######## eprisc_bus_arbiter ########
### config.mk
export PLATFORM = sky130hd
export DESIGN_NAME = eprisc_bus_arbiter
export DESIGN_NICKNAME = d
export VERILOG_FILES = /design/src/rtl/eprisc_bus_arbiter_pkg.sv /design/src/rtl/eprisc_bus_arbiter_rr.sv /design/src/rtl/eprisc_bus_arbiter.sv
export SDC_FILE = /design/constraint.sdc
export NUM_CORES = 1
export LEC_CHECK = 0
export CORE_MARGIN = 4
export CORE_UTILIZATION = 41
export DETAILED_ROUTE_END_ITERATION = 8
export GPL_ROUTABILITY_DRIVEN = 0
export GPL_TIMING_DRIVEN = 0
export PLACE_DENSITY_LB_ADDON = 0.05
export SLEW_MARGIN = 10
export SYNTH_ARGS = -nofsm -noshare
export SYNTH_HDL_FRONTEND = slang
export SYNTH_SLANG_ARGS = --single-unit
### constraint.sdc
create_clock -name iBoardClock -period 2.4 [get_ports iBoardClock]
set_clock_uncertainty 0.2 [all_clocks]
set_input_delay 0.24 -clock iBoardClock [delete_from_list [all_inputs] [get_ports iBoardClock]]
set_output_delay 0.24 -clock iBoardClock [all_outputs]
set_load 0.01 [all_outputs]
### src/rtl/eprisc_bus_arbiter_pkg.sv
// eprisc_bus_arbiter_pkg: shared bus state encodings and idle/error constants
package eprisc_bus_arbiter_pkg;
  typedef enum logic [2:0] {
    S_IDLE  = 3'd0,
    S_SETUP = 3'd1,
    S_HIGH  = 3'd2,
    S_LOW   = 3'd3,
    S_ACK   = 3'd4,
    S_ERR   = 3'd5
  } state_t;
  localparam logic [1:0] BUS_SEL_IDLE = 2'b00;
  localparam logic [7:0] ERR_DATA = 8'hFF;
endpackage

### src/rtl/eprisc_bus_arbiter_rr.sv
// eprisc_bus_arbiter_rr: two-way round-robin grant with a registered last-served pointer
module eprisc_bus_arbiter_rr (
  input  logic       clk,
  input  logic       rst,
  input  logic [1:0] req_i,
  input  logic       upd_i,
  input  logic       upd_g_i,
  output logic       gnt_o
);
  logic last_q;
  // remember who was served last; reset favours requester 0 on the first tie
  always_ff @(posedge clk)
    if (rst) last_q <= 1'b1;
    else if (upd_i) last_q <= upd_g_i;
  assign gnt_o = &req_i ? ~last_q : req_i[1];
endmodule

### src/rtl/eprisc_bus_arbiter.sv
// eprisc_bus_arbiter: shares the epRISC byte bus between core and DMA, one full-duplex cycle per grant
module eprisc_bus_arbiter
  import eprisc_bus_arbiter_pkg::*;
#(
  parameter int unsigned CLK_DIV      = 4,
  parameter int unsigned SETUP_CYCLES = 1
) (
  input  logic       iBoardClock,
  input  logic       iBoardReset,
  input  logic [1:0] iReq,
  input  logic [1:0] iDev0,
  input  logic [1:0] iDev1,
  input  logic [7:0] iData0,
  input  logic [7:0] iData1,
  output logic [1:0] oAck,
  output logic       oErr,
  output logic [7:0] oData,
  output logic [1:0] oBusSelect,
  output logic [7:0] oBusMOSI,
  output logic       oBusClock,
  input  logic [7:0] iBusMISO,
  input  logic       iBusInterrupt,
  output logic       oBusIntPending
);
  localparam logic [7:0] SETUP_LOAD = 8'(SETUP_CYCLES - 1);
  localparam logic [7:0] DIV_LOAD = 8'(CLK_DIV - 1);
  state_t state_q;
  logic g_q;
  logic [7:0] cnt_q;
  logic [1:0] sync_q;
  logic gnt;
  logic [1:0] gnt_dev;
  logic [7:0] gnt_data;
  assign gnt_dev = gnt ? iDev1 : iDev0;
  assign gnt_data = gnt ? iData1 : iData0;
  eprisc_bus_arbiter_rr u_rr (
    .clk    (iBoardClock),
    .rst    (iBoardReset),
    .req_i  (iReq),
    .upd_i  (state_q == S_ACK || state_q == S_ERR),
    .upd_g_i(g_q),
    .gnt_o  (gnt)
  );
  // bus cycle sequencer; every pin is registered on the edge that enters its phase
  always_ff @(posedge iBoardClock)
    if (iBoardReset) begin
      state_q <= S_IDLE;
      g_q <= 1'b0;
      cnt_q <= '0;
      oAck <= '0;
      oErr <= 1'b0;
      oData <= '0;
      oBusSelect <= BUS_SEL_IDLE;
      oBusMOSI <= '0;
      oBusClock <= 1'b0;
    end else begin
      oAck <= '0;
      oErr <= 1'b0;
      case (state_q)
        S_IDLE:
          if (|iReq) begin
            g_q <= gnt;
            if (gnt_dev == BUS_SEL_IDLE) begin
              state_q <= S_ERR;
              oAck[gnt] <= 1'b1;
              oErr <= 1'b1;
              oData <= ERR_DATA;
            end else begin
              state_q <= S_SETUP;
              oBusSelect <= gnt_dev;
              oBusMOSI <= gnt_data;
              cnt_q <= SETUP_LOAD;
            end
          end
        S_SETUP:
          if (cnt_q == '0) begin
            state_q <= S_HIGH;
            oBusClock <= 1'b1;
            cnt_q <= DIV_LOAD;
          end else cnt_q <= cnt_q - 8'd1;
        S_HIGH:
          if (cnt_q == '0) begin
            state_q <= S_LOW;
            oBusClock <= 1'b0;
            oData <= iBusMISO;
            cnt_q <= DIV_LOAD;
          end else cnt_q <= cnt_q - 8'd1;
        S_LOW:
          if (cnt_q == '0) begin
            state_q <= S_ACK;
            oAck[g_q] <= 1'b1;
            oBusSelect <= BUS_SEL_IDLE;
            oBusMOSI <= '0;
          end else cnt_q <= cnt_q - 8'd1;
        default: state_q <= S_IDLE;
      endcase
    end
  // two-flop synchroniser for the asynchronous peripheral interrupt
  always_ff @(posedge iBoardClock)
    if (iBoardReset) sync_q <= '0;
    else sync_q <= {sync_q[0], iBusInterrupt};
  assign oBusIntPending = sync_q[1];
endmodule

######## mem_stage_ctrl ########
File: config.mk
export PLATFORM = sky130hd
export DESIGN_NAME = mem_stage_ctrl
export DESIGN_NICKNAME = d
export VERILOG_FILES = /design/src/rtl/mem_stage_ctrl_pkg.sv /design/src/rtl/mem_stage_ctrl_timeout_cnt.sv /design/src/rtl/mem_stage_ctrl.sv
export SDC_FILE = /design/constraint.sdc
export NUM_CORES = 1
export LEC_CHECK = 0
export CORE_AREA = 2 2 101 122
export DETAILED_ROUTE_END_ITERATION = 12
export DIE_AREA = 0 0 103 124
export HOLD_SLACK_MARGIN = 0.12
export MAX_ROUTING_LAYER = met4
export PLACE_DENSITY_LB_ADDON = 0.3
export SLEW_MARGIN = 20
export SYNTH_ARGS = -nofsm -noshare
export SYNTH_HDL_FRONTEND = slang
export SYNTH_HIERARCHICAL = 1
export SYNTH_SLANG_ARGS = --single-unit
File: constraint.sdc
create_clock -name clk -period 1.4 [get_ports clk]
set_clock_uncertainty 0.2 [all_clocks]
set_input_delay 0.42 -clock clk [delete_from_list [all_inputs] [get_ports clk]]
set_output_delay 0.42 -clock clk [all_outputs]
set_load 0.05 [all_outputs]
File: src/rtl/mem_stage_ctrl_pkg.sv
// mem_stage_ctrl_pkg
// Shared definitions for the MEM-stage sequencer and its timeout counter.
//   mem_state_t         - sequencer state encoding (IDLE / ACCESS / DONE)
//   MEM_TIMEOUT_DEFAULT - default number of ACCESS cycles before an abort
//   TIMEOUT_CNT_W       - width of the timeout counter
package mem_stage_ctrl_pkg;

    typedef enum logic [1:0] {
        ST_IDLE   = 2'd0,
        ST_ACCESS = 2'd1,
        ST_DONE   = 2'd2
    } mem_state_t;

    localparam int MEM_TIMEOUT_DEFAULT = 16;
    localparam int TIMEOUT_CNT_W       = 8;

endpackage

File: src/rtl/mem_stage_ctrl_timeout_cnt.sv
// mem_timeout_cnt
// Counts ACCESS cycles that end without an acknowledge and flags the cycle
// in which the LIMIT-th such cycle is running, so the sequencer can abort
// on that same edge.
// Ports:
//   clk     in  clock
//   reset   in  synchronous, active-high reset
//   clear   in  restart the count (asserted on entry to ACCESS)
//   enable  in  this is an ACCESS cycle without acknowledge
//   expired out the current enabled cycle is the LIMIT-th one
module mem_timeout_cnt
    import mem_stage_ctrl_pkg::*;
#(
    parameter int LIMIT = MEM_TIMEOUT_DEFAULT
) (
    input  logic clk,
    input  logic reset,
    input  logic clear,
    input  logic enable,
    output logic expired
);

    logic [TIMEOUT_CNT_W-1:0] count;

    always_ff @(posedge clk) begin
        if (reset) begin
            count <= '0;
        end else if (clear) begin
            count <= '0;
        end else if (enable) begin
            count <= count + 1'b1;
        end
    end

    // The count holds the number of completed wait cycles, so the LIMIT-th
    // wait cycle is the one that sees LIMIT-1.
    assign expired = enable && (count == TIMEOUT_CNT_W'(LIMIT - 1));

endmodule

File: src/rtl/mem_stage_ctrl.sv
// mem_stage_ctrl
// MEM-stage sequencer: turns the EX/MEM memory-control bits into a req/ack
// transaction with a multi-cycle data memory, stalls the pipeline and feeds
// bubbles into MEM/WB while the access is outstanding, and presents load
// data to MEM/WB for the single advancing DONE cycle.
// Optional feature: define MEM_TIMEOUT_EN to abort accesses that get no ack
// within TIMEOUT_CYCLES ACCESS cycles (rdata forced to 0, bus_err sticky).
// Ports:
//   clk, reset             clock, synchronous active-high reset
//   mem_read, mem_write    memory-control bits from EX/MEM
//   addr, wdata            address and store data from EX/MEM
//   dmem_req/we/addr/wdata request side of the data-memory handshake
//   dmem_ack, dmem_rdata   completion pulse and read data
//   rdata                  registered load data to MEM/WB
//   stall, wb_bubble       pipeline hold and MEM/WB NOP injection
//   bus_err                sticky timeout flag (0 without MEM_TIMEOUT_EN)
module mem_stage_ctrl
    import mem_stage_ctrl_pkg::*;
#(
    parameter int TIMEOUT_CYCLES = MEM_TIMEOUT_DEFAULT
) (
    input  logic        clk,
    input  logic        reset,
    input  logic        mem_read,
    input  logic        mem_write,
    input  logic [31:0] addr,
    input  logic [31:0] wdata,
    output logic        dmem_req,
    output logic        dmem_we,
    output logic [31:0] dmem_addr,
    output logic [31:0] dmem_wdata,
    input  logic        dmem_ack,
    input  logic [31:0] dmem_rdata,
    output logic [31:0] rdata,
    output logic        stall,
    output logic        wb_bubble,
    output logic        bus_err
);

    if (TIMEOUT_CYCLES < 1 || TIMEOUT_CYCLES > 255) begin : g_bad_timeout
        $error("mem_stage_ctrl: TIMEOUT_CYCLES must be in 1..255");
    end

    mem_state_t  state;
    mem_state_t  state_next;
    logic        we_q;
    logic [31:0] addr_q;
    logic [31:0] wdata_q;
    logic [31:0] rdata_q;
    logic        access_req;
    logic        start_access;
    logic        in_access;
    logic        timeout;

    assign access_req   = mem_read | mem_write;
    assign start_access = (state == ST_IDLE) && access_req;
    assign in_access    = (state == ST_ACCESS);

`ifdef MEM_TIMEOUT_EN
    logic bus_err_q;

    mem_timeout_cnt #(
        .LIMIT (TIMEOUT_CYCLES)
    ) u_timeout_cnt (
        .clk     (clk),
        .reset   (reset),
        .clear   (start_access),
        .enable  (in_access && !dmem_ack),
        .expired (timeout)
    );

    always_ff @(posedge clk) begin
        if (reset) begin
            bus_err_q <= 1'b0;
        end else if (timeout) begin
            bus_err_q <= 1'b1;
        end
    end

    assign bus_err = bus_err_q;
`else
    assign timeout = 1'b0;
    assign bus_err = 1'b0;
`endif

    // State register plus the request latch. The request is captured in the
    // IDLE cycle that starts it, so the memory sees stable values for the
    // whole ACCESS window even if EX/MEM later changes. A write wins when both
    // control bits are set because we simply take mem_write as the direction.
    always_ff @(posedge clk) begin
        if (reset) begin
            state   <= ST_IDLE;
            we_q    <= 1'b0;
            addr_q  <= '0;
            wdata_q <= '0;
            rdata_q <= '0;
        end else begin
            state <= state_next;
            if (start_access) begin
                addr_q  <= addr;
                wdata_q <= wdata;
                we_q    <= mem_write;
            end
            if (in_access) begin
                if (dmem_ack) begin
                    if (!we_q) begin
                        rdata_q <= dmem_rdata;
                    end
                end else if (timeout) begin
                    rdata_q <= '0;
                end
            end
        end
    end

    // Next state and handshake outputs. The IDLE stall is combinational so a
    // memory instruction is held in the very cycle it is first seen.
    always_comb begin
        state_next = state;
        stall      = 1'b0;
        dmem_req   = 1'b0;
        unique case (state)
            ST_IDLE: begin
                if (access_req) begin
                    stall      = 1'b1;
                    state_next = ST_ACCESS;
                end
            end
            ST_ACCESS: begin
                stall    = 1'b1;
                dmem_req = 1'b1;
                if (dmem_ack || timeout) begin
                    state_next = ST_DONE;
                end
            end
            ST_DONE: begin
                state_next = ST_IDLE;
            end
            default: begin
                state_next = ST_IDLE;
            end
        endcase
    end

    assign wb_bubble  = stall;
    assign dmem_we    = we_q;
    assign dmem_addr  = addr_q;
    assign dmem_wdata = wdata_q;
    assign rdata      = rdata_q;

endmodule

######## flag_branch_resolver ########
<file path="src/rtl/flag_branch_resolver.sv">
// Conditional branch resolver on the read side of the ZCSO flags register.
// Ports: clock/reset, ZCSO flags + flag_write (stale marker), kill squash,
//   br_valid/br_ready/br_cond/br_target request handshake,
//   pc_load/pc_target/flush/resolved/timeout_err pulses, taken_count.
module flag_branch_resolver #(
   parameter int ADDR_WIDTH = 16,
   parameter int MAX_WAIT   = 8
) (
   input  logic                  clock,
   input  logic                  reset,
   input  logic [3:0]            ZCSO,
   input  logic                  flag_write,
   input  logic                  kill,
   input  logic                  br_valid,
   output logic                  br_ready,
   input  logic [3:0]            br_cond,
   input  logic [ADDR_WIDTH-1:0] br_target,
   output logic                  pc_load,
   output logic [ADDR_WIDTH-1:0] pc_target,
   output logic                  flush,
   output logic                  resolved,
   output logic                  timeout_err,
   output logic [15:0]           taken_count
);

   // Wait counter only has to reach MAX_WAIT-1.
   localparam int CW = (MAX_WAIT > 1) ? $clog2(MAX_WAIT) : 1;
   localparam logic [CW-1:0] LAST = CW'(MAX_WAIT - 1);

   typedef enum logic {
      S_IDLE,
      S_WAIT
   } state_t;

   state_t                state_q;
   logic [3:0]            cond_q;
   logic [ADDR_WIDTH-1:0] tgt_q;
   logic [CW-1:0]         cnt_q;
   logic                  pc_load_q;
   logic                  flush_q;
   logic                  resolved_q;
   logic                  timeout_q;
   logic [ADDR_WIDTH-1:0] pc_target_q;
   logic [15:0]           taken_q;

   logic                  hit;
   logic [15:0]           taken_d;

   function automatic logic eval_cond(
      input logic [3:0] c,
      input logic [3:0] f
   );
      logic z, cy, s, o, lt;
      z  = f[0];
      cy = f[1];
      s  = f[2];
      o  = f[3];
      lt = s ^ o;
      case (c)
         4'b0000: eval_cond = 1'b1;
         4'b0001: eval_cond = z;
         4'b0010: eval_cond = ~z;
         4'b0011: eval_cond = cy;
         4'b0100: eval_cond = ~cy;
         4'b0101: eval_cond = s;
         4'b0110: eval_cond = ~s;
         4'b0111: eval_cond = o;
         4'b1000: eval_cond = ~o;
         4'b1001: eval_cond = lt;
         4'b1010: eval_cond = ~lt;
         4'b1011: eval_cond = z | lt;
         4'b1100: eval_cond = ~z & ~lt;
         4'b1101: eval_cond = cy & ~z;
         4'b1110: eval_cond = ~cy | z;
         default: eval_cond = 1'b0;
      endcase
   endfunction

   assign hit = eval_cond(cond_q, ZCSO);

   // Saturating increment of the taken-branch counter.
   assign taken_d = (taken_q == 16'hFFFF) ? taken_q : taken_q + 16'd1;

   // A squash in the same cycle blocks acceptance.
   assign br_ready = (state_q == S_IDLE) & ~kill;

   always_ff @(posedge clock or posedge reset) begin
      if (reset) begin
         state_q     <= S_IDLE;
         cond_q      <= '0;
         tgt_q       <= '0;
         cnt_q       <= '0;
         pc_load_q   <= 1'b0;
         flush_q     <= 1'b0;
         resolved_q  <= 1'b0;
         timeout_q   <= 1'b0;
         pc_target_q <= '0;
         taken_q     <= '0;
      end else begin
         pc_load_q  <= 1'b0;
         flush_q    <= 1'b0;
         resolved_q <= 1'b0;
         timeout_q  <= 1'b0;
         case (state_q)
            S_IDLE: begin
               if (br_valid && br_ready) begin
                  cond_q  <= br_cond;
                  tgt_q   <= br_target;
                  cnt_q   <= '0;
                  state_q <= S_WAIT;
               end
            end
            S_WAIT: begin
               if (kill) begin
                  state_q <= S_IDLE;
               end else if (!flag_write) begin
                  pc_load_q   <= hit;
                  flush_q     <= hit;
                  pc_target_q <= tgt_q;
                  resolved_q  <= 1'b1;
                  if (hit) taken_q <= taken_d;
                  state_q <= S_IDLE;
               end else if (cnt_q == LAST) begin
                  timeout_q  <= 1'b1;
                  resolved_q <= 1'b1;
                  state_q    <= S_IDLE;
               end else begin
                  cnt_q <= cnt_q + 1'b1;
               end
            end
            default: state_q <= S_IDLE;
         endcase
      end
   end

   assign pc_load     = pc_load_q;
   assign flush       = flush_q;
   assign resolved    = resolved_q;
   assign timeout_err = timeout_q;
   assign pc_target   = pc_target_q;
   assign taken_count = taken_q;

endmodule

</file>
<file path="config.mk">
export PLATFORM = sky130hd
export DESIGN_NAME = flag_branch_resolver
export DESIGN_NICKNAME = d
export VERILOG_FILES = /design/src/rtl/flag_branch_resolver.sv
export SDC_FILE = /design/constraint.sdc
export NUM_CORES = 1
export LEC_CHECK = 0
export ABC_CLOCK_PERIOD_IN_PS = 5550
export CORE_AREA = 2 2 78 80
export DETAILED_ROUTE_END_ITERATION = 12
export DIE_AREA = 0 0 80 82
export DONT_BUFFER_PORTS = 1
export MAX_ROUTING_LAYER = met4
export PLACE_DENSITY = 0.71
export SLEW_MARGIN = 15
export SYNTH_ARGS = -nofsm -noshare
export SYNTH_HDL_FRONTEND = slang
export SYNTH_SLANG_ARGS = --single-unit
</file>
<file path="constraint.sdc">
create_clock -name clock -period 5.55 [get_ports clock]
set_clock_uncertainty 0.05 [all_clocks]
set_input_delay 1.11 -clock clock [delete_from_list [all_inputs] [get_ports clock]]
set_output_delay 1.11 -clock clock [all_outputs]
set_load 0.005 [all_outputs]
</file>
######## ex_muldiv_unit ########
### config.mk
export PLATFORM = sky130hd
export DESIGN_NAME = ex_muldiv_unit
export DESIGN_NICKNAME = d
export VERILOG_FILES = /design/src/rtl/ex_muldiv_unit.sv
export SDC_FILE = /design/constraint.sdc
export NUM_CORES = 1
export LEC_CHECK = 0
export CAP_MARGIN = 10
export CORE_MARGIN = 5
export CORE_UTILIZATION = 50
export CTS_CLUSTER_DIAMETER = 120
export CTS_CLUSTER_SIZE = 40
export DETAILED_ROUTE_END_ITERATION = 8
export GPL_TIMING_DRIVEN = 0
export PLACE_DENSITY_LB_ADDON = 0.1
export SLEW_MARGIN = 20
export SYNTH_ARGS = -nofsm -noshare
export SYNTH_HDL_FRONTEND = slang
export SYNTH_SLANG_ARGS = --single-unit
### constraint.sdc
create_clock -name CLK -period 3.55 [get_ports CLK]
set_input_delay 0.355 -clock CLK [delete_from_list [all_inputs] [get_ports CLK]]
set_output_delay 0.355 -clock CLK [all_outputs]
set_load 0.01 [all_outputs]
### src/rtl/ex_muldiv_unit.sv
// Iterative RV32M multiply/divide unit: radix-2 shift-add multiply and restoring divide
// on operand magnitudes, with sign fix-up and special cases resolved in the FINISH cycle.
module ex_muldiv_unit #(
    parameter int XLEN = 32
) (
    input  logic            CLK,
    input  logic            Reset,
    input  logic            Start,
    input  logic [2:0]      func3,
    input  logic [XLEN-1:0] Data1,
    input  logic [XLEN-1:0] Data2,
    input  logic            Flush,
    output logic            Busy,
    output logic            Done,
    output logic [XLEN-1:0] Result
);
    localparam int CW = $clog2(XLEN) + 1;

    typedef enum logic [1:0] {S_IDLE, S_CALC, S_FINISH} state_t;

    state_t              state_q, state_d;
    logic [2:0]          func3_q, func3_d;
    logic [XLEN-1:0]     a_q, a_d;
    logic [XLEN-1:0]     b_q, b_d;
    logic                sign1_q, sign1_d;
    logic                sign2_q, sign2_d;
    logic [2*XLEN-1:0]   acc_q, acc_d;
    logic [CW-1:0]       count_q, count_d;
    logic [XLEN-1:0]     result_q, result_d;
    logic                done_q, done_d;

    logic                signed1_in, signed2_in;
    logic                neg1_in, neg2_in;
    logic [XLEN-1:0]     mag1_in, mag2_in;
    logic [XLEN:0]       mul_sum;
    logic [2*XLEN-1:0]   mul_next;
    logic [XLEN:0]       div_trial;
    logic                div_ge;
    logic [2*XLEN-1:0]   div_next;
    logic [2*XLEN-1:0]   prod_s;
    logic [XLEN-1:0]     quo, rem;

    // Operand signedness from func3: MULHSU treats only rs1 as signed.
    always_comb begin
        signed1_in = func3[2] ? ~func3[0] : (func3[1:0] != 2'b11);
        signed2_in = func3[2] ? ~func3[0] : ~func3[1];
        neg1_in    = signed1_in & Data1[XLEN-1];
        neg2_in    = signed2_in & Data2[XLEN-1];
        mag1_in    = neg1_in ? (~Data1 + 1'b1) : Data1;
        mag2_in    = neg2_in ? (~Data2 + 1'b1) : Data2;
    end

    // acc holds {high product, remaining multiplier} or {partial remainder, quotient}.
    always_comb begin
        mul_sum   = {1'b0, acc_q[2*XLEN-1:XLEN]} + (acc_q[0] ? {1'b0, a_q} : '0);
        mul_next  = {mul_sum, acc_q[XLEN-1:1]};
        div_trial = acc_q[2*XLEN-1:XLEN-1] - {1'b0, b_q};
        div_ge    = ~div_trial[XLEN];
        div_next  = {(div_ge ? div_trial[XLEN-1:0] : acc_q[2*XLEN-2:XLEN-1]),
                     acc_q[XLEN-2:0], div_ge};
        prod_s    = (sign1_q ^ sign2_q) ? (~acc_q + 1'b1) : acc_q;
        quo       = acc_q[XLEN-1:0];
        rem       = acc_q[2*XLEN-1:XLEN];
    end

    always_comb begin
        state_d  = state_q;
        func3_d  = func3_q;
        a_d      = a_q;
        b_d      = b_q;
        sign1_d  = sign1_q;
        sign2_d  = sign2_q;
        acc_d    = acc_q;
        count_d  = count_q;
        result_d = result_q;
        done_d   = 1'b0;
        case (state_q)
            S_IDLE: begin
                if (Start && !Flush) begin
                    func3_d = func3;
                    a_d     = mag1_in;
                    b_d     = mag2_in;
                    sign1_d = neg1_in;
                    sign2_d = neg2_in;
                    acc_d   = func3[2] ? {{XLEN{1'b0}}, mag1_in} : {{XLEN{1'b0}}, mag2_in};
                    count_d = '0;
                    state_d = S_CALC;
                end
            end
            S_CALC: begin
                if (Flush) begin
                    state_d = S_IDLE;
                end else begin
                    acc_d   = func3_q[2] ? div_next : mul_next;
                    count_d = count_q + 1'b1;
                    if (count_q == CW'(XLEN - 1)) begin
                        state_d = S_FINISH;
                    end
                end
            end
            S_FINISH: begin
                done_d  = 1'b1;
                state_d = S_IDLE;
                case (func3_q)
                    3'b000:                 result_d = prod_s[XLEN-1:0];
                    3'b001, 3'b010, 3'b011: result_d = prod_s[2*XLEN-1:XLEN];
                    3'b100, 3'b101:
                        result_d = (b_q == '0) ? {XLEN{1'b1}} :
                                   ((sign1_q ^ sign2_q) ? (~quo + 1'b1) : quo);
                    default:
                        // Divide-by-zero remainder returns rs1, rebuilt from its magnitude.
                        result_d = (b_q == '0) ? (sign1_q ? (~a_q + 1'b1) : a_q) :
                                   (sign1_q ? (~rem + 1'b1) : rem);
                endcase
            end
            default: state_d = S_IDLE;
        endcase
    end

    always_ff @(posedge CLK or negedge Reset) begin
        if (!Reset) begin
            state_q  <= S_IDLE;
            func3_q  <= '0;
            a_q      <= '0;
            b_q      <= '0;
            sign1_q  <= 1'b0;
            sign2_q  <= 1'b0;
            acc_q    <= '0;
            count_q  <= '0;
            result_q <= '0;
            done_q   <= 1'b0;
        end else begin
            state_q  <= state_d;
            func3_q  <= func3_d;
            a_q      <= a_d;
            b_q      <= b_d;
            sign1_q  <= sign1_d;
            sign2_q  <= sign2_d;
            acc_q    <= acc_d;
            count_q  <= count_d;
            result_q <= result_d;
            done_q   <= done_d;
        end
    end

    // Busy is combinational so the upstream stall lands in the Start cycle itself.
    assign Busy   = ((state_q == S_IDLE) && Start && !Flush) || (state_q == S_CALC);
    assign Done   = done_q;
    assign Result = result_q;

endmodule

flag_branch_resolver, wiring by layer:
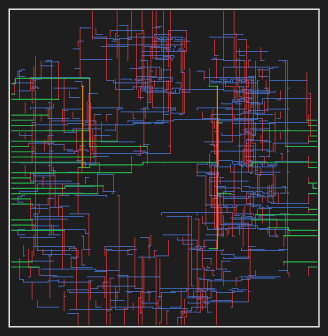
Key: blue = M1 [wire length 2000 um]; red = M2 [wire length 2080 um]; orange = M4 [wire length 80.9 um]; green = M3 [wire length 474 um]
post-DR wirelength/cell: 15.82 um
Routed WL: 4635 um
total number of vias: 1595

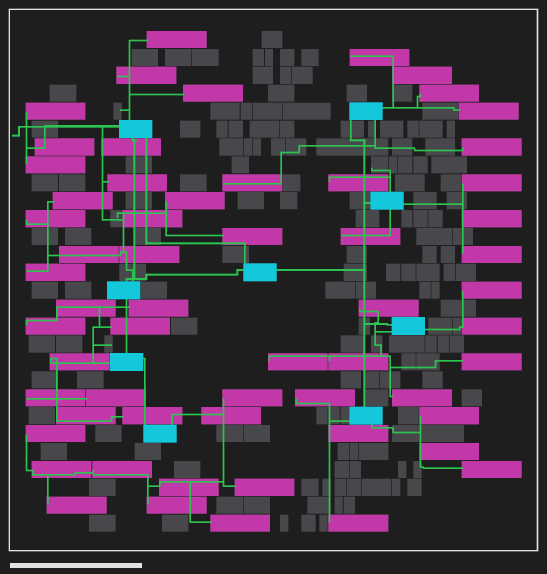
flag_branch_resolver: routed clock nets over the placement
The bar under the picture is 20 um long.
Key: green = clock wires [length 761 um]; cyan = clock-net drivers [count 9]; magenta = flip-flops [count 59]
There are 10 routed clock nets. Position of the flops: spread over the die.
Clock Power Share: 0.356
Power Clock: 0.416 mW
Late-Pin Clk Latency: 0.33 ns

==> run summary, flag_branch_resolver <==
Warnings, synthesis: 0
IO Count: 66
critical path cell sequence: mux2_2 > nand3b_1 > a32oi_1 > a211oi_4 > nor3b_2 > mux2_4
register fraction of the total cell area: 0.4915
Hold Crit Start: tgt_q[10]
fin. max-slew vios: 0
met3 routed WL: 474 um
status: finished clean
post-layout util: 0.5229
Top power group: registers
Final Hold Vio Count: 0
logic share of the area: 0.3994
die height: 82 um
diodes inserted: 1
HP Class: flop to flop
worst r2r dst: taken_count[1]
PortBufs: 0
Synth Seq Share: 0.5323
CP bufs+invs: 0
Log Warnings: 26
hold_ws: 0.4503 ns
sw power: 0.3142 mW
DRT iter0 DRCs: 46
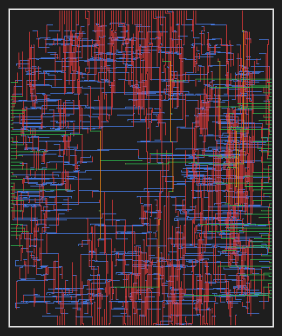
mem_stage_ctrl: wiring by layer
Key: red = M2 [wire length 7430 um]; green = M3 [wire length 859 um]; orange = M4 [wire length 271 um]; blue = M1 [wire length 5000 um]
total number of vias: 3854
Total GRT Usage: 0.2116
Routed WL: 13560 um
post-DR wirelength/cell: 16.17 um

==> run summary, mem_stage_ctrl <==
Layout Cells excl Fill: 839
IO Count: 202
top post-synthesis cells by area: dfxtp_1 (47%), nand2b_1 (19%), mux2i_1 (15%), nand2_1 (5.9%), a21oi_1 (3.9%)
register fraction of the total cell area: 0.2513
Congestion Overflow GR: 0
XOR/XNOR Area Share: 0
final worst slack: -0.3535 ns
CTS Sinks: 99
met1 wire length: 4999 um
CP Data Required Time: 0.78 ns
setup violators final: 197
violated checks: negative setup slack
worst r2r dst: rdata[31]
Hold Crit Start: mem_write
chip area: 12770 um2
initial antenna violation count: 0
CP delay by family, top: buffers and inverters
CP max FO: 3
status: finished, violations left
core region area: 11510 um2
clock slew at reported path FFs: 0.07 ns
Synth Seq Share: 0.4696
comb pwr: 2.96 mW
Yosys Chip Area: 4220 um2
logic share of the area: 0.2495
area grow syn2layout: 100.2%
Netlist cell types: 20
Post-synth EDFFs: 0
Seq. cell area: 2123 um2
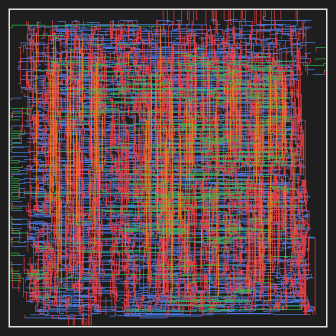
ex_muldiv_unit: wiring by layer
Key: blue = M1 [wire length 28.8 mm]; red = M2 [wire length 29.2 mm]; orange = M4 [wire length 4900 um]; green = M3 [wire length 6740 um]
post-DR wirelength/cell: 25.52 um
Routed WL: 69650 um
total number of vias: 17850
Total GRT Usage: 0.3726

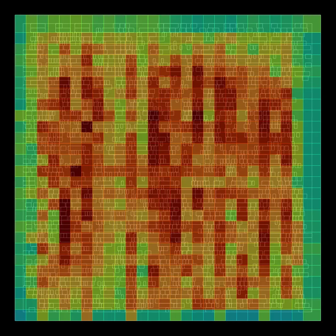
ex_muldiv_unit: routing congestion
met1 Resource Use GR: 0.5194
GRT Max-Usage Layer: met2
grt met2 use: 0.5404

==> run summary, ex_muldiv_unit <==
status: finished, violations left
leading cell category by total area: logic gates
post-layout util: 0.6033
WL met2: 29200 um
drt first pass iters: 6
final worst slack: -0.01909 ns
Late-Pin Clk Latency: 0.47 ns
setup violators final: 1
Cell Area, Placed: 17880 um2
CTS resizes: 63
Netlist cell types: 77
DRC: 0
CP dominant cell by count: or4_4
CP delay by family, top: simple AND/OR/NAND/NOR gates
violated checks: negative setup slack
actual slew at the worst max-slew pin: 1.002 ns
Logic family by area: AND-OR/OR-AND gates
sequential power share: 0.220
Leak: 8.119 nW
hold-fix buffers at CTS: 1
top post-synthesis cells by area: dfrtp_1 (27%), o21ai_0 (6.6%), xnor2_1 (6.1%), nand2_1 (5.8%), a21oi_1 (5.6%)
die height: 190.3 um
CP max FO: 10
post-synth top area cell: dfrtp_1
CTS tree: built
IO Count: 105
number of routed nets with antenna violations: 0
GP Congestion: 1.038
Log Warnings: 27
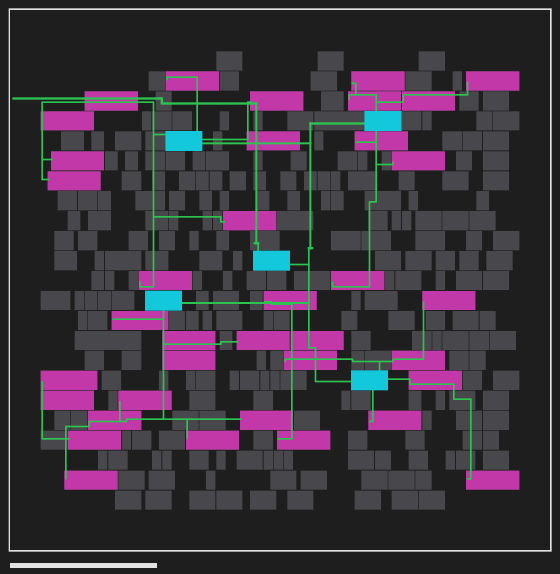
eprisc_bus_arbiter: routed clock nets over the placement
The bar under the picture is 20 um long.
Key: green = clock wires [length 484 um]; magenta = flip-flops [count 37]; cyan = clock-net drivers [count 5]
Position of the flops: spread over the die. There are 6 routed clock nets.
Power Clock: 0.427 mW
Late-Pin Clk Latency: 0.29 ns
Clock Power Share: 0.140

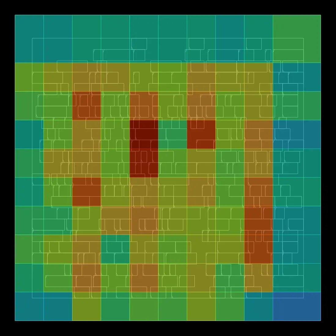
eprisc_bus_arbiter: routing congestion
GRT Max-Usage Layer: met2
post-layout util: 0.6271
met3 usage: 0.05472
Total GRT Usage: 0.1831

==> run summary, eprisc_bus_arbiter <==
status: finished clean
clk root buf: clkbuf_8
core region area: 4086 um2
synthesized area: 1764 um2
Routed WL: 4616 um
fin. max-slew vios: 0
chip area: 5416 um2
clock slew at reported path FFs: 0.07 ns
CTS Sinks: 37
clk buf depth: 2
share of layout cells above drive strength 1: 0.1533
cycle use final: 0.9672
logic area: 952.2 um2
hold_ws: 0.2451 ns
Seq. cell area: 743.2 um2
Slew HR: 0.5171
Non-clk invs: 6
Layout Cells excl Fill: 324
Hold Crit Start: sync_q[0]
num rows: 23
Final clock-cell share: 0.03369
area grow syn2layout: 45.25%

######## grf_wport_arb ########
grf_wport_arb, the metal 3 layer:
The bar under the picture is 20 um long. Cells faint in the background.
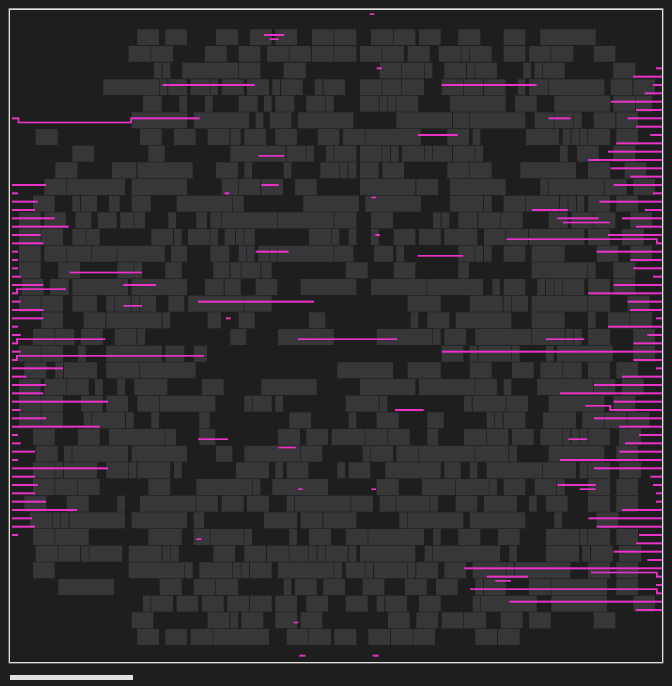

## config.mk

```make
export PLATFORM = sky130hd
export DESIGN_NAME = grf_wport_arb
export DESIGN_NICKNAME = d
export VERILOG_FILES = /design/src/rtl/grf_wport_arb.sv
export SDC_FILE = /design/constraint.sdc
export NUM_CORES = 1
export LEC_CHECK = 0
export CAP_MARGIN = 20
export CORE_UTILIZATION = 40
export CTS_BUF_LIST = sky130_fd_sc_hd__clkbuf_4
export DETAILED_ROUTE_END_ITERATION = 8
export PLACE_DENSITY = 0.79
export SYNTH_ARGS = -nofsm -noshare
export SYNTH_HDL_FRONTEND = slang
export SYNTH_SLANG_ARGS = --single-unit
export TNS_END_PERCENT = 30
```

## constraint.sdc

```tcl
create_clock -name clk -period 5.4 [get_ports clk]
set_input_delay 0.54 -clock clk [delete_from_list [all_inputs] [get_ports clk]]
set_output_delay 0.54 -clock clk [all_outputs]
set_load 0.02 [all_outputs]
```

## src/rtl/grf_wport_arb.sv

```systemverilog
// rtl/grf_wport_arb.sv - two-requester arbiter for the shared GRF write port with starvation guard
module grf_wport_arb #(
  parameter int unsigned STARVE_LIM = 4,
  parameter int unsigned DW         = 32
) (
  input  logic          clk,
  input  logic          reset,
  input  logic          hold,
  input  logic          req0Valid,
  input  logic [4:0]    req0A,
  input  logic [DW-1:0] req0D,
  input  logic [DW-1:0] req0Pc,
  output logic          req0Ready,
  input  logic          req1Valid,
  input  logic [4:0]    req1A,
  input  logic [DW-1:0] req1D,
  input  logic [DW-1:0] req1Pc,
  output logic          req1Ready,
  output logic          wEn,
  output logic [4:0]    wA,
  output logic [DW-1:0] wD,
  output logic [DW-1:0] pc,
  output logic          fwdValid,
  output logic          starved
);

  typedef enum logic {
    PRIO0  = 1'b0,
    FORCE1 = 1'b1
  } state_e;

  localparam logic [3:0] LIM = 4'(STARVE_LIM);

  state_e        state_q;
  logic [3:0]    cnt_q;
  logic [3:0]    cnt_d;
  logic          force_act;
  logic          gnt0;
  logic          gnt1;
  logic [4:0]    wa_d;
  logic [DW-1:0] wd_d;
  logic [DW-1:0] pc_d;
  logic          wr_d;
  logic          wen_q;
  logic [4:0]    wa_q;
  logic [DW-1:0] wd_q;
  logic [DW-1:0] pc_q;

  // Grant decision: requester 0 has priority unless requester 1 is being forced through.
  // A forced state whose requester has dropped valid falls back to normal priority.
  always_comb begin
    force_act = (state_q == FORCE1) && req1Valid;
    gnt1      = reset && !hold && req1Valid && (force_act || !req0Valid);
    gnt0      = reset && !hold && req0Valid && !force_act;
    cnt_d     = (cnt_q == 4'hF) ? cnt_q : cnt_q + 4'd1;
    wa_d      = gnt1 ? req1A  : req0A;
    wd_d      = gnt1 ? req1D  : req0D;
    pc_d      = gnt1 ? req1Pc : req0Pc;
    wr_d      = (gnt0 || gnt1) && (wa_d != 5'd0);
  end

  assign req0Ready = gnt0;
  assign req1Ready = gnt1;

  // Starvation FSM: count denied requester-1 cycles, force a grant once the limit is reached.
  always_ff @(posedge clk or negedge reset) begin
    if (!reset) begin
      state_q <= PRIO0;
      cnt_q   <= 4'd0;
    end else if (gnt1) begin
      state_q <= PRIO0;
      cnt_q   <= 4'd0;
    end else if ((state_q == FORCE1) && !req1Valid) begin
      state_q <= PRIO0;
      cnt_q   <= 4'd0;
    end else if (req1Valid) begin
      cnt_q <= cnt_d;
      if (cnt_d >= LIM) begin
        state_q <= FORCE1;
      end
    end
  end

  // Registered write stage; address-0 grants are swallowed and leave the last write visible.
  always_ff @(posedge clk or negedge reset) begin
    if (!reset) begin
      wen_q <= 1'b0;
      wa_q  <= 5'd0;
      wd_q  <= '0;
      pc_q  <= '0;
    end else begin
      wen_q <= wr_d;
      if (wr_d) begin
        wa_q <= wa_d;
        wd_q <= wd_d;
        pc_q <= pc_d;
      end
    end
  end

  assign wEn      = wen_q;
  assign fwdValid = wen_q;
  assign wA       = wa_q;
  assign wD       = wd_q;
  assign pc       = pc_q;
  assign starved  = (state_q == FORCE1);

endmodule

```

######## mem_dump_reader_flat ########
## src/rtl/mem_dump_reader_if.sv

```systemverilog
// Bundle of the memory read port, the UART byte handshake and the dump control
// signals shared between mem_dump_reader (master) and its environment (slave).
interface mem_dump_reader_if #(
    parameter int len_data = 32,
    parameter int addr_w   = 6
);
    logic                start;
    logic [addr_w-1:0]   Addr;
    logic                Rd;
    logic [len_data-1:0] Out_Data;
    logic [7:0]          tx_data;
    logic                tx_start;
    logic                tx_done;
    logic                busy;
    logic                done;

    modport master (
        input  start, Out_Data, tx_done,
        output Addr, Rd, tx_data, tx_start, busy, done
    );

    modport slave (
        output start, Out_Data, tx_done,
        input  Addr, Rd, tx_data, tx_start, busy, done
    );
endinterface

```

## src/rtl/mem_dump_reader.sv

```systemverilog
// Streams every word of the data memory out through a byte-wide UART,
// most-significant byte first, one read and one byte handshake at a time.
module mem_dump_reader #(
    parameter int len_data  = 32,
    parameter int ram_depth = 64
) (
    input  logic              clk,
    input  logic              reset,
    mem_dump_reader_if.master bus
);
    // Number of bits needed to hold the given value.
    function automatic int clogb2(input int value);
        int result;
        int v;
        result = 0;
        v      = value;
        while (v > 0) begin
            result = result + 1;
            v      = v >> 1;
        end
        return result;
    endfunction

    localparam int addr_w  = clogb2(ram_depth - 1);
    localparam int n_bytes = len_data / 8;
    localparam int cnt_w   = (n_bytes > 1) ? clogb2(n_bytes - 1) : 1;

    localparam logic [addr_w-1:0] last_addr = addr_w'(ram_depth - 1);
    localparam logic [cnt_w-1:0]  last_byte = cnt_w'(n_bytes - 1);

    typedef enum logic [2:0] {
        IDLE,
        READ,
        CAPTURE,
        SEND,
        WAIT_TX,
        NEXT,
        FIN
    } state_t;

    state_t              state;
    state_t              next_state;
    logic [addr_w-1:0]   addr_q;
    logic [len_data-1:0] word_q;
    logic [cnt_w-1:0]    byte_cnt;
    logic [7:0]          word_bytes [n_bytes];

    always_ff @(posedge clk or posedge reset) begin
        if (reset) begin
            state <= IDLE;
        end else begin
            state <= next_state;
        end
    end

    // tx_done is only honoured in WAIT_TX, so one arriving alongside tx_start is ignored.
    always_comb begin
        next_state = state;
        case (state)
            IDLE:    if (bus.start) next_state = READ;
            READ:    next_state = CAPTURE;
            CAPTURE: next_state = SEND;
            SEND:    next_state = WAIT_TX;
            WAIT_TX: begin
                if (bus.tx_done) begin
                    next_state = (byte_cnt == last_byte) ? NEXT : SEND;
                end
            end
            NEXT:    next_state = (addr_q == last_addr) ? FIN : READ;
            FIN:     next_state = IDLE;
            default: next_state = IDLE;
        endcase
    end

    always_ff @(posedge clk or posedge reset) begin
        if (reset) begin
            addr_q   <= '0;
            word_q   <= '0;
            byte_cnt <= '0;
        end else begin
            case (state)
                IDLE:    if (bus.start) addr_q <= '0;
                CAPTURE: begin
                    word_q   <= bus.Out_Data;
                    byte_cnt <= '0;
                end
                WAIT_TX: begin
                    if (bus.tx_done && (byte_cnt != last_byte)) begin
                        byte_cnt <= byte_cnt + 1'b1;
                    end
                end
                NEXT:    if (addr_q != last_addr) addr_q <= addr_q + 1'b1;
                FIN:     addr_q <= '0;
                default: ;
            endcase
        end
    end

    // Byte 0 is the most significant byte of the captured word.
    always_comb begin
        for (int i = 0; i < n_bytes; i++) begin
            word_bytes[i] = word_q[len_data-1-8*i -: 8];
        end
    end

    assign bus.tx_data  = word_bytes[byte_cnt];
    assign bus.Addr     = addr_q;
    assign bus.Rd       = (state == READ);
    assign bus.tx_start = (state == SEND);
    assign bus.busy     = (state != IDLE);
    assign bus.done     = (state == FIN);
endmodule

```

## src/flat_wrapper.sv

```systemverilog
// flat-port wrapper written by rule: the top's interface ports become plain ports
module mem_dump_reader_flat 
#(
    parameter int len_data  = 32,
    parameter int ram_depth = 64
)
  (clk, reset, bus_start, bus_Out_Data, bus_tx_done, bus_Addr, bus_Rd, bus_tx_data, bus_tx_start, bus_busy, bus_done);
  mem_dump_reader_if #(.len_data(len_data), .addr_w((2))) bus_i ();
  input  logic clk;
  input  logic reset;
  input wire logic [$bits(bus_i.start)-1:0] bus_start;
  input wire logic [$bits(bus_i.Out_Data)-1:0] bus_Out_Data;
  input wire logic [$bits(bus_i.tx_done)-1:0] bus_tx_done;
  output wire logic [$bits(bus_i.Addr)-1:0] bus_Addr;
  output wire logic [$bits(bus_i.Rd)-1:0] bus_Rd;
  output wire logic [$bits(bus_i.tx_data)-1:0] bus_tx_data;
  output wire logic [$bits(bus_i.tx_start)-1:0] bus_tx_start;
  output wire logic [$bits(bus_i.busy)-1:0] bus_busy;
  output wire logic [$bits(bus_i.done)-1:0] bus_done;
  assign bus_i.start = bus_start;
  assign bus_i.Out_Data = bus_Out_Data;
  assign bus_i.tx_done = bus_tx_done;
  assign bus_Addr = bus_i.Addr;
  assign bus_Rd = bus_i.Rd;
  assign bus_tx_data = bus_i.tx_data;
  assign bus_tx_start = bus_i.tx_start;
  assign bus_busy = bus_i.busy;
  assign bus_done = bus_i.done;
  mem_dump_reader #(.len_data(len_data), .ram_depth(ram_depth)) u_core (.clk(clk), .reset(reset), .bus(bus_i));
endmodule
```

## config.mk

```make
export PLATFORM = sky130hd
export DESIGN_NAME = mem_dump_reader_flat
export DESIGN_NICKNAME = d
export VERILOG_FILES = /design/src/rtl/mem_dump_reader_if.sv /design/src/rtl/mem_dump_reader.sv /design/src/flat_wrapper.sv
export SDC_FILE = /design/constraint.sdc
export NUM_CORES = 1
export LEC_CHECK = 0
export ABC_AREA = 1
export CORE_ASPECT_RATIO = 2
export CORE_MARGIN = 2
export CORE_UTILIZATION = 30
export CTS_CLUSTER_SIZE = 12
export DETAILED_ROUTE_END_ITERATION = 8
export SYNTH_ARGS = -nofsm -noshare
export SYNTH_HDL_FRONTEND = slang
export SYNTH_SLANG_ARGS = --single-unit
```

## constraint.sdc

```tcl
create_clock -name clk -period 2.9 [get_ports clk]
set_input_delay 0.435 -clock clk [delete_from_list [all_inputs] [get_ports clk]]
set_output_delay 0.435 -clock clk [all_outputs]
set_load 0.005 [all_outputs]
```


==> notes/layouts.md <==
Pictures saved along the way, in no particular order.

Routed clock nets over the placement.
The bar under the picture is 20 um long.
picture 1
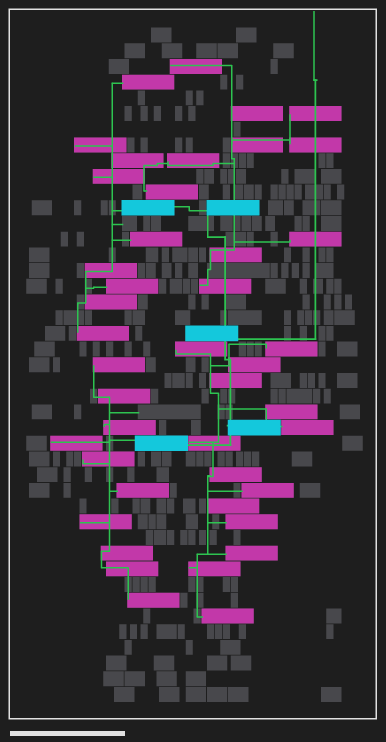
picture 2
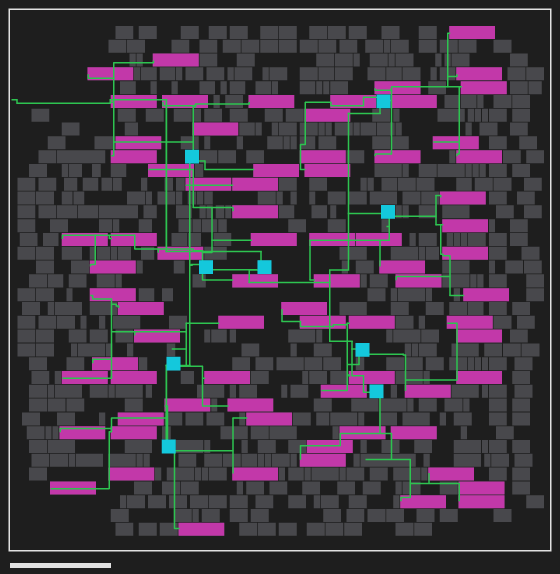
The one with the most sequential cells is picture 2.
The one with the largest die is picture 2.
Picture 1 comes from mem_dump_reader_flat.
Picture 2 comes from grf_wport_arb.

grf_wport_arb, metal 2:
Cells faint in the background.
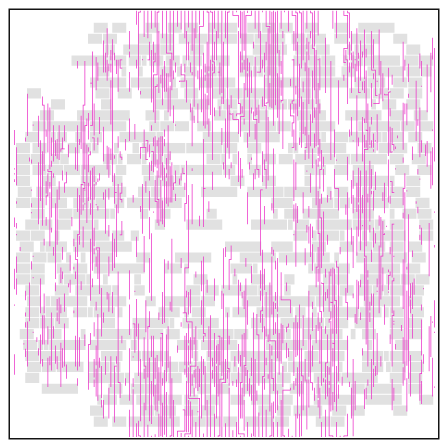
The layer carries 6600 um of wire. The layer holds 50% of the routed length. The wires run mostly vertical. 667 nets have wire on it. The longest straight run is 46.6 um.
total number of vias: 4003
Routed WL: 13210 um
grt met2 use: 0.3956

## Picture notes: 'the metal 3 layer' of grf_wport_arb
The layer holds 7.2% of the routed length. 130 nets have wire on it. The longest straight run is 35.7 um. The wires run mostly horizontal.
met3 usage: 0.05273

==> run summary, grf_wport_arb <==
XOR/XNOR Area Share: 0.004016
critical path startpoint: reset
status: finished clean
MUX area fraction: 0.1540
top post-synthesis cells by area: dfrtp_1 (43%), mux2i_1 (15%), a221oi_2 (14%), nor2_1 (5.9%), inv_1 (5.7%)
DRT iter0 DRCs: 200
sequential power share: 0.399
Complex Gates by Area: 0.2235
max cap viols: 0
Final clock-cell share: 0.01880
Peak VDD IR: 163.8 uV
Logic family by area: AND-OR/OR-AND gates
top cells by count, synth: dfrtp_1 (75), nor2_1 (68), inv_1 (66), mux2i_1 (66), a221oi_2 (40)
Post-synth EDFFs: 0
GRT Max-Usage Layer: met2
Gate power share: 0.441
Top Metal Used: met4
die width: 106.4 um
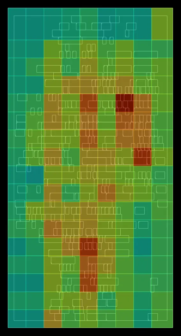
mem_dump_reader_flat: routing congestion
post-layout util: 0.4159
Total GRT Usage: 0.1434
met1 Resource Use GR: 0.1514
grt met2 use: 0.2730
post-DR wirelength/cell: 12.05 um

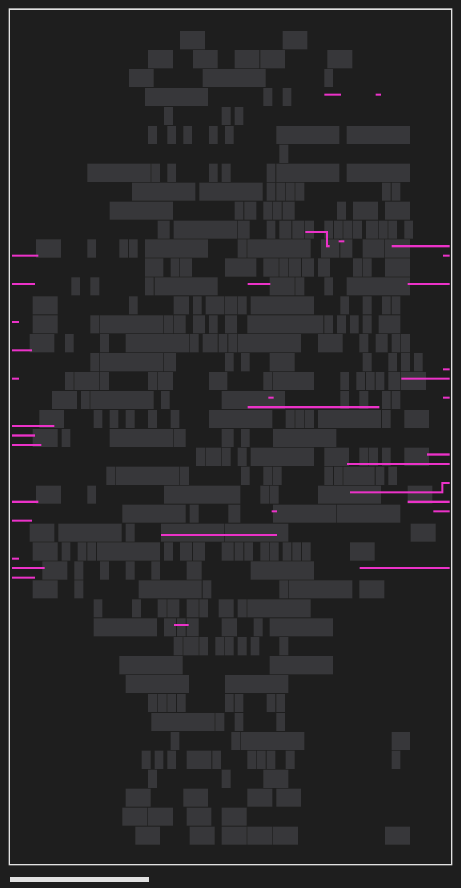
mem_dump_reader_flat: the metal 3 layer
The bar under the picture is 20 um long. Cells faint in the background.
The layer carries 161 um of wire. 30 nets have wire on it. The longest straight run is 18.6 um. The layer holds 3.2% of the routed length. The wires run mostly horizontal.
Routed WL: 5049 um
met3 usage: 0.02566
total number of vias: 1881

==> run summary, mem_dump_reader_flat <==
Logic family by area: simple AND/OR/NAND/NOR gates
reg2reg setup slack: 1.00 ns
sequential power share: 0.352
initial antenna violation count: 0
CP startpoint kind: flop
clk_buf instances: 5
max cap viols: 0
ys flop type: dfrtp_1
cell depth of the worst flop-to-flop path: 5
status: finished clean
met1 wire length: 2005 um
GRT Max-Usage Layer: met2
pwr/cell area: 1053 nW/um2
H-tree levels: 2
CTS tree: built
Netlist cell types: 21
logic share of the area: 0.3163

######## fp_to_fixed ########
fp_to_fixed, metal 2:
Cells faint in the background.
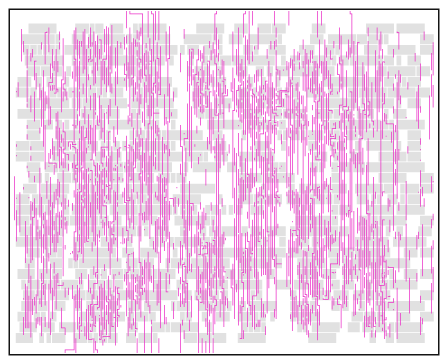

### config.mk
export PLATFORM = sky130hd
export DESIGN_NAME = fp_to_fixed
export DESIGN_NICKNAME = d
export VERILOG_FILES = /design/src/rtl/fp_to_fixed.sv
export SDC_FILE = /design/constraint.sdc
export NUM_CORES = 1
export LEC_CHECK = 0
export ABC_CLOCK_PERIOD_IN_PS = 5000
export CORE_ASPECT_RATIO = 0.8
export CORE_UTILIZATION = 57
export CTS_BUF_LIST = sky130_fd_sc_hd__clkbuf_16
export CTS_CLUSTER_DIAMETER = 200
export DETAILED_ROUTE_END_ITERATION = 12
export GPL_TIMING_DRIVEN = 0
export PLACE_DENSITY = 0.83
export SYNTH_ARGS = -nofsm -noshare
export SYNTH_HDL_FRONTEND = slang
export SYNTH_SLANG_ARGS = --single-unit
### constraint.sdc
create_clock -name clk -period 5 [get_ports clk]
set_input_delay 0.5 -clock clk [delete_from_list [all_inputs] [get_ports clk]]
set_output_delay 0.5 -clock clk [all_outputs]
set_load 0.02 [all_outputs]
### src/rtl/fp_to_fixed.sv
// fp32 -> signed fixed-point converter with a one-bit-per-cycle aligner and valid/ready on both sides.
// Define FP_TO_FIXED_ROUND_NEAREST_EN for round-half-to-even; otherwise the magnitude is truncated.
module fp_to_fixed #(
    parameter int OUT_W  = 32,
    parameter int FRAC_W = 16
) (
    input  logic             clk,
    input  logic             rst,
    input  logic             enable,
    input  logic             in_valid,
    output logic             in_ready,
    input  logic [31:0]      in_data,
    output logic             out_valid,
    input  logic             out_ready,
    output logic [OUT_W-1:0] out_data,
    output logic             overflow,
    output logic             invalid
);

    localparam int AW = OUT_W + 1;
    localparam int CW = 6;
    localparam logic signed [9:0] SH_BIAS = 10'(FRAC_W - 150);
    localparam logic signed [9:0] SH_MAX  = 10'(OUT_W - 25);
    localparam logic signed [9:0] SH_MIN  = -10'sd26;
    localparam logic [CW-1:0]     CNT_ONE = CW'(1);
    localparam logic [OUT_W-1:0]  SAT_POS = {1'b0, {(OUT_W-1){1'b1}}};
    localparam logic [OUT_W-1:0]  SAT_NEG = {1'b1, {(OUT_W-1){1'b0}}};

    typedef enum logic [1:0] {IDLE, ALIGN, ROUND, DONE} state_t;

    state_t            state_q, state_d;
    logic [AW-1:0]     mag_q, mag_d;
    logic [CW-1:0]     cnt_q, cnt_d;
    logic              left_q, left_d;
    logic              sign_q, sign_d;
    logic [OUT_W-1:0]  data_q, data_d;
    logic              ovf_q, ovf_d;
    logic              inv_q, inv_d;
`ifdef FP_TO_FIXED_ROUND_NEAREST_EN
    logic              guard_q, guard_d;
    logic              sticky_q, sticky_d;
`endif

    // Decode of the incoming operand (used only on the accept cycle).
    logic signed [9:0] sh, sh_abs;
    logic              exp_max, exp_zero, man_nz, too_big, too_small;

    assign sh        = $signed({2'b00, in_data[30:23]}) + SH_BIAS;
    assign sh_abs    = sh[9] ? -sh : sh;
    assign exp_max   = &in_data[30:23];
    assign exp_zero  = ~|in_data[30:23];
    assign man_nz    = |in_data[22:0];
    assign too_big   = sh > SH_MAX;
    assign too_small = sh < SH_MIN;

    // Rounding, sign application and range check on the aligned magnitude.
    logic              round_inc;
    logic [AW-1:0]     rounded;
    logic [OUT_W-1:0]  mag_trunc, signed_val;
    logic              pos_ovf, neg_ovf, rng_ovf;

`ifdef FP_TO_FIXED_ROUND_NEAREST_EN
    assign round_inc = guard_q && (sticky_q || mag_q[0]);
`else
    assign round_inc = 1'b0;
`endif
    assign rounded    = mag_q + AW'(round_inc);
    assign pos_ovf    = |rounded[AW-1:OUT_W-1];
    // Negative side can hold exactly 2^(OUT_W-1).
    assign neg_ovf    = rounded[OUT_W] | (rounded[OUT_W-1] & (|rounded[OUT_W-2:0]));
    assign rng_ovf    = sign_q ? neg_ovf : pos_ovf;
    assign mag_trunc  = rounded[OUT_W-1:0];
    assign signed_val = sign_q ? -mag_trunc : mag_trunc;

    assign in_ready  = (state_q == IDLE) && enable && !rst;
    assign out_valid = (state_q == DONE);
    assign out_data  = data_q;
    assign overflow  = ovf_q;
    assign invalid   = inv_q;

    always_comb begin
        state_d  = state_q;
        mag_d    = mag_q;
        cnt_d    = cnt_q;
        left_d   = left_q;
        sign_d   = sign_q;
        data_d   = data_q;
        ovf_d    = ovf_q;
        inv_d    = inv_q;
`ifdef FP_TO_FIXED_ROUND_NEAREST_EN
        guard_d  = guard_q;
        sticky_d = sticky_q;
`endif
        if (enable) begin
            case (state_q)
                IDLE: begin
                    if (in_valid && in_ready) begin
                        sign_d = in_data[31];
                        mag_d  = AW'({1'b1, in_data[22:0]});
                        cnt_d  = CW'(sh_abs);
                        left_d = !sh[9];
                        data_d = '0;
                        ovf_d  = 1'b0;
                        inv_d  = 1'b0;
`ifdef FP_TO_FIXED_ROUND_NEAREST_EN
                        guard_d  = 1'b0;
                        sticky_d = 1'b0;
`endif
                        if (exp_max) begin
                            state_d = DONE;
                            if (man_nz) begin
                                inv_d = 1'b1;
                            end else begin
                                ovf_d  = 1'b1;
                                data_d = in_data[31] ? SAT_NEG : SAT_POS;
                            end
                        end else if (exp_zero || too_small) begin
                            state_d = DONE;
                        end else if (too_big) begin
                            state_d = DONE;
                            ovf_d   = 1'b1;
                            data_d  = in_data[31] ? SAT_NEG : SAT_POS;
                        end else if (sh == '0) begin
                            state_d = ROUND;
                        end else begin
                            state_d = ALIGN;
                        end
                    end
                end
                ALIGN: begin
                    cnt_d = cnt_q - CNT_ONE;
                    if (left_q) begin
                        mag_d = mag_q << 1;
                    end else begin
                        mag_d = mag_q >> 1;
`ifdef FP_TO_FIXED_ROUND_NEAREST_EN
                        guard_d  = mag_q[0];
                        sticky_d = sticky_q | guard_q;
`endif
                    end
                    // Leave on the final shift so latency is |sh|+2 from the accept edge.
                    if (cnt_q == CNT_ONE) begin
                        state_d = ROUND;
                    end
                end
                ROUND: begin
                    data_d  = rng_ovf ? (sign_q ? SAT_NEG : SAT_POS) : signed_val;
                    ovf_d   = rng_ovf;
                    inv_d   = 1'b0;
                    state_d = DONE;
                end
                DONE: begin
                    if (out_ready) begin
                        state_d = IDLE;
                    end
                end
                default: state_d = IDLE;
            endcase
        end
    end

    always_ff @(posedge clk) begin
        if (rst) begin
            state_q  <= IDLE;
            mag_q    <= '0;
            cnt_q    <= '0;
            left_q   <= 1'b0;
            sign_q   <= 1'b0;
            data_q   <= '0;
            ovf_q    <= 1'b0;
            inv_q    <= 1'b0;
`ifdef FP_TO_FIXED_ROUND_NEAREST_EN
            guard_q  <= 1'b0;
            sticky_q <= 1'b0;
`endif
        end else begin
            state_q  <= state_d;
            mag_q    <= mag_d;
            cnt_q    <= cnt_d;
            left_q   <= left_d;
            sign_q   <= sign_d;
            data_q   <= data_d;
            ovf_q    <= ovf_d;
            inv_q    <= inv_d;
`ifdef FP_TO_FIXED_ROUND_NEAREST_EN
            guard_q  <= guard_d;
            sticky_q <= sticky_d;
`endif
        end
    end

endmodule

######## traffic_light_ctrl_flat ########
<file path="src/rtl/traffic_pkg.sv">
// -----------------------------------------------------------------------------
// traffic_pkg
// Shared definitions for the traffic light controller:
//   - state_e     : phase state encoding (value is exported on the phase port)
//   - LAMP_*      : lamp patterns in {red,yellow,green} order
//   - TIMER_W     : width of the phase timer / remain port
//   - next_phase(): cyclic successor in the normal (non-flash) phase ring
// -----------------------------------------------------------------------------
package traffic_pkg;

    localparam int TIMER_W = 8;

    typedef enum logic [2:0] {
        ALL_RED_A = 3'd0,
        NS_GREEN  = 3'd1,
        NS_YELLOW = 3'd2,
        ALL_RED_B = 3'd3,
        EW_GREEN  = 3'd4,
        EW_YELLOW = 3'd5,
        FLASH     = 3'd6
    } state_e;

    localparam logic [2:0] LAMP_RED = 3'b100;
    localparam logic [2:0] LAMP_YEL = 3'b010;
    localparam logic [2:0] LAMP_GRN = 3'b001;
    localparam logic [2:0] LAMP_OFF = 3'b000;

    // FLASH is not part of the ring; it falls back to ALL_RED_A.
    function automatic state_e next_phase(input state_e s);
        case (s)
            ALL_RED_A: next_phase = NS_GREEN;
            NS_GREEN:  next_phase = NS_YELLOW;
            NS_YELLOW: next_phase = ALL_RED_B;
            ALL_RED_B: next_phase = EW_GREEN;
            EW_GREEN:  next_phase = EW_YELLOW;
            default:   next_phase = ALL_RED_A;
        endcase
    endfunction

endpackage

</file>
<file path="src/rtl/traffic_light_ctrl_if.sv">
// -----------------------------------------------------------------------------
// traffic_light_ctrl_if
// Control inputs and lamp/status outputs of the traffic light controller.
//   enable   : run; low freezes the whole controller
//   night    : flash mode request
//   ped_req  : pedestrian button (level, synchronised)
//   ns_light : north-south lamps {red,yellow,green}
//   ew_light : east-west lamps {red,yellow,green}
//   phase    : current state encoding
//   remain   : ticks left in phase minus one
// Modports: master drives the control inputs, slave is the controller.
// -----------------------------------------------------------------------------
interface traffic_light_ctrl_if;
    import traffic_pkg::*;

    logic               enable;
    logic               night;
    logic               ped_req;
    logic [2:0]         ns_light;
    logic [2:0]         ew_light;
    logic [2:0]         phase;
    logic [TIMER_W-1:0] remain;

    modport master (
        output enable, night, ped_req,
        input  ns_light, ew_light, phase, remain
    );

    modport slave (
        input  enable, night, ped_req,
        output ns_light, ew_light, phase, remain
    );

endinterface

</file>
<file path="src/rtl/tick_gen.sv">
// -----------------------------------------------------------------------------
// tick_gen
// Prescaler producing a one-cycle tick every TICK_DIV enabled clocks.
//   clk20M : system clock
//   Reset  : asynchronous, active-high; clears the count
//   enable : low holds the count and suppresses tick
//   tick   : high on the cycle where the count equals TICK_DIV-1
// -----------------------------------------------------------------------------
module tick_gen #(
    parameter int TICK_DIV = 20000000
) (
    input  logic clk20M,
    input  logic Reset,
    input  logic enable,
    output logic tick
);
    localparam int CNT_W = $clog2(TICK_DIV);

    logic [CNT_W-1:0] cnt_q;
    logic [CNT_W-1:0] cnt_d;

    assign tick = enable && (cnt_q == CNT_W'(TICK_DIV - 1));

    always_comb begin
        cnt_d = cnt_q;
        if (enable) begin
            cnt_d = tick ? '0 : cnt_q + CNT_W'(1);
        end
    end

    always_ff @(posedge clk20M or posedge Reset) begin
        if (Reset) cnt_q <= '0;
        else       cnt_q <= cnt_d;
    end

endmodule

</file>
<file path="src/rtl/traffic_light_ctrl.sv">
// -----------------------------------------------------------------------------
// traffic_light_ctrl
// Two-road intersection phase sequencer with night flash mode.
//   clk20M : system clock (20 MHz)
//   Reset  : asynchronous, active-high
//   tl     : traffic_light_ctrl_if.slave (enable, night, ped_req in;
//            ns_light, ew_light, phase, remain out)
// Optional feature macro: PED_REQ_EN -- a latched pedestrian request shortens
// the remaining green to SHORT_T ticks. Without it ped_req is ignored.
// -----------------------------------------------------------------------------
module traffic_light_ctrl
    import traffic_pkg::*;
#(
    parameter int TICK_DIV = 20000000,
    parameter int GREEN_T  = 25,
    parameter int YELLOW_T = 3,
    parameter int ALLRED_T = 2,
    parameter int SHORT_T  = 5
) (
    input  logic                 clk20M,
    input  logic                 Reset,
    traffic_light_ctrl_if.slave  tl
);
    localparam logic [TIMER_W-1:0] SHORT_LD = TIMER_W'(SHORT_T - 1);

    state_e             state_q, state_d;
    logic [TIMER_W-1:0] timer_q, timer_d;
    logic               blink_q, blink_d;
    logic               tick;
    logic               ped_pending;
    logic [2:0]         ns_light, ew_light;

    // Timer load value on entry to a state (duration minus one).
    function automatic logic [TIMER_W-1:0] phase_len(input state_e s);
        case (s)
            NS_GREEN, EW_GREEN:   phase_len = TIMER_W'(GREEN_T - 1);
            NS_YELLOW, EW_YELLOW: phase_len = TIMER_W'(YELLOW_T - 1);
            default:              phase_len = TIMER_W'(ALLRED_T - 1);
        endcase
    endfunction

    tick_gen #(
        .TICK_DIV (TICK_DIV)
    ) u_tick_gen (
        .clk20M (clk20M),
        .Reset  (Reset),
        .enable (tl.enable),
        .tick   (tick)
    );

    // tick is already gated by enable, so nothing moves while enable is low.
    always_comb begin
        state_d = state_q;
        timer_d = timer_q;
        blink_d = blink_q;
        if (tick) begin
            if (tl.night) begin
                if (state_q == FLASH) begin
                    blink_d = ~blink_q;
                end else begin
                    state_d = FLASH;
                    blink_d = 1'b0;
                end
            end else if (state_q == FLASH) begin
                state_d = ALL_RED_A;
                timer_d = phase_len(ALL_RED_A);
            end else if (ped_pending && (state_q == NS_GREEN || state_q == EW_GREEN)
                         && (timer_q > SHORT_LD)) begin
                timer_d = SHORT_LD;
            end else if (timer_q != '0) begin
                timer_d = timer_q - TIMER_W'(1);
            end else begin
                state_d = next_phase(state_q);
                timer_d = phase_len(next_phase(state_q));
            end
        end
    end

    always_ff @(posedge clk20M or posedge Reset) begin
        if (Reset) begin
            state_q <= ALL_RED_A;
            timer_q <= phase_len(ALL_RED_A);
            blink_q <= 1'b0;
        end else begin
            state_q <= state_d;
            timer_q <= timer_d;
            blink_q <= blink_d;
        end
    end

`ifdef PED_REQ_EN
    logic ped_pending_q, ped_pending_d;
    logic enter_all_red;

    // Entering an all-red phase drops the old request; a press on the same
    // cycle still registers for the next green.
    assign enter_all_red = (state_d != state_q) &&
                           (state_d == ALL_RED_A || state_d == ALL_RED_B);

    always_comb begin
        ped_pending_d = enter_all_red ? 1'b0 : ped_pending_q;
        if (tl.enable && tl.ped_req) ped_pending_d = 1'b1;
    end

    always_ff @(posedge clk20M or posedge Reset) begin
        if (Reset) ped_pending_q <= 1'b0;
        else       ped_pending_q <= ped_pending_d;
    end

    assign ped_pending = ped_pending_q;
`else
    logic unused_ped_req;
    assign unused_ped_req = tl.ped_req;
    assign ped_pending    = 1'b0;
`endif

    // Moore lamp decode from registered state only.
    always_comb begin
        ns_light = LAMP_RED;
        ew_light = LAMP_RED;
        case (state_q)
            NS_GREEN:  ns_light = LAMP_GRN;
            NS_YELLOW: ns_light = LAMP_YEL;
            EW_GREEN:  ew_light = LAMP_GRN;
            EW_YELLOW: ew_light = LAMP_YEL;
            FLASH: begin
                ns_light = blink_q ? LAMP_YEL : LAMP_OFF;
                ew_light = blink_q ? LAMP_YEL : LAMP_OFF;
            end
            default: ;
        endcase
    end

    assign tl.ns_light = ns_light;
    assign tl.ew_light = ew_light;
    assign tl.phase    = state_q;
    assign tl.remain   = timer_q;

endmodule
</file>
<file path="src/flat_wrapper.sv">
// flat-port wrapper written by rule: the top's interface ports become plain ports
module traffic_light_ctrl_flat import traffic_pkg::*;
#(
    parameter int TICK_DIV = 20000000,
    parameter int GREEN_T  = 25,
    parameter int YELLOW_T = 3,
    parameter int ALLRED_T = 2,
    parameter int SHORT_T  = 5
)
  (clk20M, Reset, tl_enable, tl_night, tl_ped_req, tl_ns_light, tl_ew_light, tl_phase, tl_remain);
  traffic_light_ctrl_if tl_i ();
  input  logic clk20M;
  input  logic Reset;
  input wire logic [$bits(tl_i.enable)-1:0] tl_enable;
  input wire logic [$bits(tl_i.night)-1:0] tl_night;
  input wire logic [$bits(tl_i.ped_req)-1:0] tl_ped_req;
  output wire logic [$bits(tl_i.ns_light)-1:0] tl_ns_light;
  output wire logic [$bits(tl_i.ew_light)-1:0] tl_ew_light;
  output wire logic [$bits(tl_i.phase)-1:0] tl_phase;
  output wire logic [$bits(tl_i.remain)-1:0] tl_remain;
  assign tl_i.enable = tl_enable;
  assign tl_i.night = tl_night;
  assign tl_i.ped_req = tl_ped_req;
  assign tl_ns_light = tl_i.ns_light;
  assign tl_ew_light = tl_i.ew_light;
  assign tl_phase = tl_i.phase;
  assign tl_remain = tl_i.remain;
  traffic_light_ctrl #(.TICK_DIV(TICK_DIV), .GREEN_T(GREEN_T), .YELLOW_T(YELLOW_T), .ALLRED_T(ALLRED_T), .SHORT_T(SHORT_T)) u_core (.clk20M(clk20M), .Reset(Reset), .tl(tl_i));
endmodule
</file>
<file path="config.mk">
export PLATFORM = sky130hd
export DESIGN_NAME = traffic_light_ctrl_flat
export DESIGN_NICKNAME = d
export VERILOG_FILES = /design/src/rtl/traffic_pkg.sv /design/src/rtl/traffic_light_ctrl_if.sv /design/src/rtl/tick_gen.sv /design/src/rtl/traffic_light_ctrl.sv /design/src/flat_wrapper.sv
export SDC_FILE = /design/constraint.sdc
export NUM_CORES = 1
export LEC_CHECK = 0
export ABC_AREA = 1
export CORE_AREA = 4 4 81 83
export DETAILED_ROUTE_END_ITERATION = 8
export DIE_AREA = 0 0 85 87
export RECOVER_POWER = 50
export SLEW_MARGIN = 20
export SYNTH_ARGS = -nofsm -noshare
export SYNTH_HDL_FRONTEND = slang
export SYNTH_SLANG_ARGS = --single-unit
</file>
<file path="constraint.sdc">
create_clock -name clk20M -period 1.87 [get_ports clk20M]
set_input_delay 0.2805 -clock clk20M [delete_from_list [all_inputs] [get_ports clk20M]]
set_output_delay 0.2805 -clock clk20M [all_outputs]
set_load 0.005 [all_outputs]
</file>
######## seq_alu ########
$ cat config.mk
export PLATFORM = sky130hd
export DESIGN_NAME = seq_alu
export DESIGN_NICKNAME = d
export VERILOG_FILES = /design/src/rtl/seq_alu.sv
export SDC_FILE = /design/constraint.sdc
export NUM_CORES = 1
export LEC_CHECK = 0
export CAP_MARGIN = 20
export CORE_UTILIZATION = 45
export DETAILED_ROUTE_END_ITERATION = 12
export GPL_TIMING_DRIVEN = 1
export PLACE_DENSITY = 0.73
export SLEW_MARGIN = 40
export SYNTH_ARGS = -nofsm -noshare
export SYNTH_HDL_FRONTEND = slang
export SYNTH_SLANG_ARGS = --single-unit
$ cat constraint.sdc
create_clock -name clk -period 6.7 [get_ports clk]
set_clock_uncertainty 0.1 [all_clocks]
set_input_delay 1.005 -clock clk [delete_from_list [all_inputs] [get_ports clk]]
set_output_delay 1.005 -clock clk [all_outputs]
set_load 0.05 [all_outputs]
$ cat src/rtl/seq_alu.sv
// Multi-cycle 32-bit ALU with a Start/Busy/Done handshake.
// Single-cycle add/sub/logic ops, bit-serial shifts and a 32-step shift-add multiply.
module seq_alu (
  input  logic        clk,
  input  logic        rst,
  input  logic        start,
  input  logic [2:0]  opcode,
  input  logic [31:0] data_a,
  input  logic [31:0] data_b,
  output logic [32:0] calc,
  output logic [31:0] op_a,
  output logic [31:0] op_b,
  output logic        busy,
  output logic        done
);

  localparam logic [2:0] OP_ADD = 3'd0;
  localparam logic [2:0] OP_SUB = 3'd1;
  localparam logic [2:0] OP_AND = 3'd2;
  localparam logic [2:0] OP_OR  = 3'd3;
  localparam logic [2:0] OP_XOR = 3'd4;
  localparam logic [2:0] OP_SLL = 3'd5;
  localparam logic [2:0] OP_SRL = 3'd6;
  localparam logic [2:0] OP_MUL = 3'd7;

  typedef enum logic [1:0] {IDLE, EXEC, DONE} state_t;

  state_t      state_q, state_d;
  logic [2:0]  op_q, op_d;
  logic [31:0] a_q, a_d;
  logic [31:0] b_q, b_d;
  logic [63:0] work_q, work_d;
  logic [5:0]  cnt_q, cnt_d;
  logic        carry_q, carry_d;
  logic [32:0] calc_q, calc_d;
  logic        busy_q, busy_d;
  logic        done_q, done_d;

  logic [32:0] sum_w;
  logic [32:0] result_w;

  // Multiply keeps {high, low} in work_q; the low half starts as the multiplier
  // and is consumed LSB-first as the partial product shifts right into it.
  assign sum_w = {1'b0, work_q[63:32]} + (work_q[0] ? {1'b0, a_q} : 33'd0);

  always_comb begin
    result_w = 33'd0;
    case (op_q)
      OP_ADD:  result_w = {1'b0, a_q} + {1'b0, b_q};
      OP_SUB:  result_w = {1'b0, a_q} + {1'b0, ~b_q} + 33'd1;
      OP_AND:  result_w = {1'b0, a_q & b_q};
      OP_OR:   result_w = {1'b0, a_q | b_q};
      OP_XOR:  result_w = {1'b0, a_q ^ b_q};
      OP_SLL,
      OP_SRL:  result_w = {carry_q, work_q[31:0]};
      default: result_w = {|work_q[63:32], work_q[31:0]};
    endcase
  end

  always_comb begin
    state_d = state_q;
    op_d    = op_q;
    a_d     = a_q;
    b_d     = b_q;
    work_d  = work_q;
    cnt_d   = cnt_q;
    carry_d = carry_q;
    calc_d  = calc_q;
    busy_d  = busy_q;
    done_d  = 1'b0;
    case (state_q)
      EXEC: begin
        if (cnt_q == 6'd0) begin
          calc_d  = result_w;
          done_d  = 1'b1;
          busy_d  = 1'b0;
          state_d = DONE;
        end else begin
          case (op_q)
            OP_SLL: begin
              carry_d = work_q[31];
              work_d  = {32'd0, work_q[30:0], 1'b0};
            end
            OP_SRL: begin
              carry_d = work_q[0];
              work_d  = {32'd0, 1'b0, work_q[31:1]};
            end
            default: work_d = {sum_w, work_q[31:1]};
          endcase
          cnt_d = cnt_q - 6'd1;
        end
      end
      default: begin
        state_d = IDLE;
        busy_d  = 1'b0;
        if (start) begin
          op_d    = opcode;
          a_d     = data_a;
          b_d     = data_b;
          carry_d = 1'b0;
          busy_d  = 1'b1;
          state_d = EXEC;
          work_d  = (opcode == OP_MUL) ? {32'd0, data_b} : {32'd0, data_a};
          if (opcode == OP_MUL)
            cnt_d = 6'd32;
          else if (opcode == OP_SLL || opcode == OP_SRL)
            cnt_d = {1'b0, data_b[4:0]};
          else
            cnt_d = 6'd0;
        end
      end
    endcase
  end

  always_ff @(posedge clk or posedge rst) begin
    if (rst) begin
      state_q <= IDLE;
      op_q    <= 3'd0;
      a_q     <= 32'd0;
      b_q     <= 32'd0;
      work_q  <= 64'd0;
      cnt_q   <= 6'd0;
      carry_q <= 1'b0;
      calc_q  <= 33'd0;
      busy_q  <= 1'b0;
      done_q  <= 1'b0;
    end else begin
      state_q <= state_d;
      op_q    <= op_d;
      a_q     <= a_d;
      b_q     <= b_d;
      work_q  <= work_d;
      cnt_q   <= cnt_d;
      carry_q <= carry_d;
      calc_q  <= calc_d;
      busy_q  <= busy_d;
      done_q  <= done_d;
    end
  end

  assign calc = calc_q;
  assign op_a = a_q;
  assign op_b = b_q;
  assign busy = busy_q;
  assign done = done_q;

endmodule


==> layout pictures side by side <==
Wiring by layer.
shot_01.png
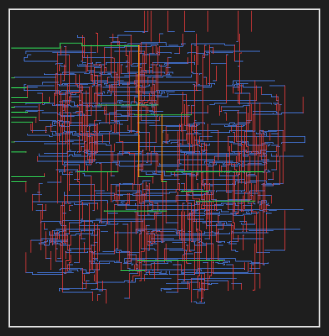
shot_02.png
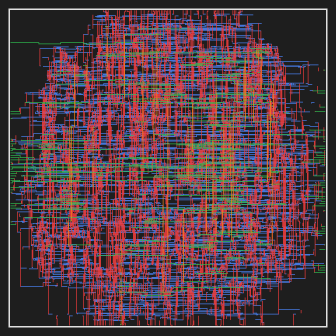
shot_03.png
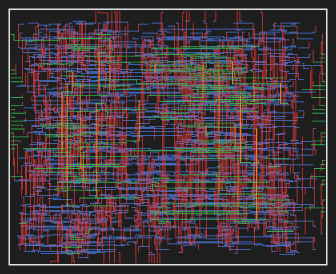
The one with the least wire is shot_01.png.
The one with the most wire is shot_02.png.
shot_01.png: traffic_light_ctrl_flat
shot_02.png: seq_alu
shot_03.png: fp_to_fixed

Key to shot_02.png:
Key: red = M2 [wire length 23.6 mm]; orange = M4 [wire length 1330 um]; blue = M1 [wire length 23.4 mm]; green = M3 [wire length 4490 um]

seq_alu, routed clock nets over the placement:
The bar under the picture is 50 um long.
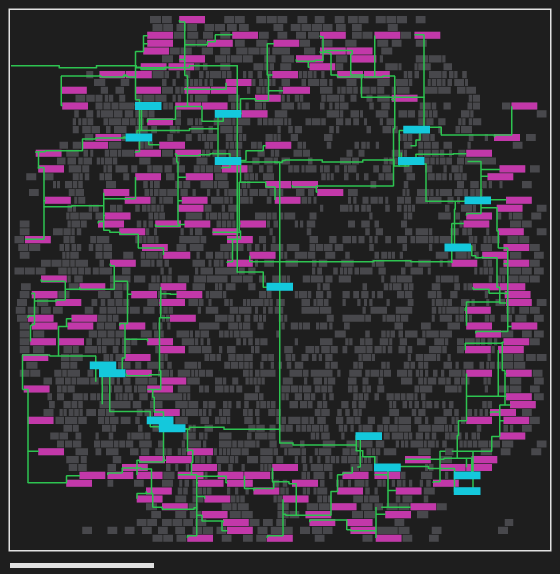
Key: green = clock wires [length 2750 um]; magenta = flip-flops [count 174]; cyan = clock-net drivers [count 17]
There are 18 routed clock nets.
Late-Pin Clk Latency: 0.46 ns

==> run summary, seq_alu <==
num rows: 67
crit path time final: 3.868 ns
status: finished clean
reg2reg setup slack: 2.83 ns
met1 Resource Use GR: 0.4204
Adder Share, Synth: 0.1184
core region area: 33620 um2
grt met2 use: 0.4691
die height: 186.9 um
logic share of the area: 0.5651
Top Metal Used: met4
CP startpoint kind: flop
post-DR vias/cell: 6.224
Arrival @ worst endpoint: 4.11 ns
share of layout cells above drive strength 1: 0.1015
Slew HR: 0.4241
synthesized area: 15390 um2
NonClk Buf Share: 0.1030
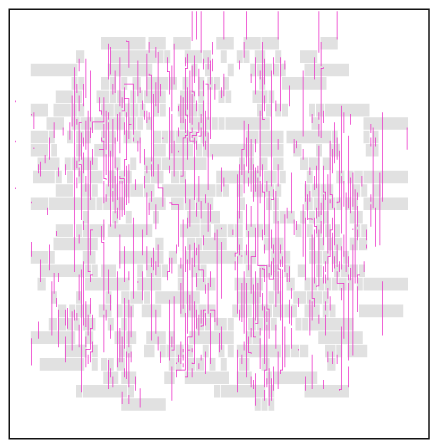
traffic_light_ctrl_flat: metal 2
Cells faint in the background.
The wires run mostly vertical. The longest straight run is 41.5 um.
Routed WL: 6174 um
total number of vias: 2457
grt met2 use: 0.3001

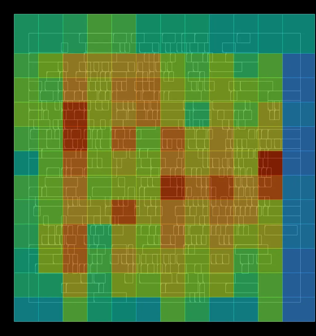
traffic_light_ctrl_flat: routing congestion
post-layout util: 0.5340
GRT Max-Usage Layer: met2
met3 usage: 0.03311
post-DR wirelength/cell: 12.15 um
Total GRT Usage: 0.1795

==> run summary, traffic_light_ctrl_flat <==
Slew HR: 0.3663
Top cell excl fill/tap: nand2_1
post-route setup TNS: 0 ns
Area leader share: 0.3478
cell depth of the worst flop-to-flop path: 10
Clock Skew: 0.007668 ns
Final Hold Vio Count: 0
CP max stage delay: 0.50 ns
Top Metal Used: met4
Layout Cells excl Fill: 508
actual slew at the worst max-slew pin: 0.9506 ns
CP startpoint kind: flop
clk buf depth: 2
WL met2: 2821 um
critical path's slowest cell: clkdlybuf4s50_1
Complex Gates by Area: 0.07391
leading cell category by total area: logic gates
Late-Pin Clk Latency: 0.29 ns
drt first pass iters: 4
core region area: 5851 um2
flop count: 37
Post-synth EDFFs: 0
RSZ-0062 raised after global routing: true
Mapped Nets: 399
asr flop ratio synth: 1.000
status: finished clean
Simple Share, Synth: 0.4101
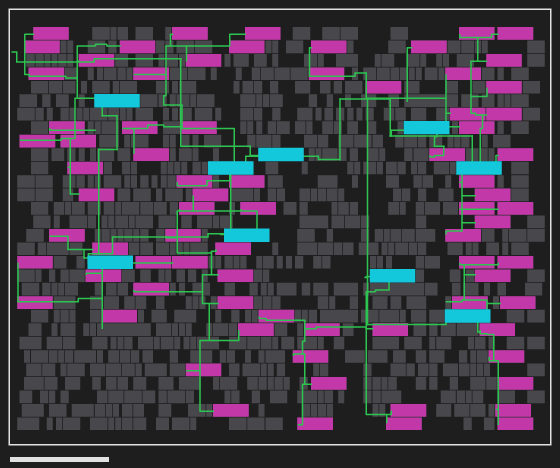
fp_to_fixed: routed clock nets over the placement
The bar under the picture is 20 um long.
Key: green = clock wires [length 1020 um]; cyan = clock-net drivers [count 9]; magenta = flip-flops [count 77]
Position of the flops: spread over the die. There are 10 routed clock nets.
Late-Pin Clk Latency: 0.35 ns
Clock Skew: 0.01066 ns

Notes on 'metal 2' of fp_to_fixed above:
The layer holds 45% of the routed length. 671 nets have wire on it. The longest straight run is 39.8 um. The layer carries 7510 um of wire.
Routed WL: 16830 um
total number of vias: 5804
grt met2 use: 0.5689

==> run summary, fp_to_fixed <==
clk buf depth: 2
post-placement setup slack: 1.447 ns
Worst path depth: 9
num rows: 30
clock slew at reported path FFs: 0.06 ns
worst r2r dst: out_data[2]
Post-CTS Setup Repair Bufs: 0
CP startpoint kind: input port
CP max FO: 11
fill count: 718
RSZ-0062 raised after global routing: false
status: finished clean
crit end category: flop
yosys stat cell total: 696
met3 routed WL: 1896 um
final worst slack: 1.675 ns
Layout Cells excl Fill: 892
NonClk Buf Share: 0.1511
GRT Max-Usage Layer: met2
Adder Share, Synth: 0.03109
post-DR vias/cell: 6.507
DRC: 0
Complex Gates by Area: 0.2696
fin. max-slew vios: 0
Top cell excl fill/tap: nand2_1

######## arf074b032e1r1w0cbbehsaa4acw_init_seq ########
arf074b032e1r1w0cbbehsaa4acw_init_seq, the metal 3 layer:
The bar under the picture is 10 um long. Cells faint in the background.
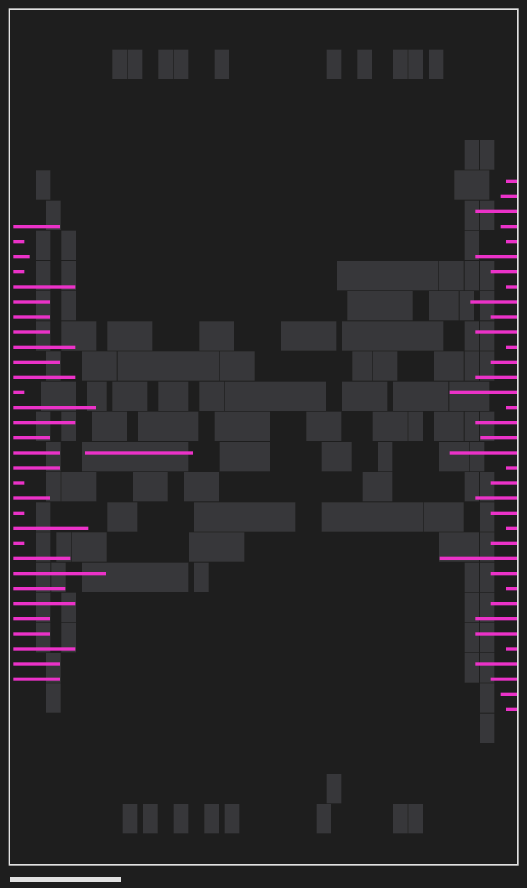
arf074b032e1r1w0cbbehsaa4acw_init_seq, metal 2:
Cells faint in the background.
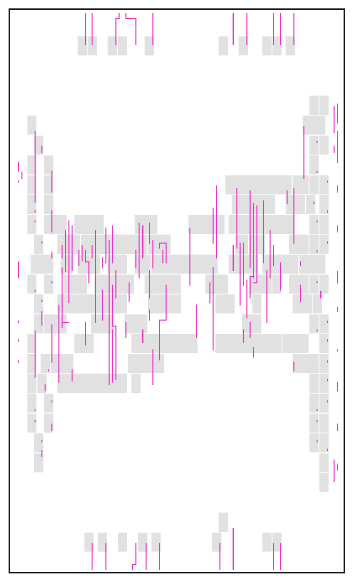
arf074b032e1r1w0cbbehsaa4acw_init_seq, wiring by layer:
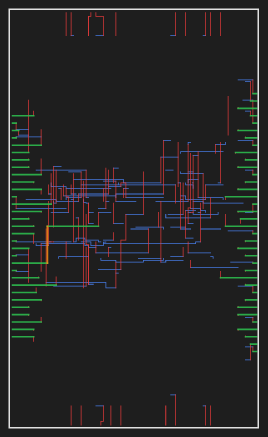
==> config.mk <==
export PLATFORM = sky130hd
export DESIGN_NAME = arf074b032e1r1w0cbbehsaa4acw_init_seq
export DESIGN_NICKNAME = d
export VERILOG_FILES = /design/src/rtl/arf074b032e1r1w0cbbehsaa4acw_init_seq.sv
export SDC_FILE = /design/constraint.sdc
export NUM_CORES = 1
export LEC_CHECK = 0
export CAP_MARGIN = 20
export CORE_ASPECT_RATIO = 1.75
export CORE_MARGIN = 2
export CORE_UTILIZATION = 31
export DETAILED_ROUTE_END_ITERATION = 10
export PLACE_DENSITY = 0.86
export SLEW_MARGIN = 40
export SYNTH_ARGS = -nofsm -noshare
export SYNTH_HDL_FRONTEND = slang
export SYNTH_SLANG_ARGS = --single-unit
==> constraint.sdc <==
create_clock -name clk -period 1.6 [get_ports clk]
set_input_delay 0.32 -clock clk [delete_from_list [all_inputs] [get_ports clk]]
set_output_delay 0.32 -clock clk [all_outputs]
set_load 0.03 [all_outputs]
==> src/rtl/arf074b032e1r1w0cbbehsaa4acw_init_seq.sv <==
// Register-file clear sequencer: on a synchronized init request, zero-writes every entry
// in ascending order, then holds a 4-phase acknowledge until the request drops.
module arf074b032e1r1w0cbbehsaa4acw_init_seq #(
    parameter int unsigned DEPTH  = 32,
    parameter int unsigned WIDTH  = 74,
    parameter int unsigned ADDR_W = $clog2(DEPTH)
) (
    input  logic              clk,
    input  logic              rst_b,
    input  logic              init_req_sync,
    output logic              init_ack,
    output logic              init_busy,
    output logic              init_wr_en,
    output logic [ADDR_W-1:0] init_wr_addr,
    output logic [WIDTH-1:0]  init_wr_data,
    output logic              init_done
);

    typedef enum logic [1:0] {
        StIdle  = 2'd0,
        StSweep = 2'd1,
        StAck   = 2'd2
    } state_e;

    // Terminal count compare rather than overflow, so non-power-of-two depths stop exactly.
    localparam logic [ADDR_W-1:0] LastAddr = ADDR_W'(DEPTH - 1);

    state_e            state;
    logic [ADDR_W-1:0] counter;
    logic              done;

    always_ff @(posedge clk or negedge rst_b) begin
        if (!rst_b) begin
            state   <= StIdle;
            counter <= '0;
            done    <= 1'b0;
        end else begin
            case (state)
                // Ack is always low in idle, so a high request alone starts a sweep.
                StIdle: begin
                    if (init_req_sync) begin
                        state   <= StSweep;
                        counter <= '0;
                    end
                end
                // The request is deliberately ignored here; a sweep always runs to completion.
                StSweep: begin
                    if (counter == LastAddr) begin
                        state   <= StAck;
                        counter <= '0;
                        done    <= 1'b1;
                    end else begin
                        counter <= counter + ADDR_W'(1);
                    end
                end
                StAck: begin
                    if (!init_req_sync) begin
                        state <= StIdle;
                    end
                end
                default: begin
                    state   <= StIdle;
                    counter <= '0;
                end
            endcase
        end
    end

    assign init_wr_en   = (state == StSweep);
    assign init_wr_addr = counter;
    assign init_wr_data = '0;
    assign init_busy    = (state != StIdle);
    assign init_ack     = (state == StAck);
    assign init_done    = done;

endmodule

==> run summary <==
status: finished clean
Non-clk invs: 1
Synth Seq Share: 0.2122
Post-CTS Setup Repair Bufs: 0
total CTS buffers: 3
share of layout cells above drive strength 1: 0.1613
yosys stat cell total: 105
Post-synth EDFFs: 0
Log Warnings: 26
Late-Pin Clk Latency: 0.23 ns
first-pass GRT wire length: 1518 um
Multi-In Gates: 95
Final Hold Vio Count: 0
comb pwr: 0.772 mW
Total Power: 1.363 mW
Worst path depth: 1
sequential power share: 0.247
cell depth of the worst flop-to-flop path: 6
Area leader share: 0.5889
fin. max-slew vios: 0
final worst slack: 0.04897 ns
Power Clock: 0.254 mW
hold-fix buffers at CTS: 0
area grow syn2layout: -5.703%
post-layout util: 0.3038
number of routed nets with antenna violations: 0
Yosys Chip Area: 943.4 um2
Gate power share: 0.566
Flops after synth: 8
About 'the metal 3 layer' of arf074b032e1r1w0cbbehsaa4acw_init_seq:
The layer holds 18% of the routed length. The longest straight run is 9.40 um. The wires run mostly horizontal.
Routed WL: 1129 um
met3 usage: 0.02588
total number of vias: 521

About 'metal 2' of arf074b032e1r1w0cbbehsaa4acw_init_seq:
The layer carries 490 um of wire. The longest straight run is 19.7 um. The wires run mostly vertical. 126 nets have wire on it.
grt met2 use: 0.08169

About 'wiring by layer' of arf074b032e1r1w0cbbehsaa4acw_init_seq:
Key: blue = M1 [wire length 426 um]; red = M2 [wire length 490 um]; green = M3 [wire length 207 um]; orange = M4 [wire length 6.80 um]
post-DR wirelength/cell: 7.428 um
Total GRT Usage: 0.05767



==> layout pictures side by side <==
Metal 2.
Cells faint in the background.
panel A
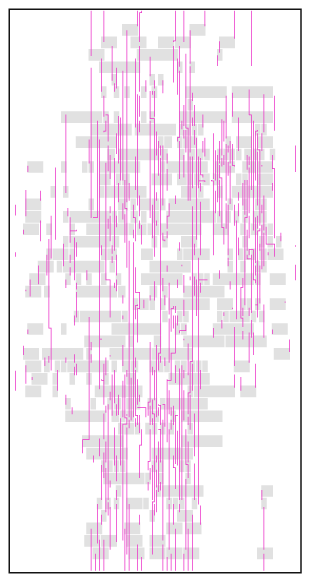
panel B
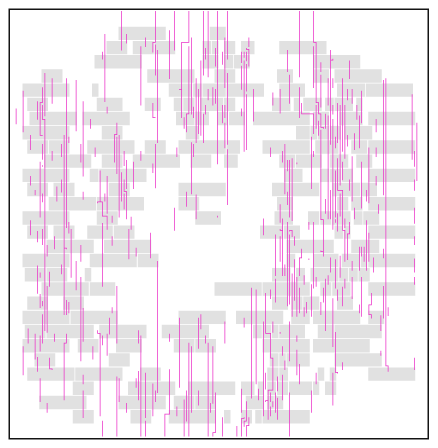
panel C
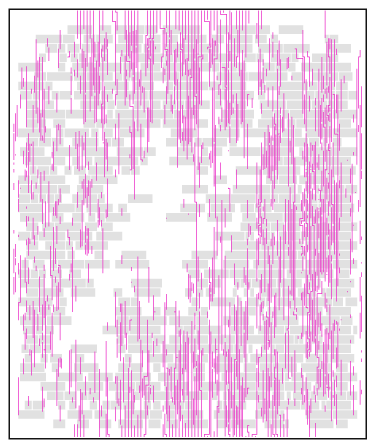
panel D
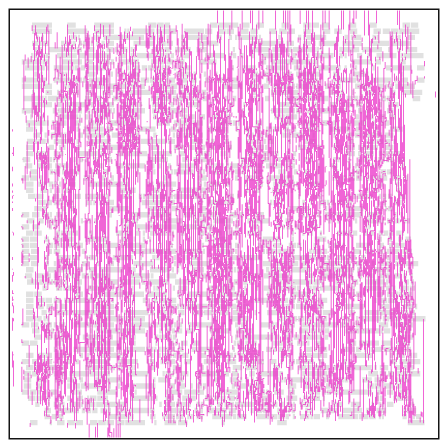
panel E
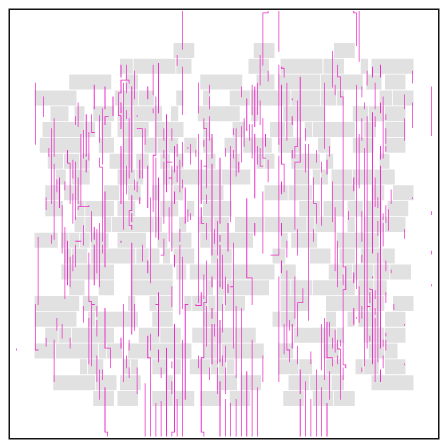
panel F
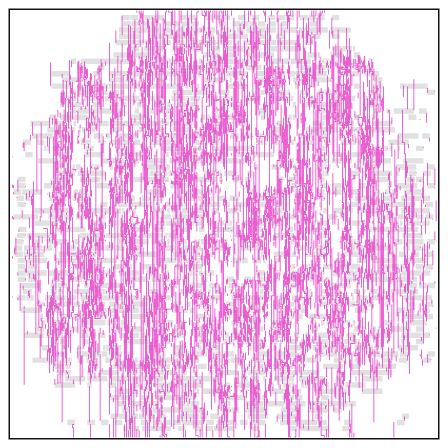
Panel D is ex_muldiv_unit.
Panel B is flag_branch_resolver.
Panel C is mem_stage_ctrl.
Panel A is mem_dump_reader_flat.
Panel F is seq_alu.
Panel E is eprisc_bus_arbiter.

Key to panel F:
The wires run mostly vertical. The layer carries 23.6 mm of wire. The layer holds 45% of the routed length. The longest straight run is 78.7 um.


==> screenshots <==
Wiring by layer.
image #1
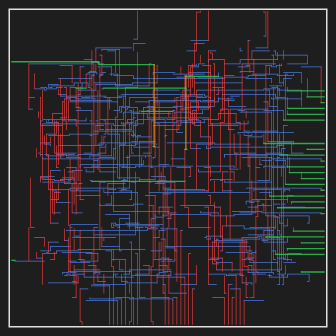
image #2
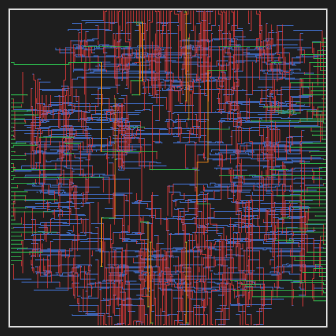
image #3
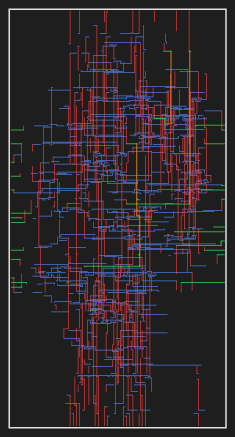
- image #3 = mem_dump_reader_flat
- image #2 = grf_wport_arb
- image #1 = eprisc_bus_arbiter

Power and IR drop assume default switching activity.
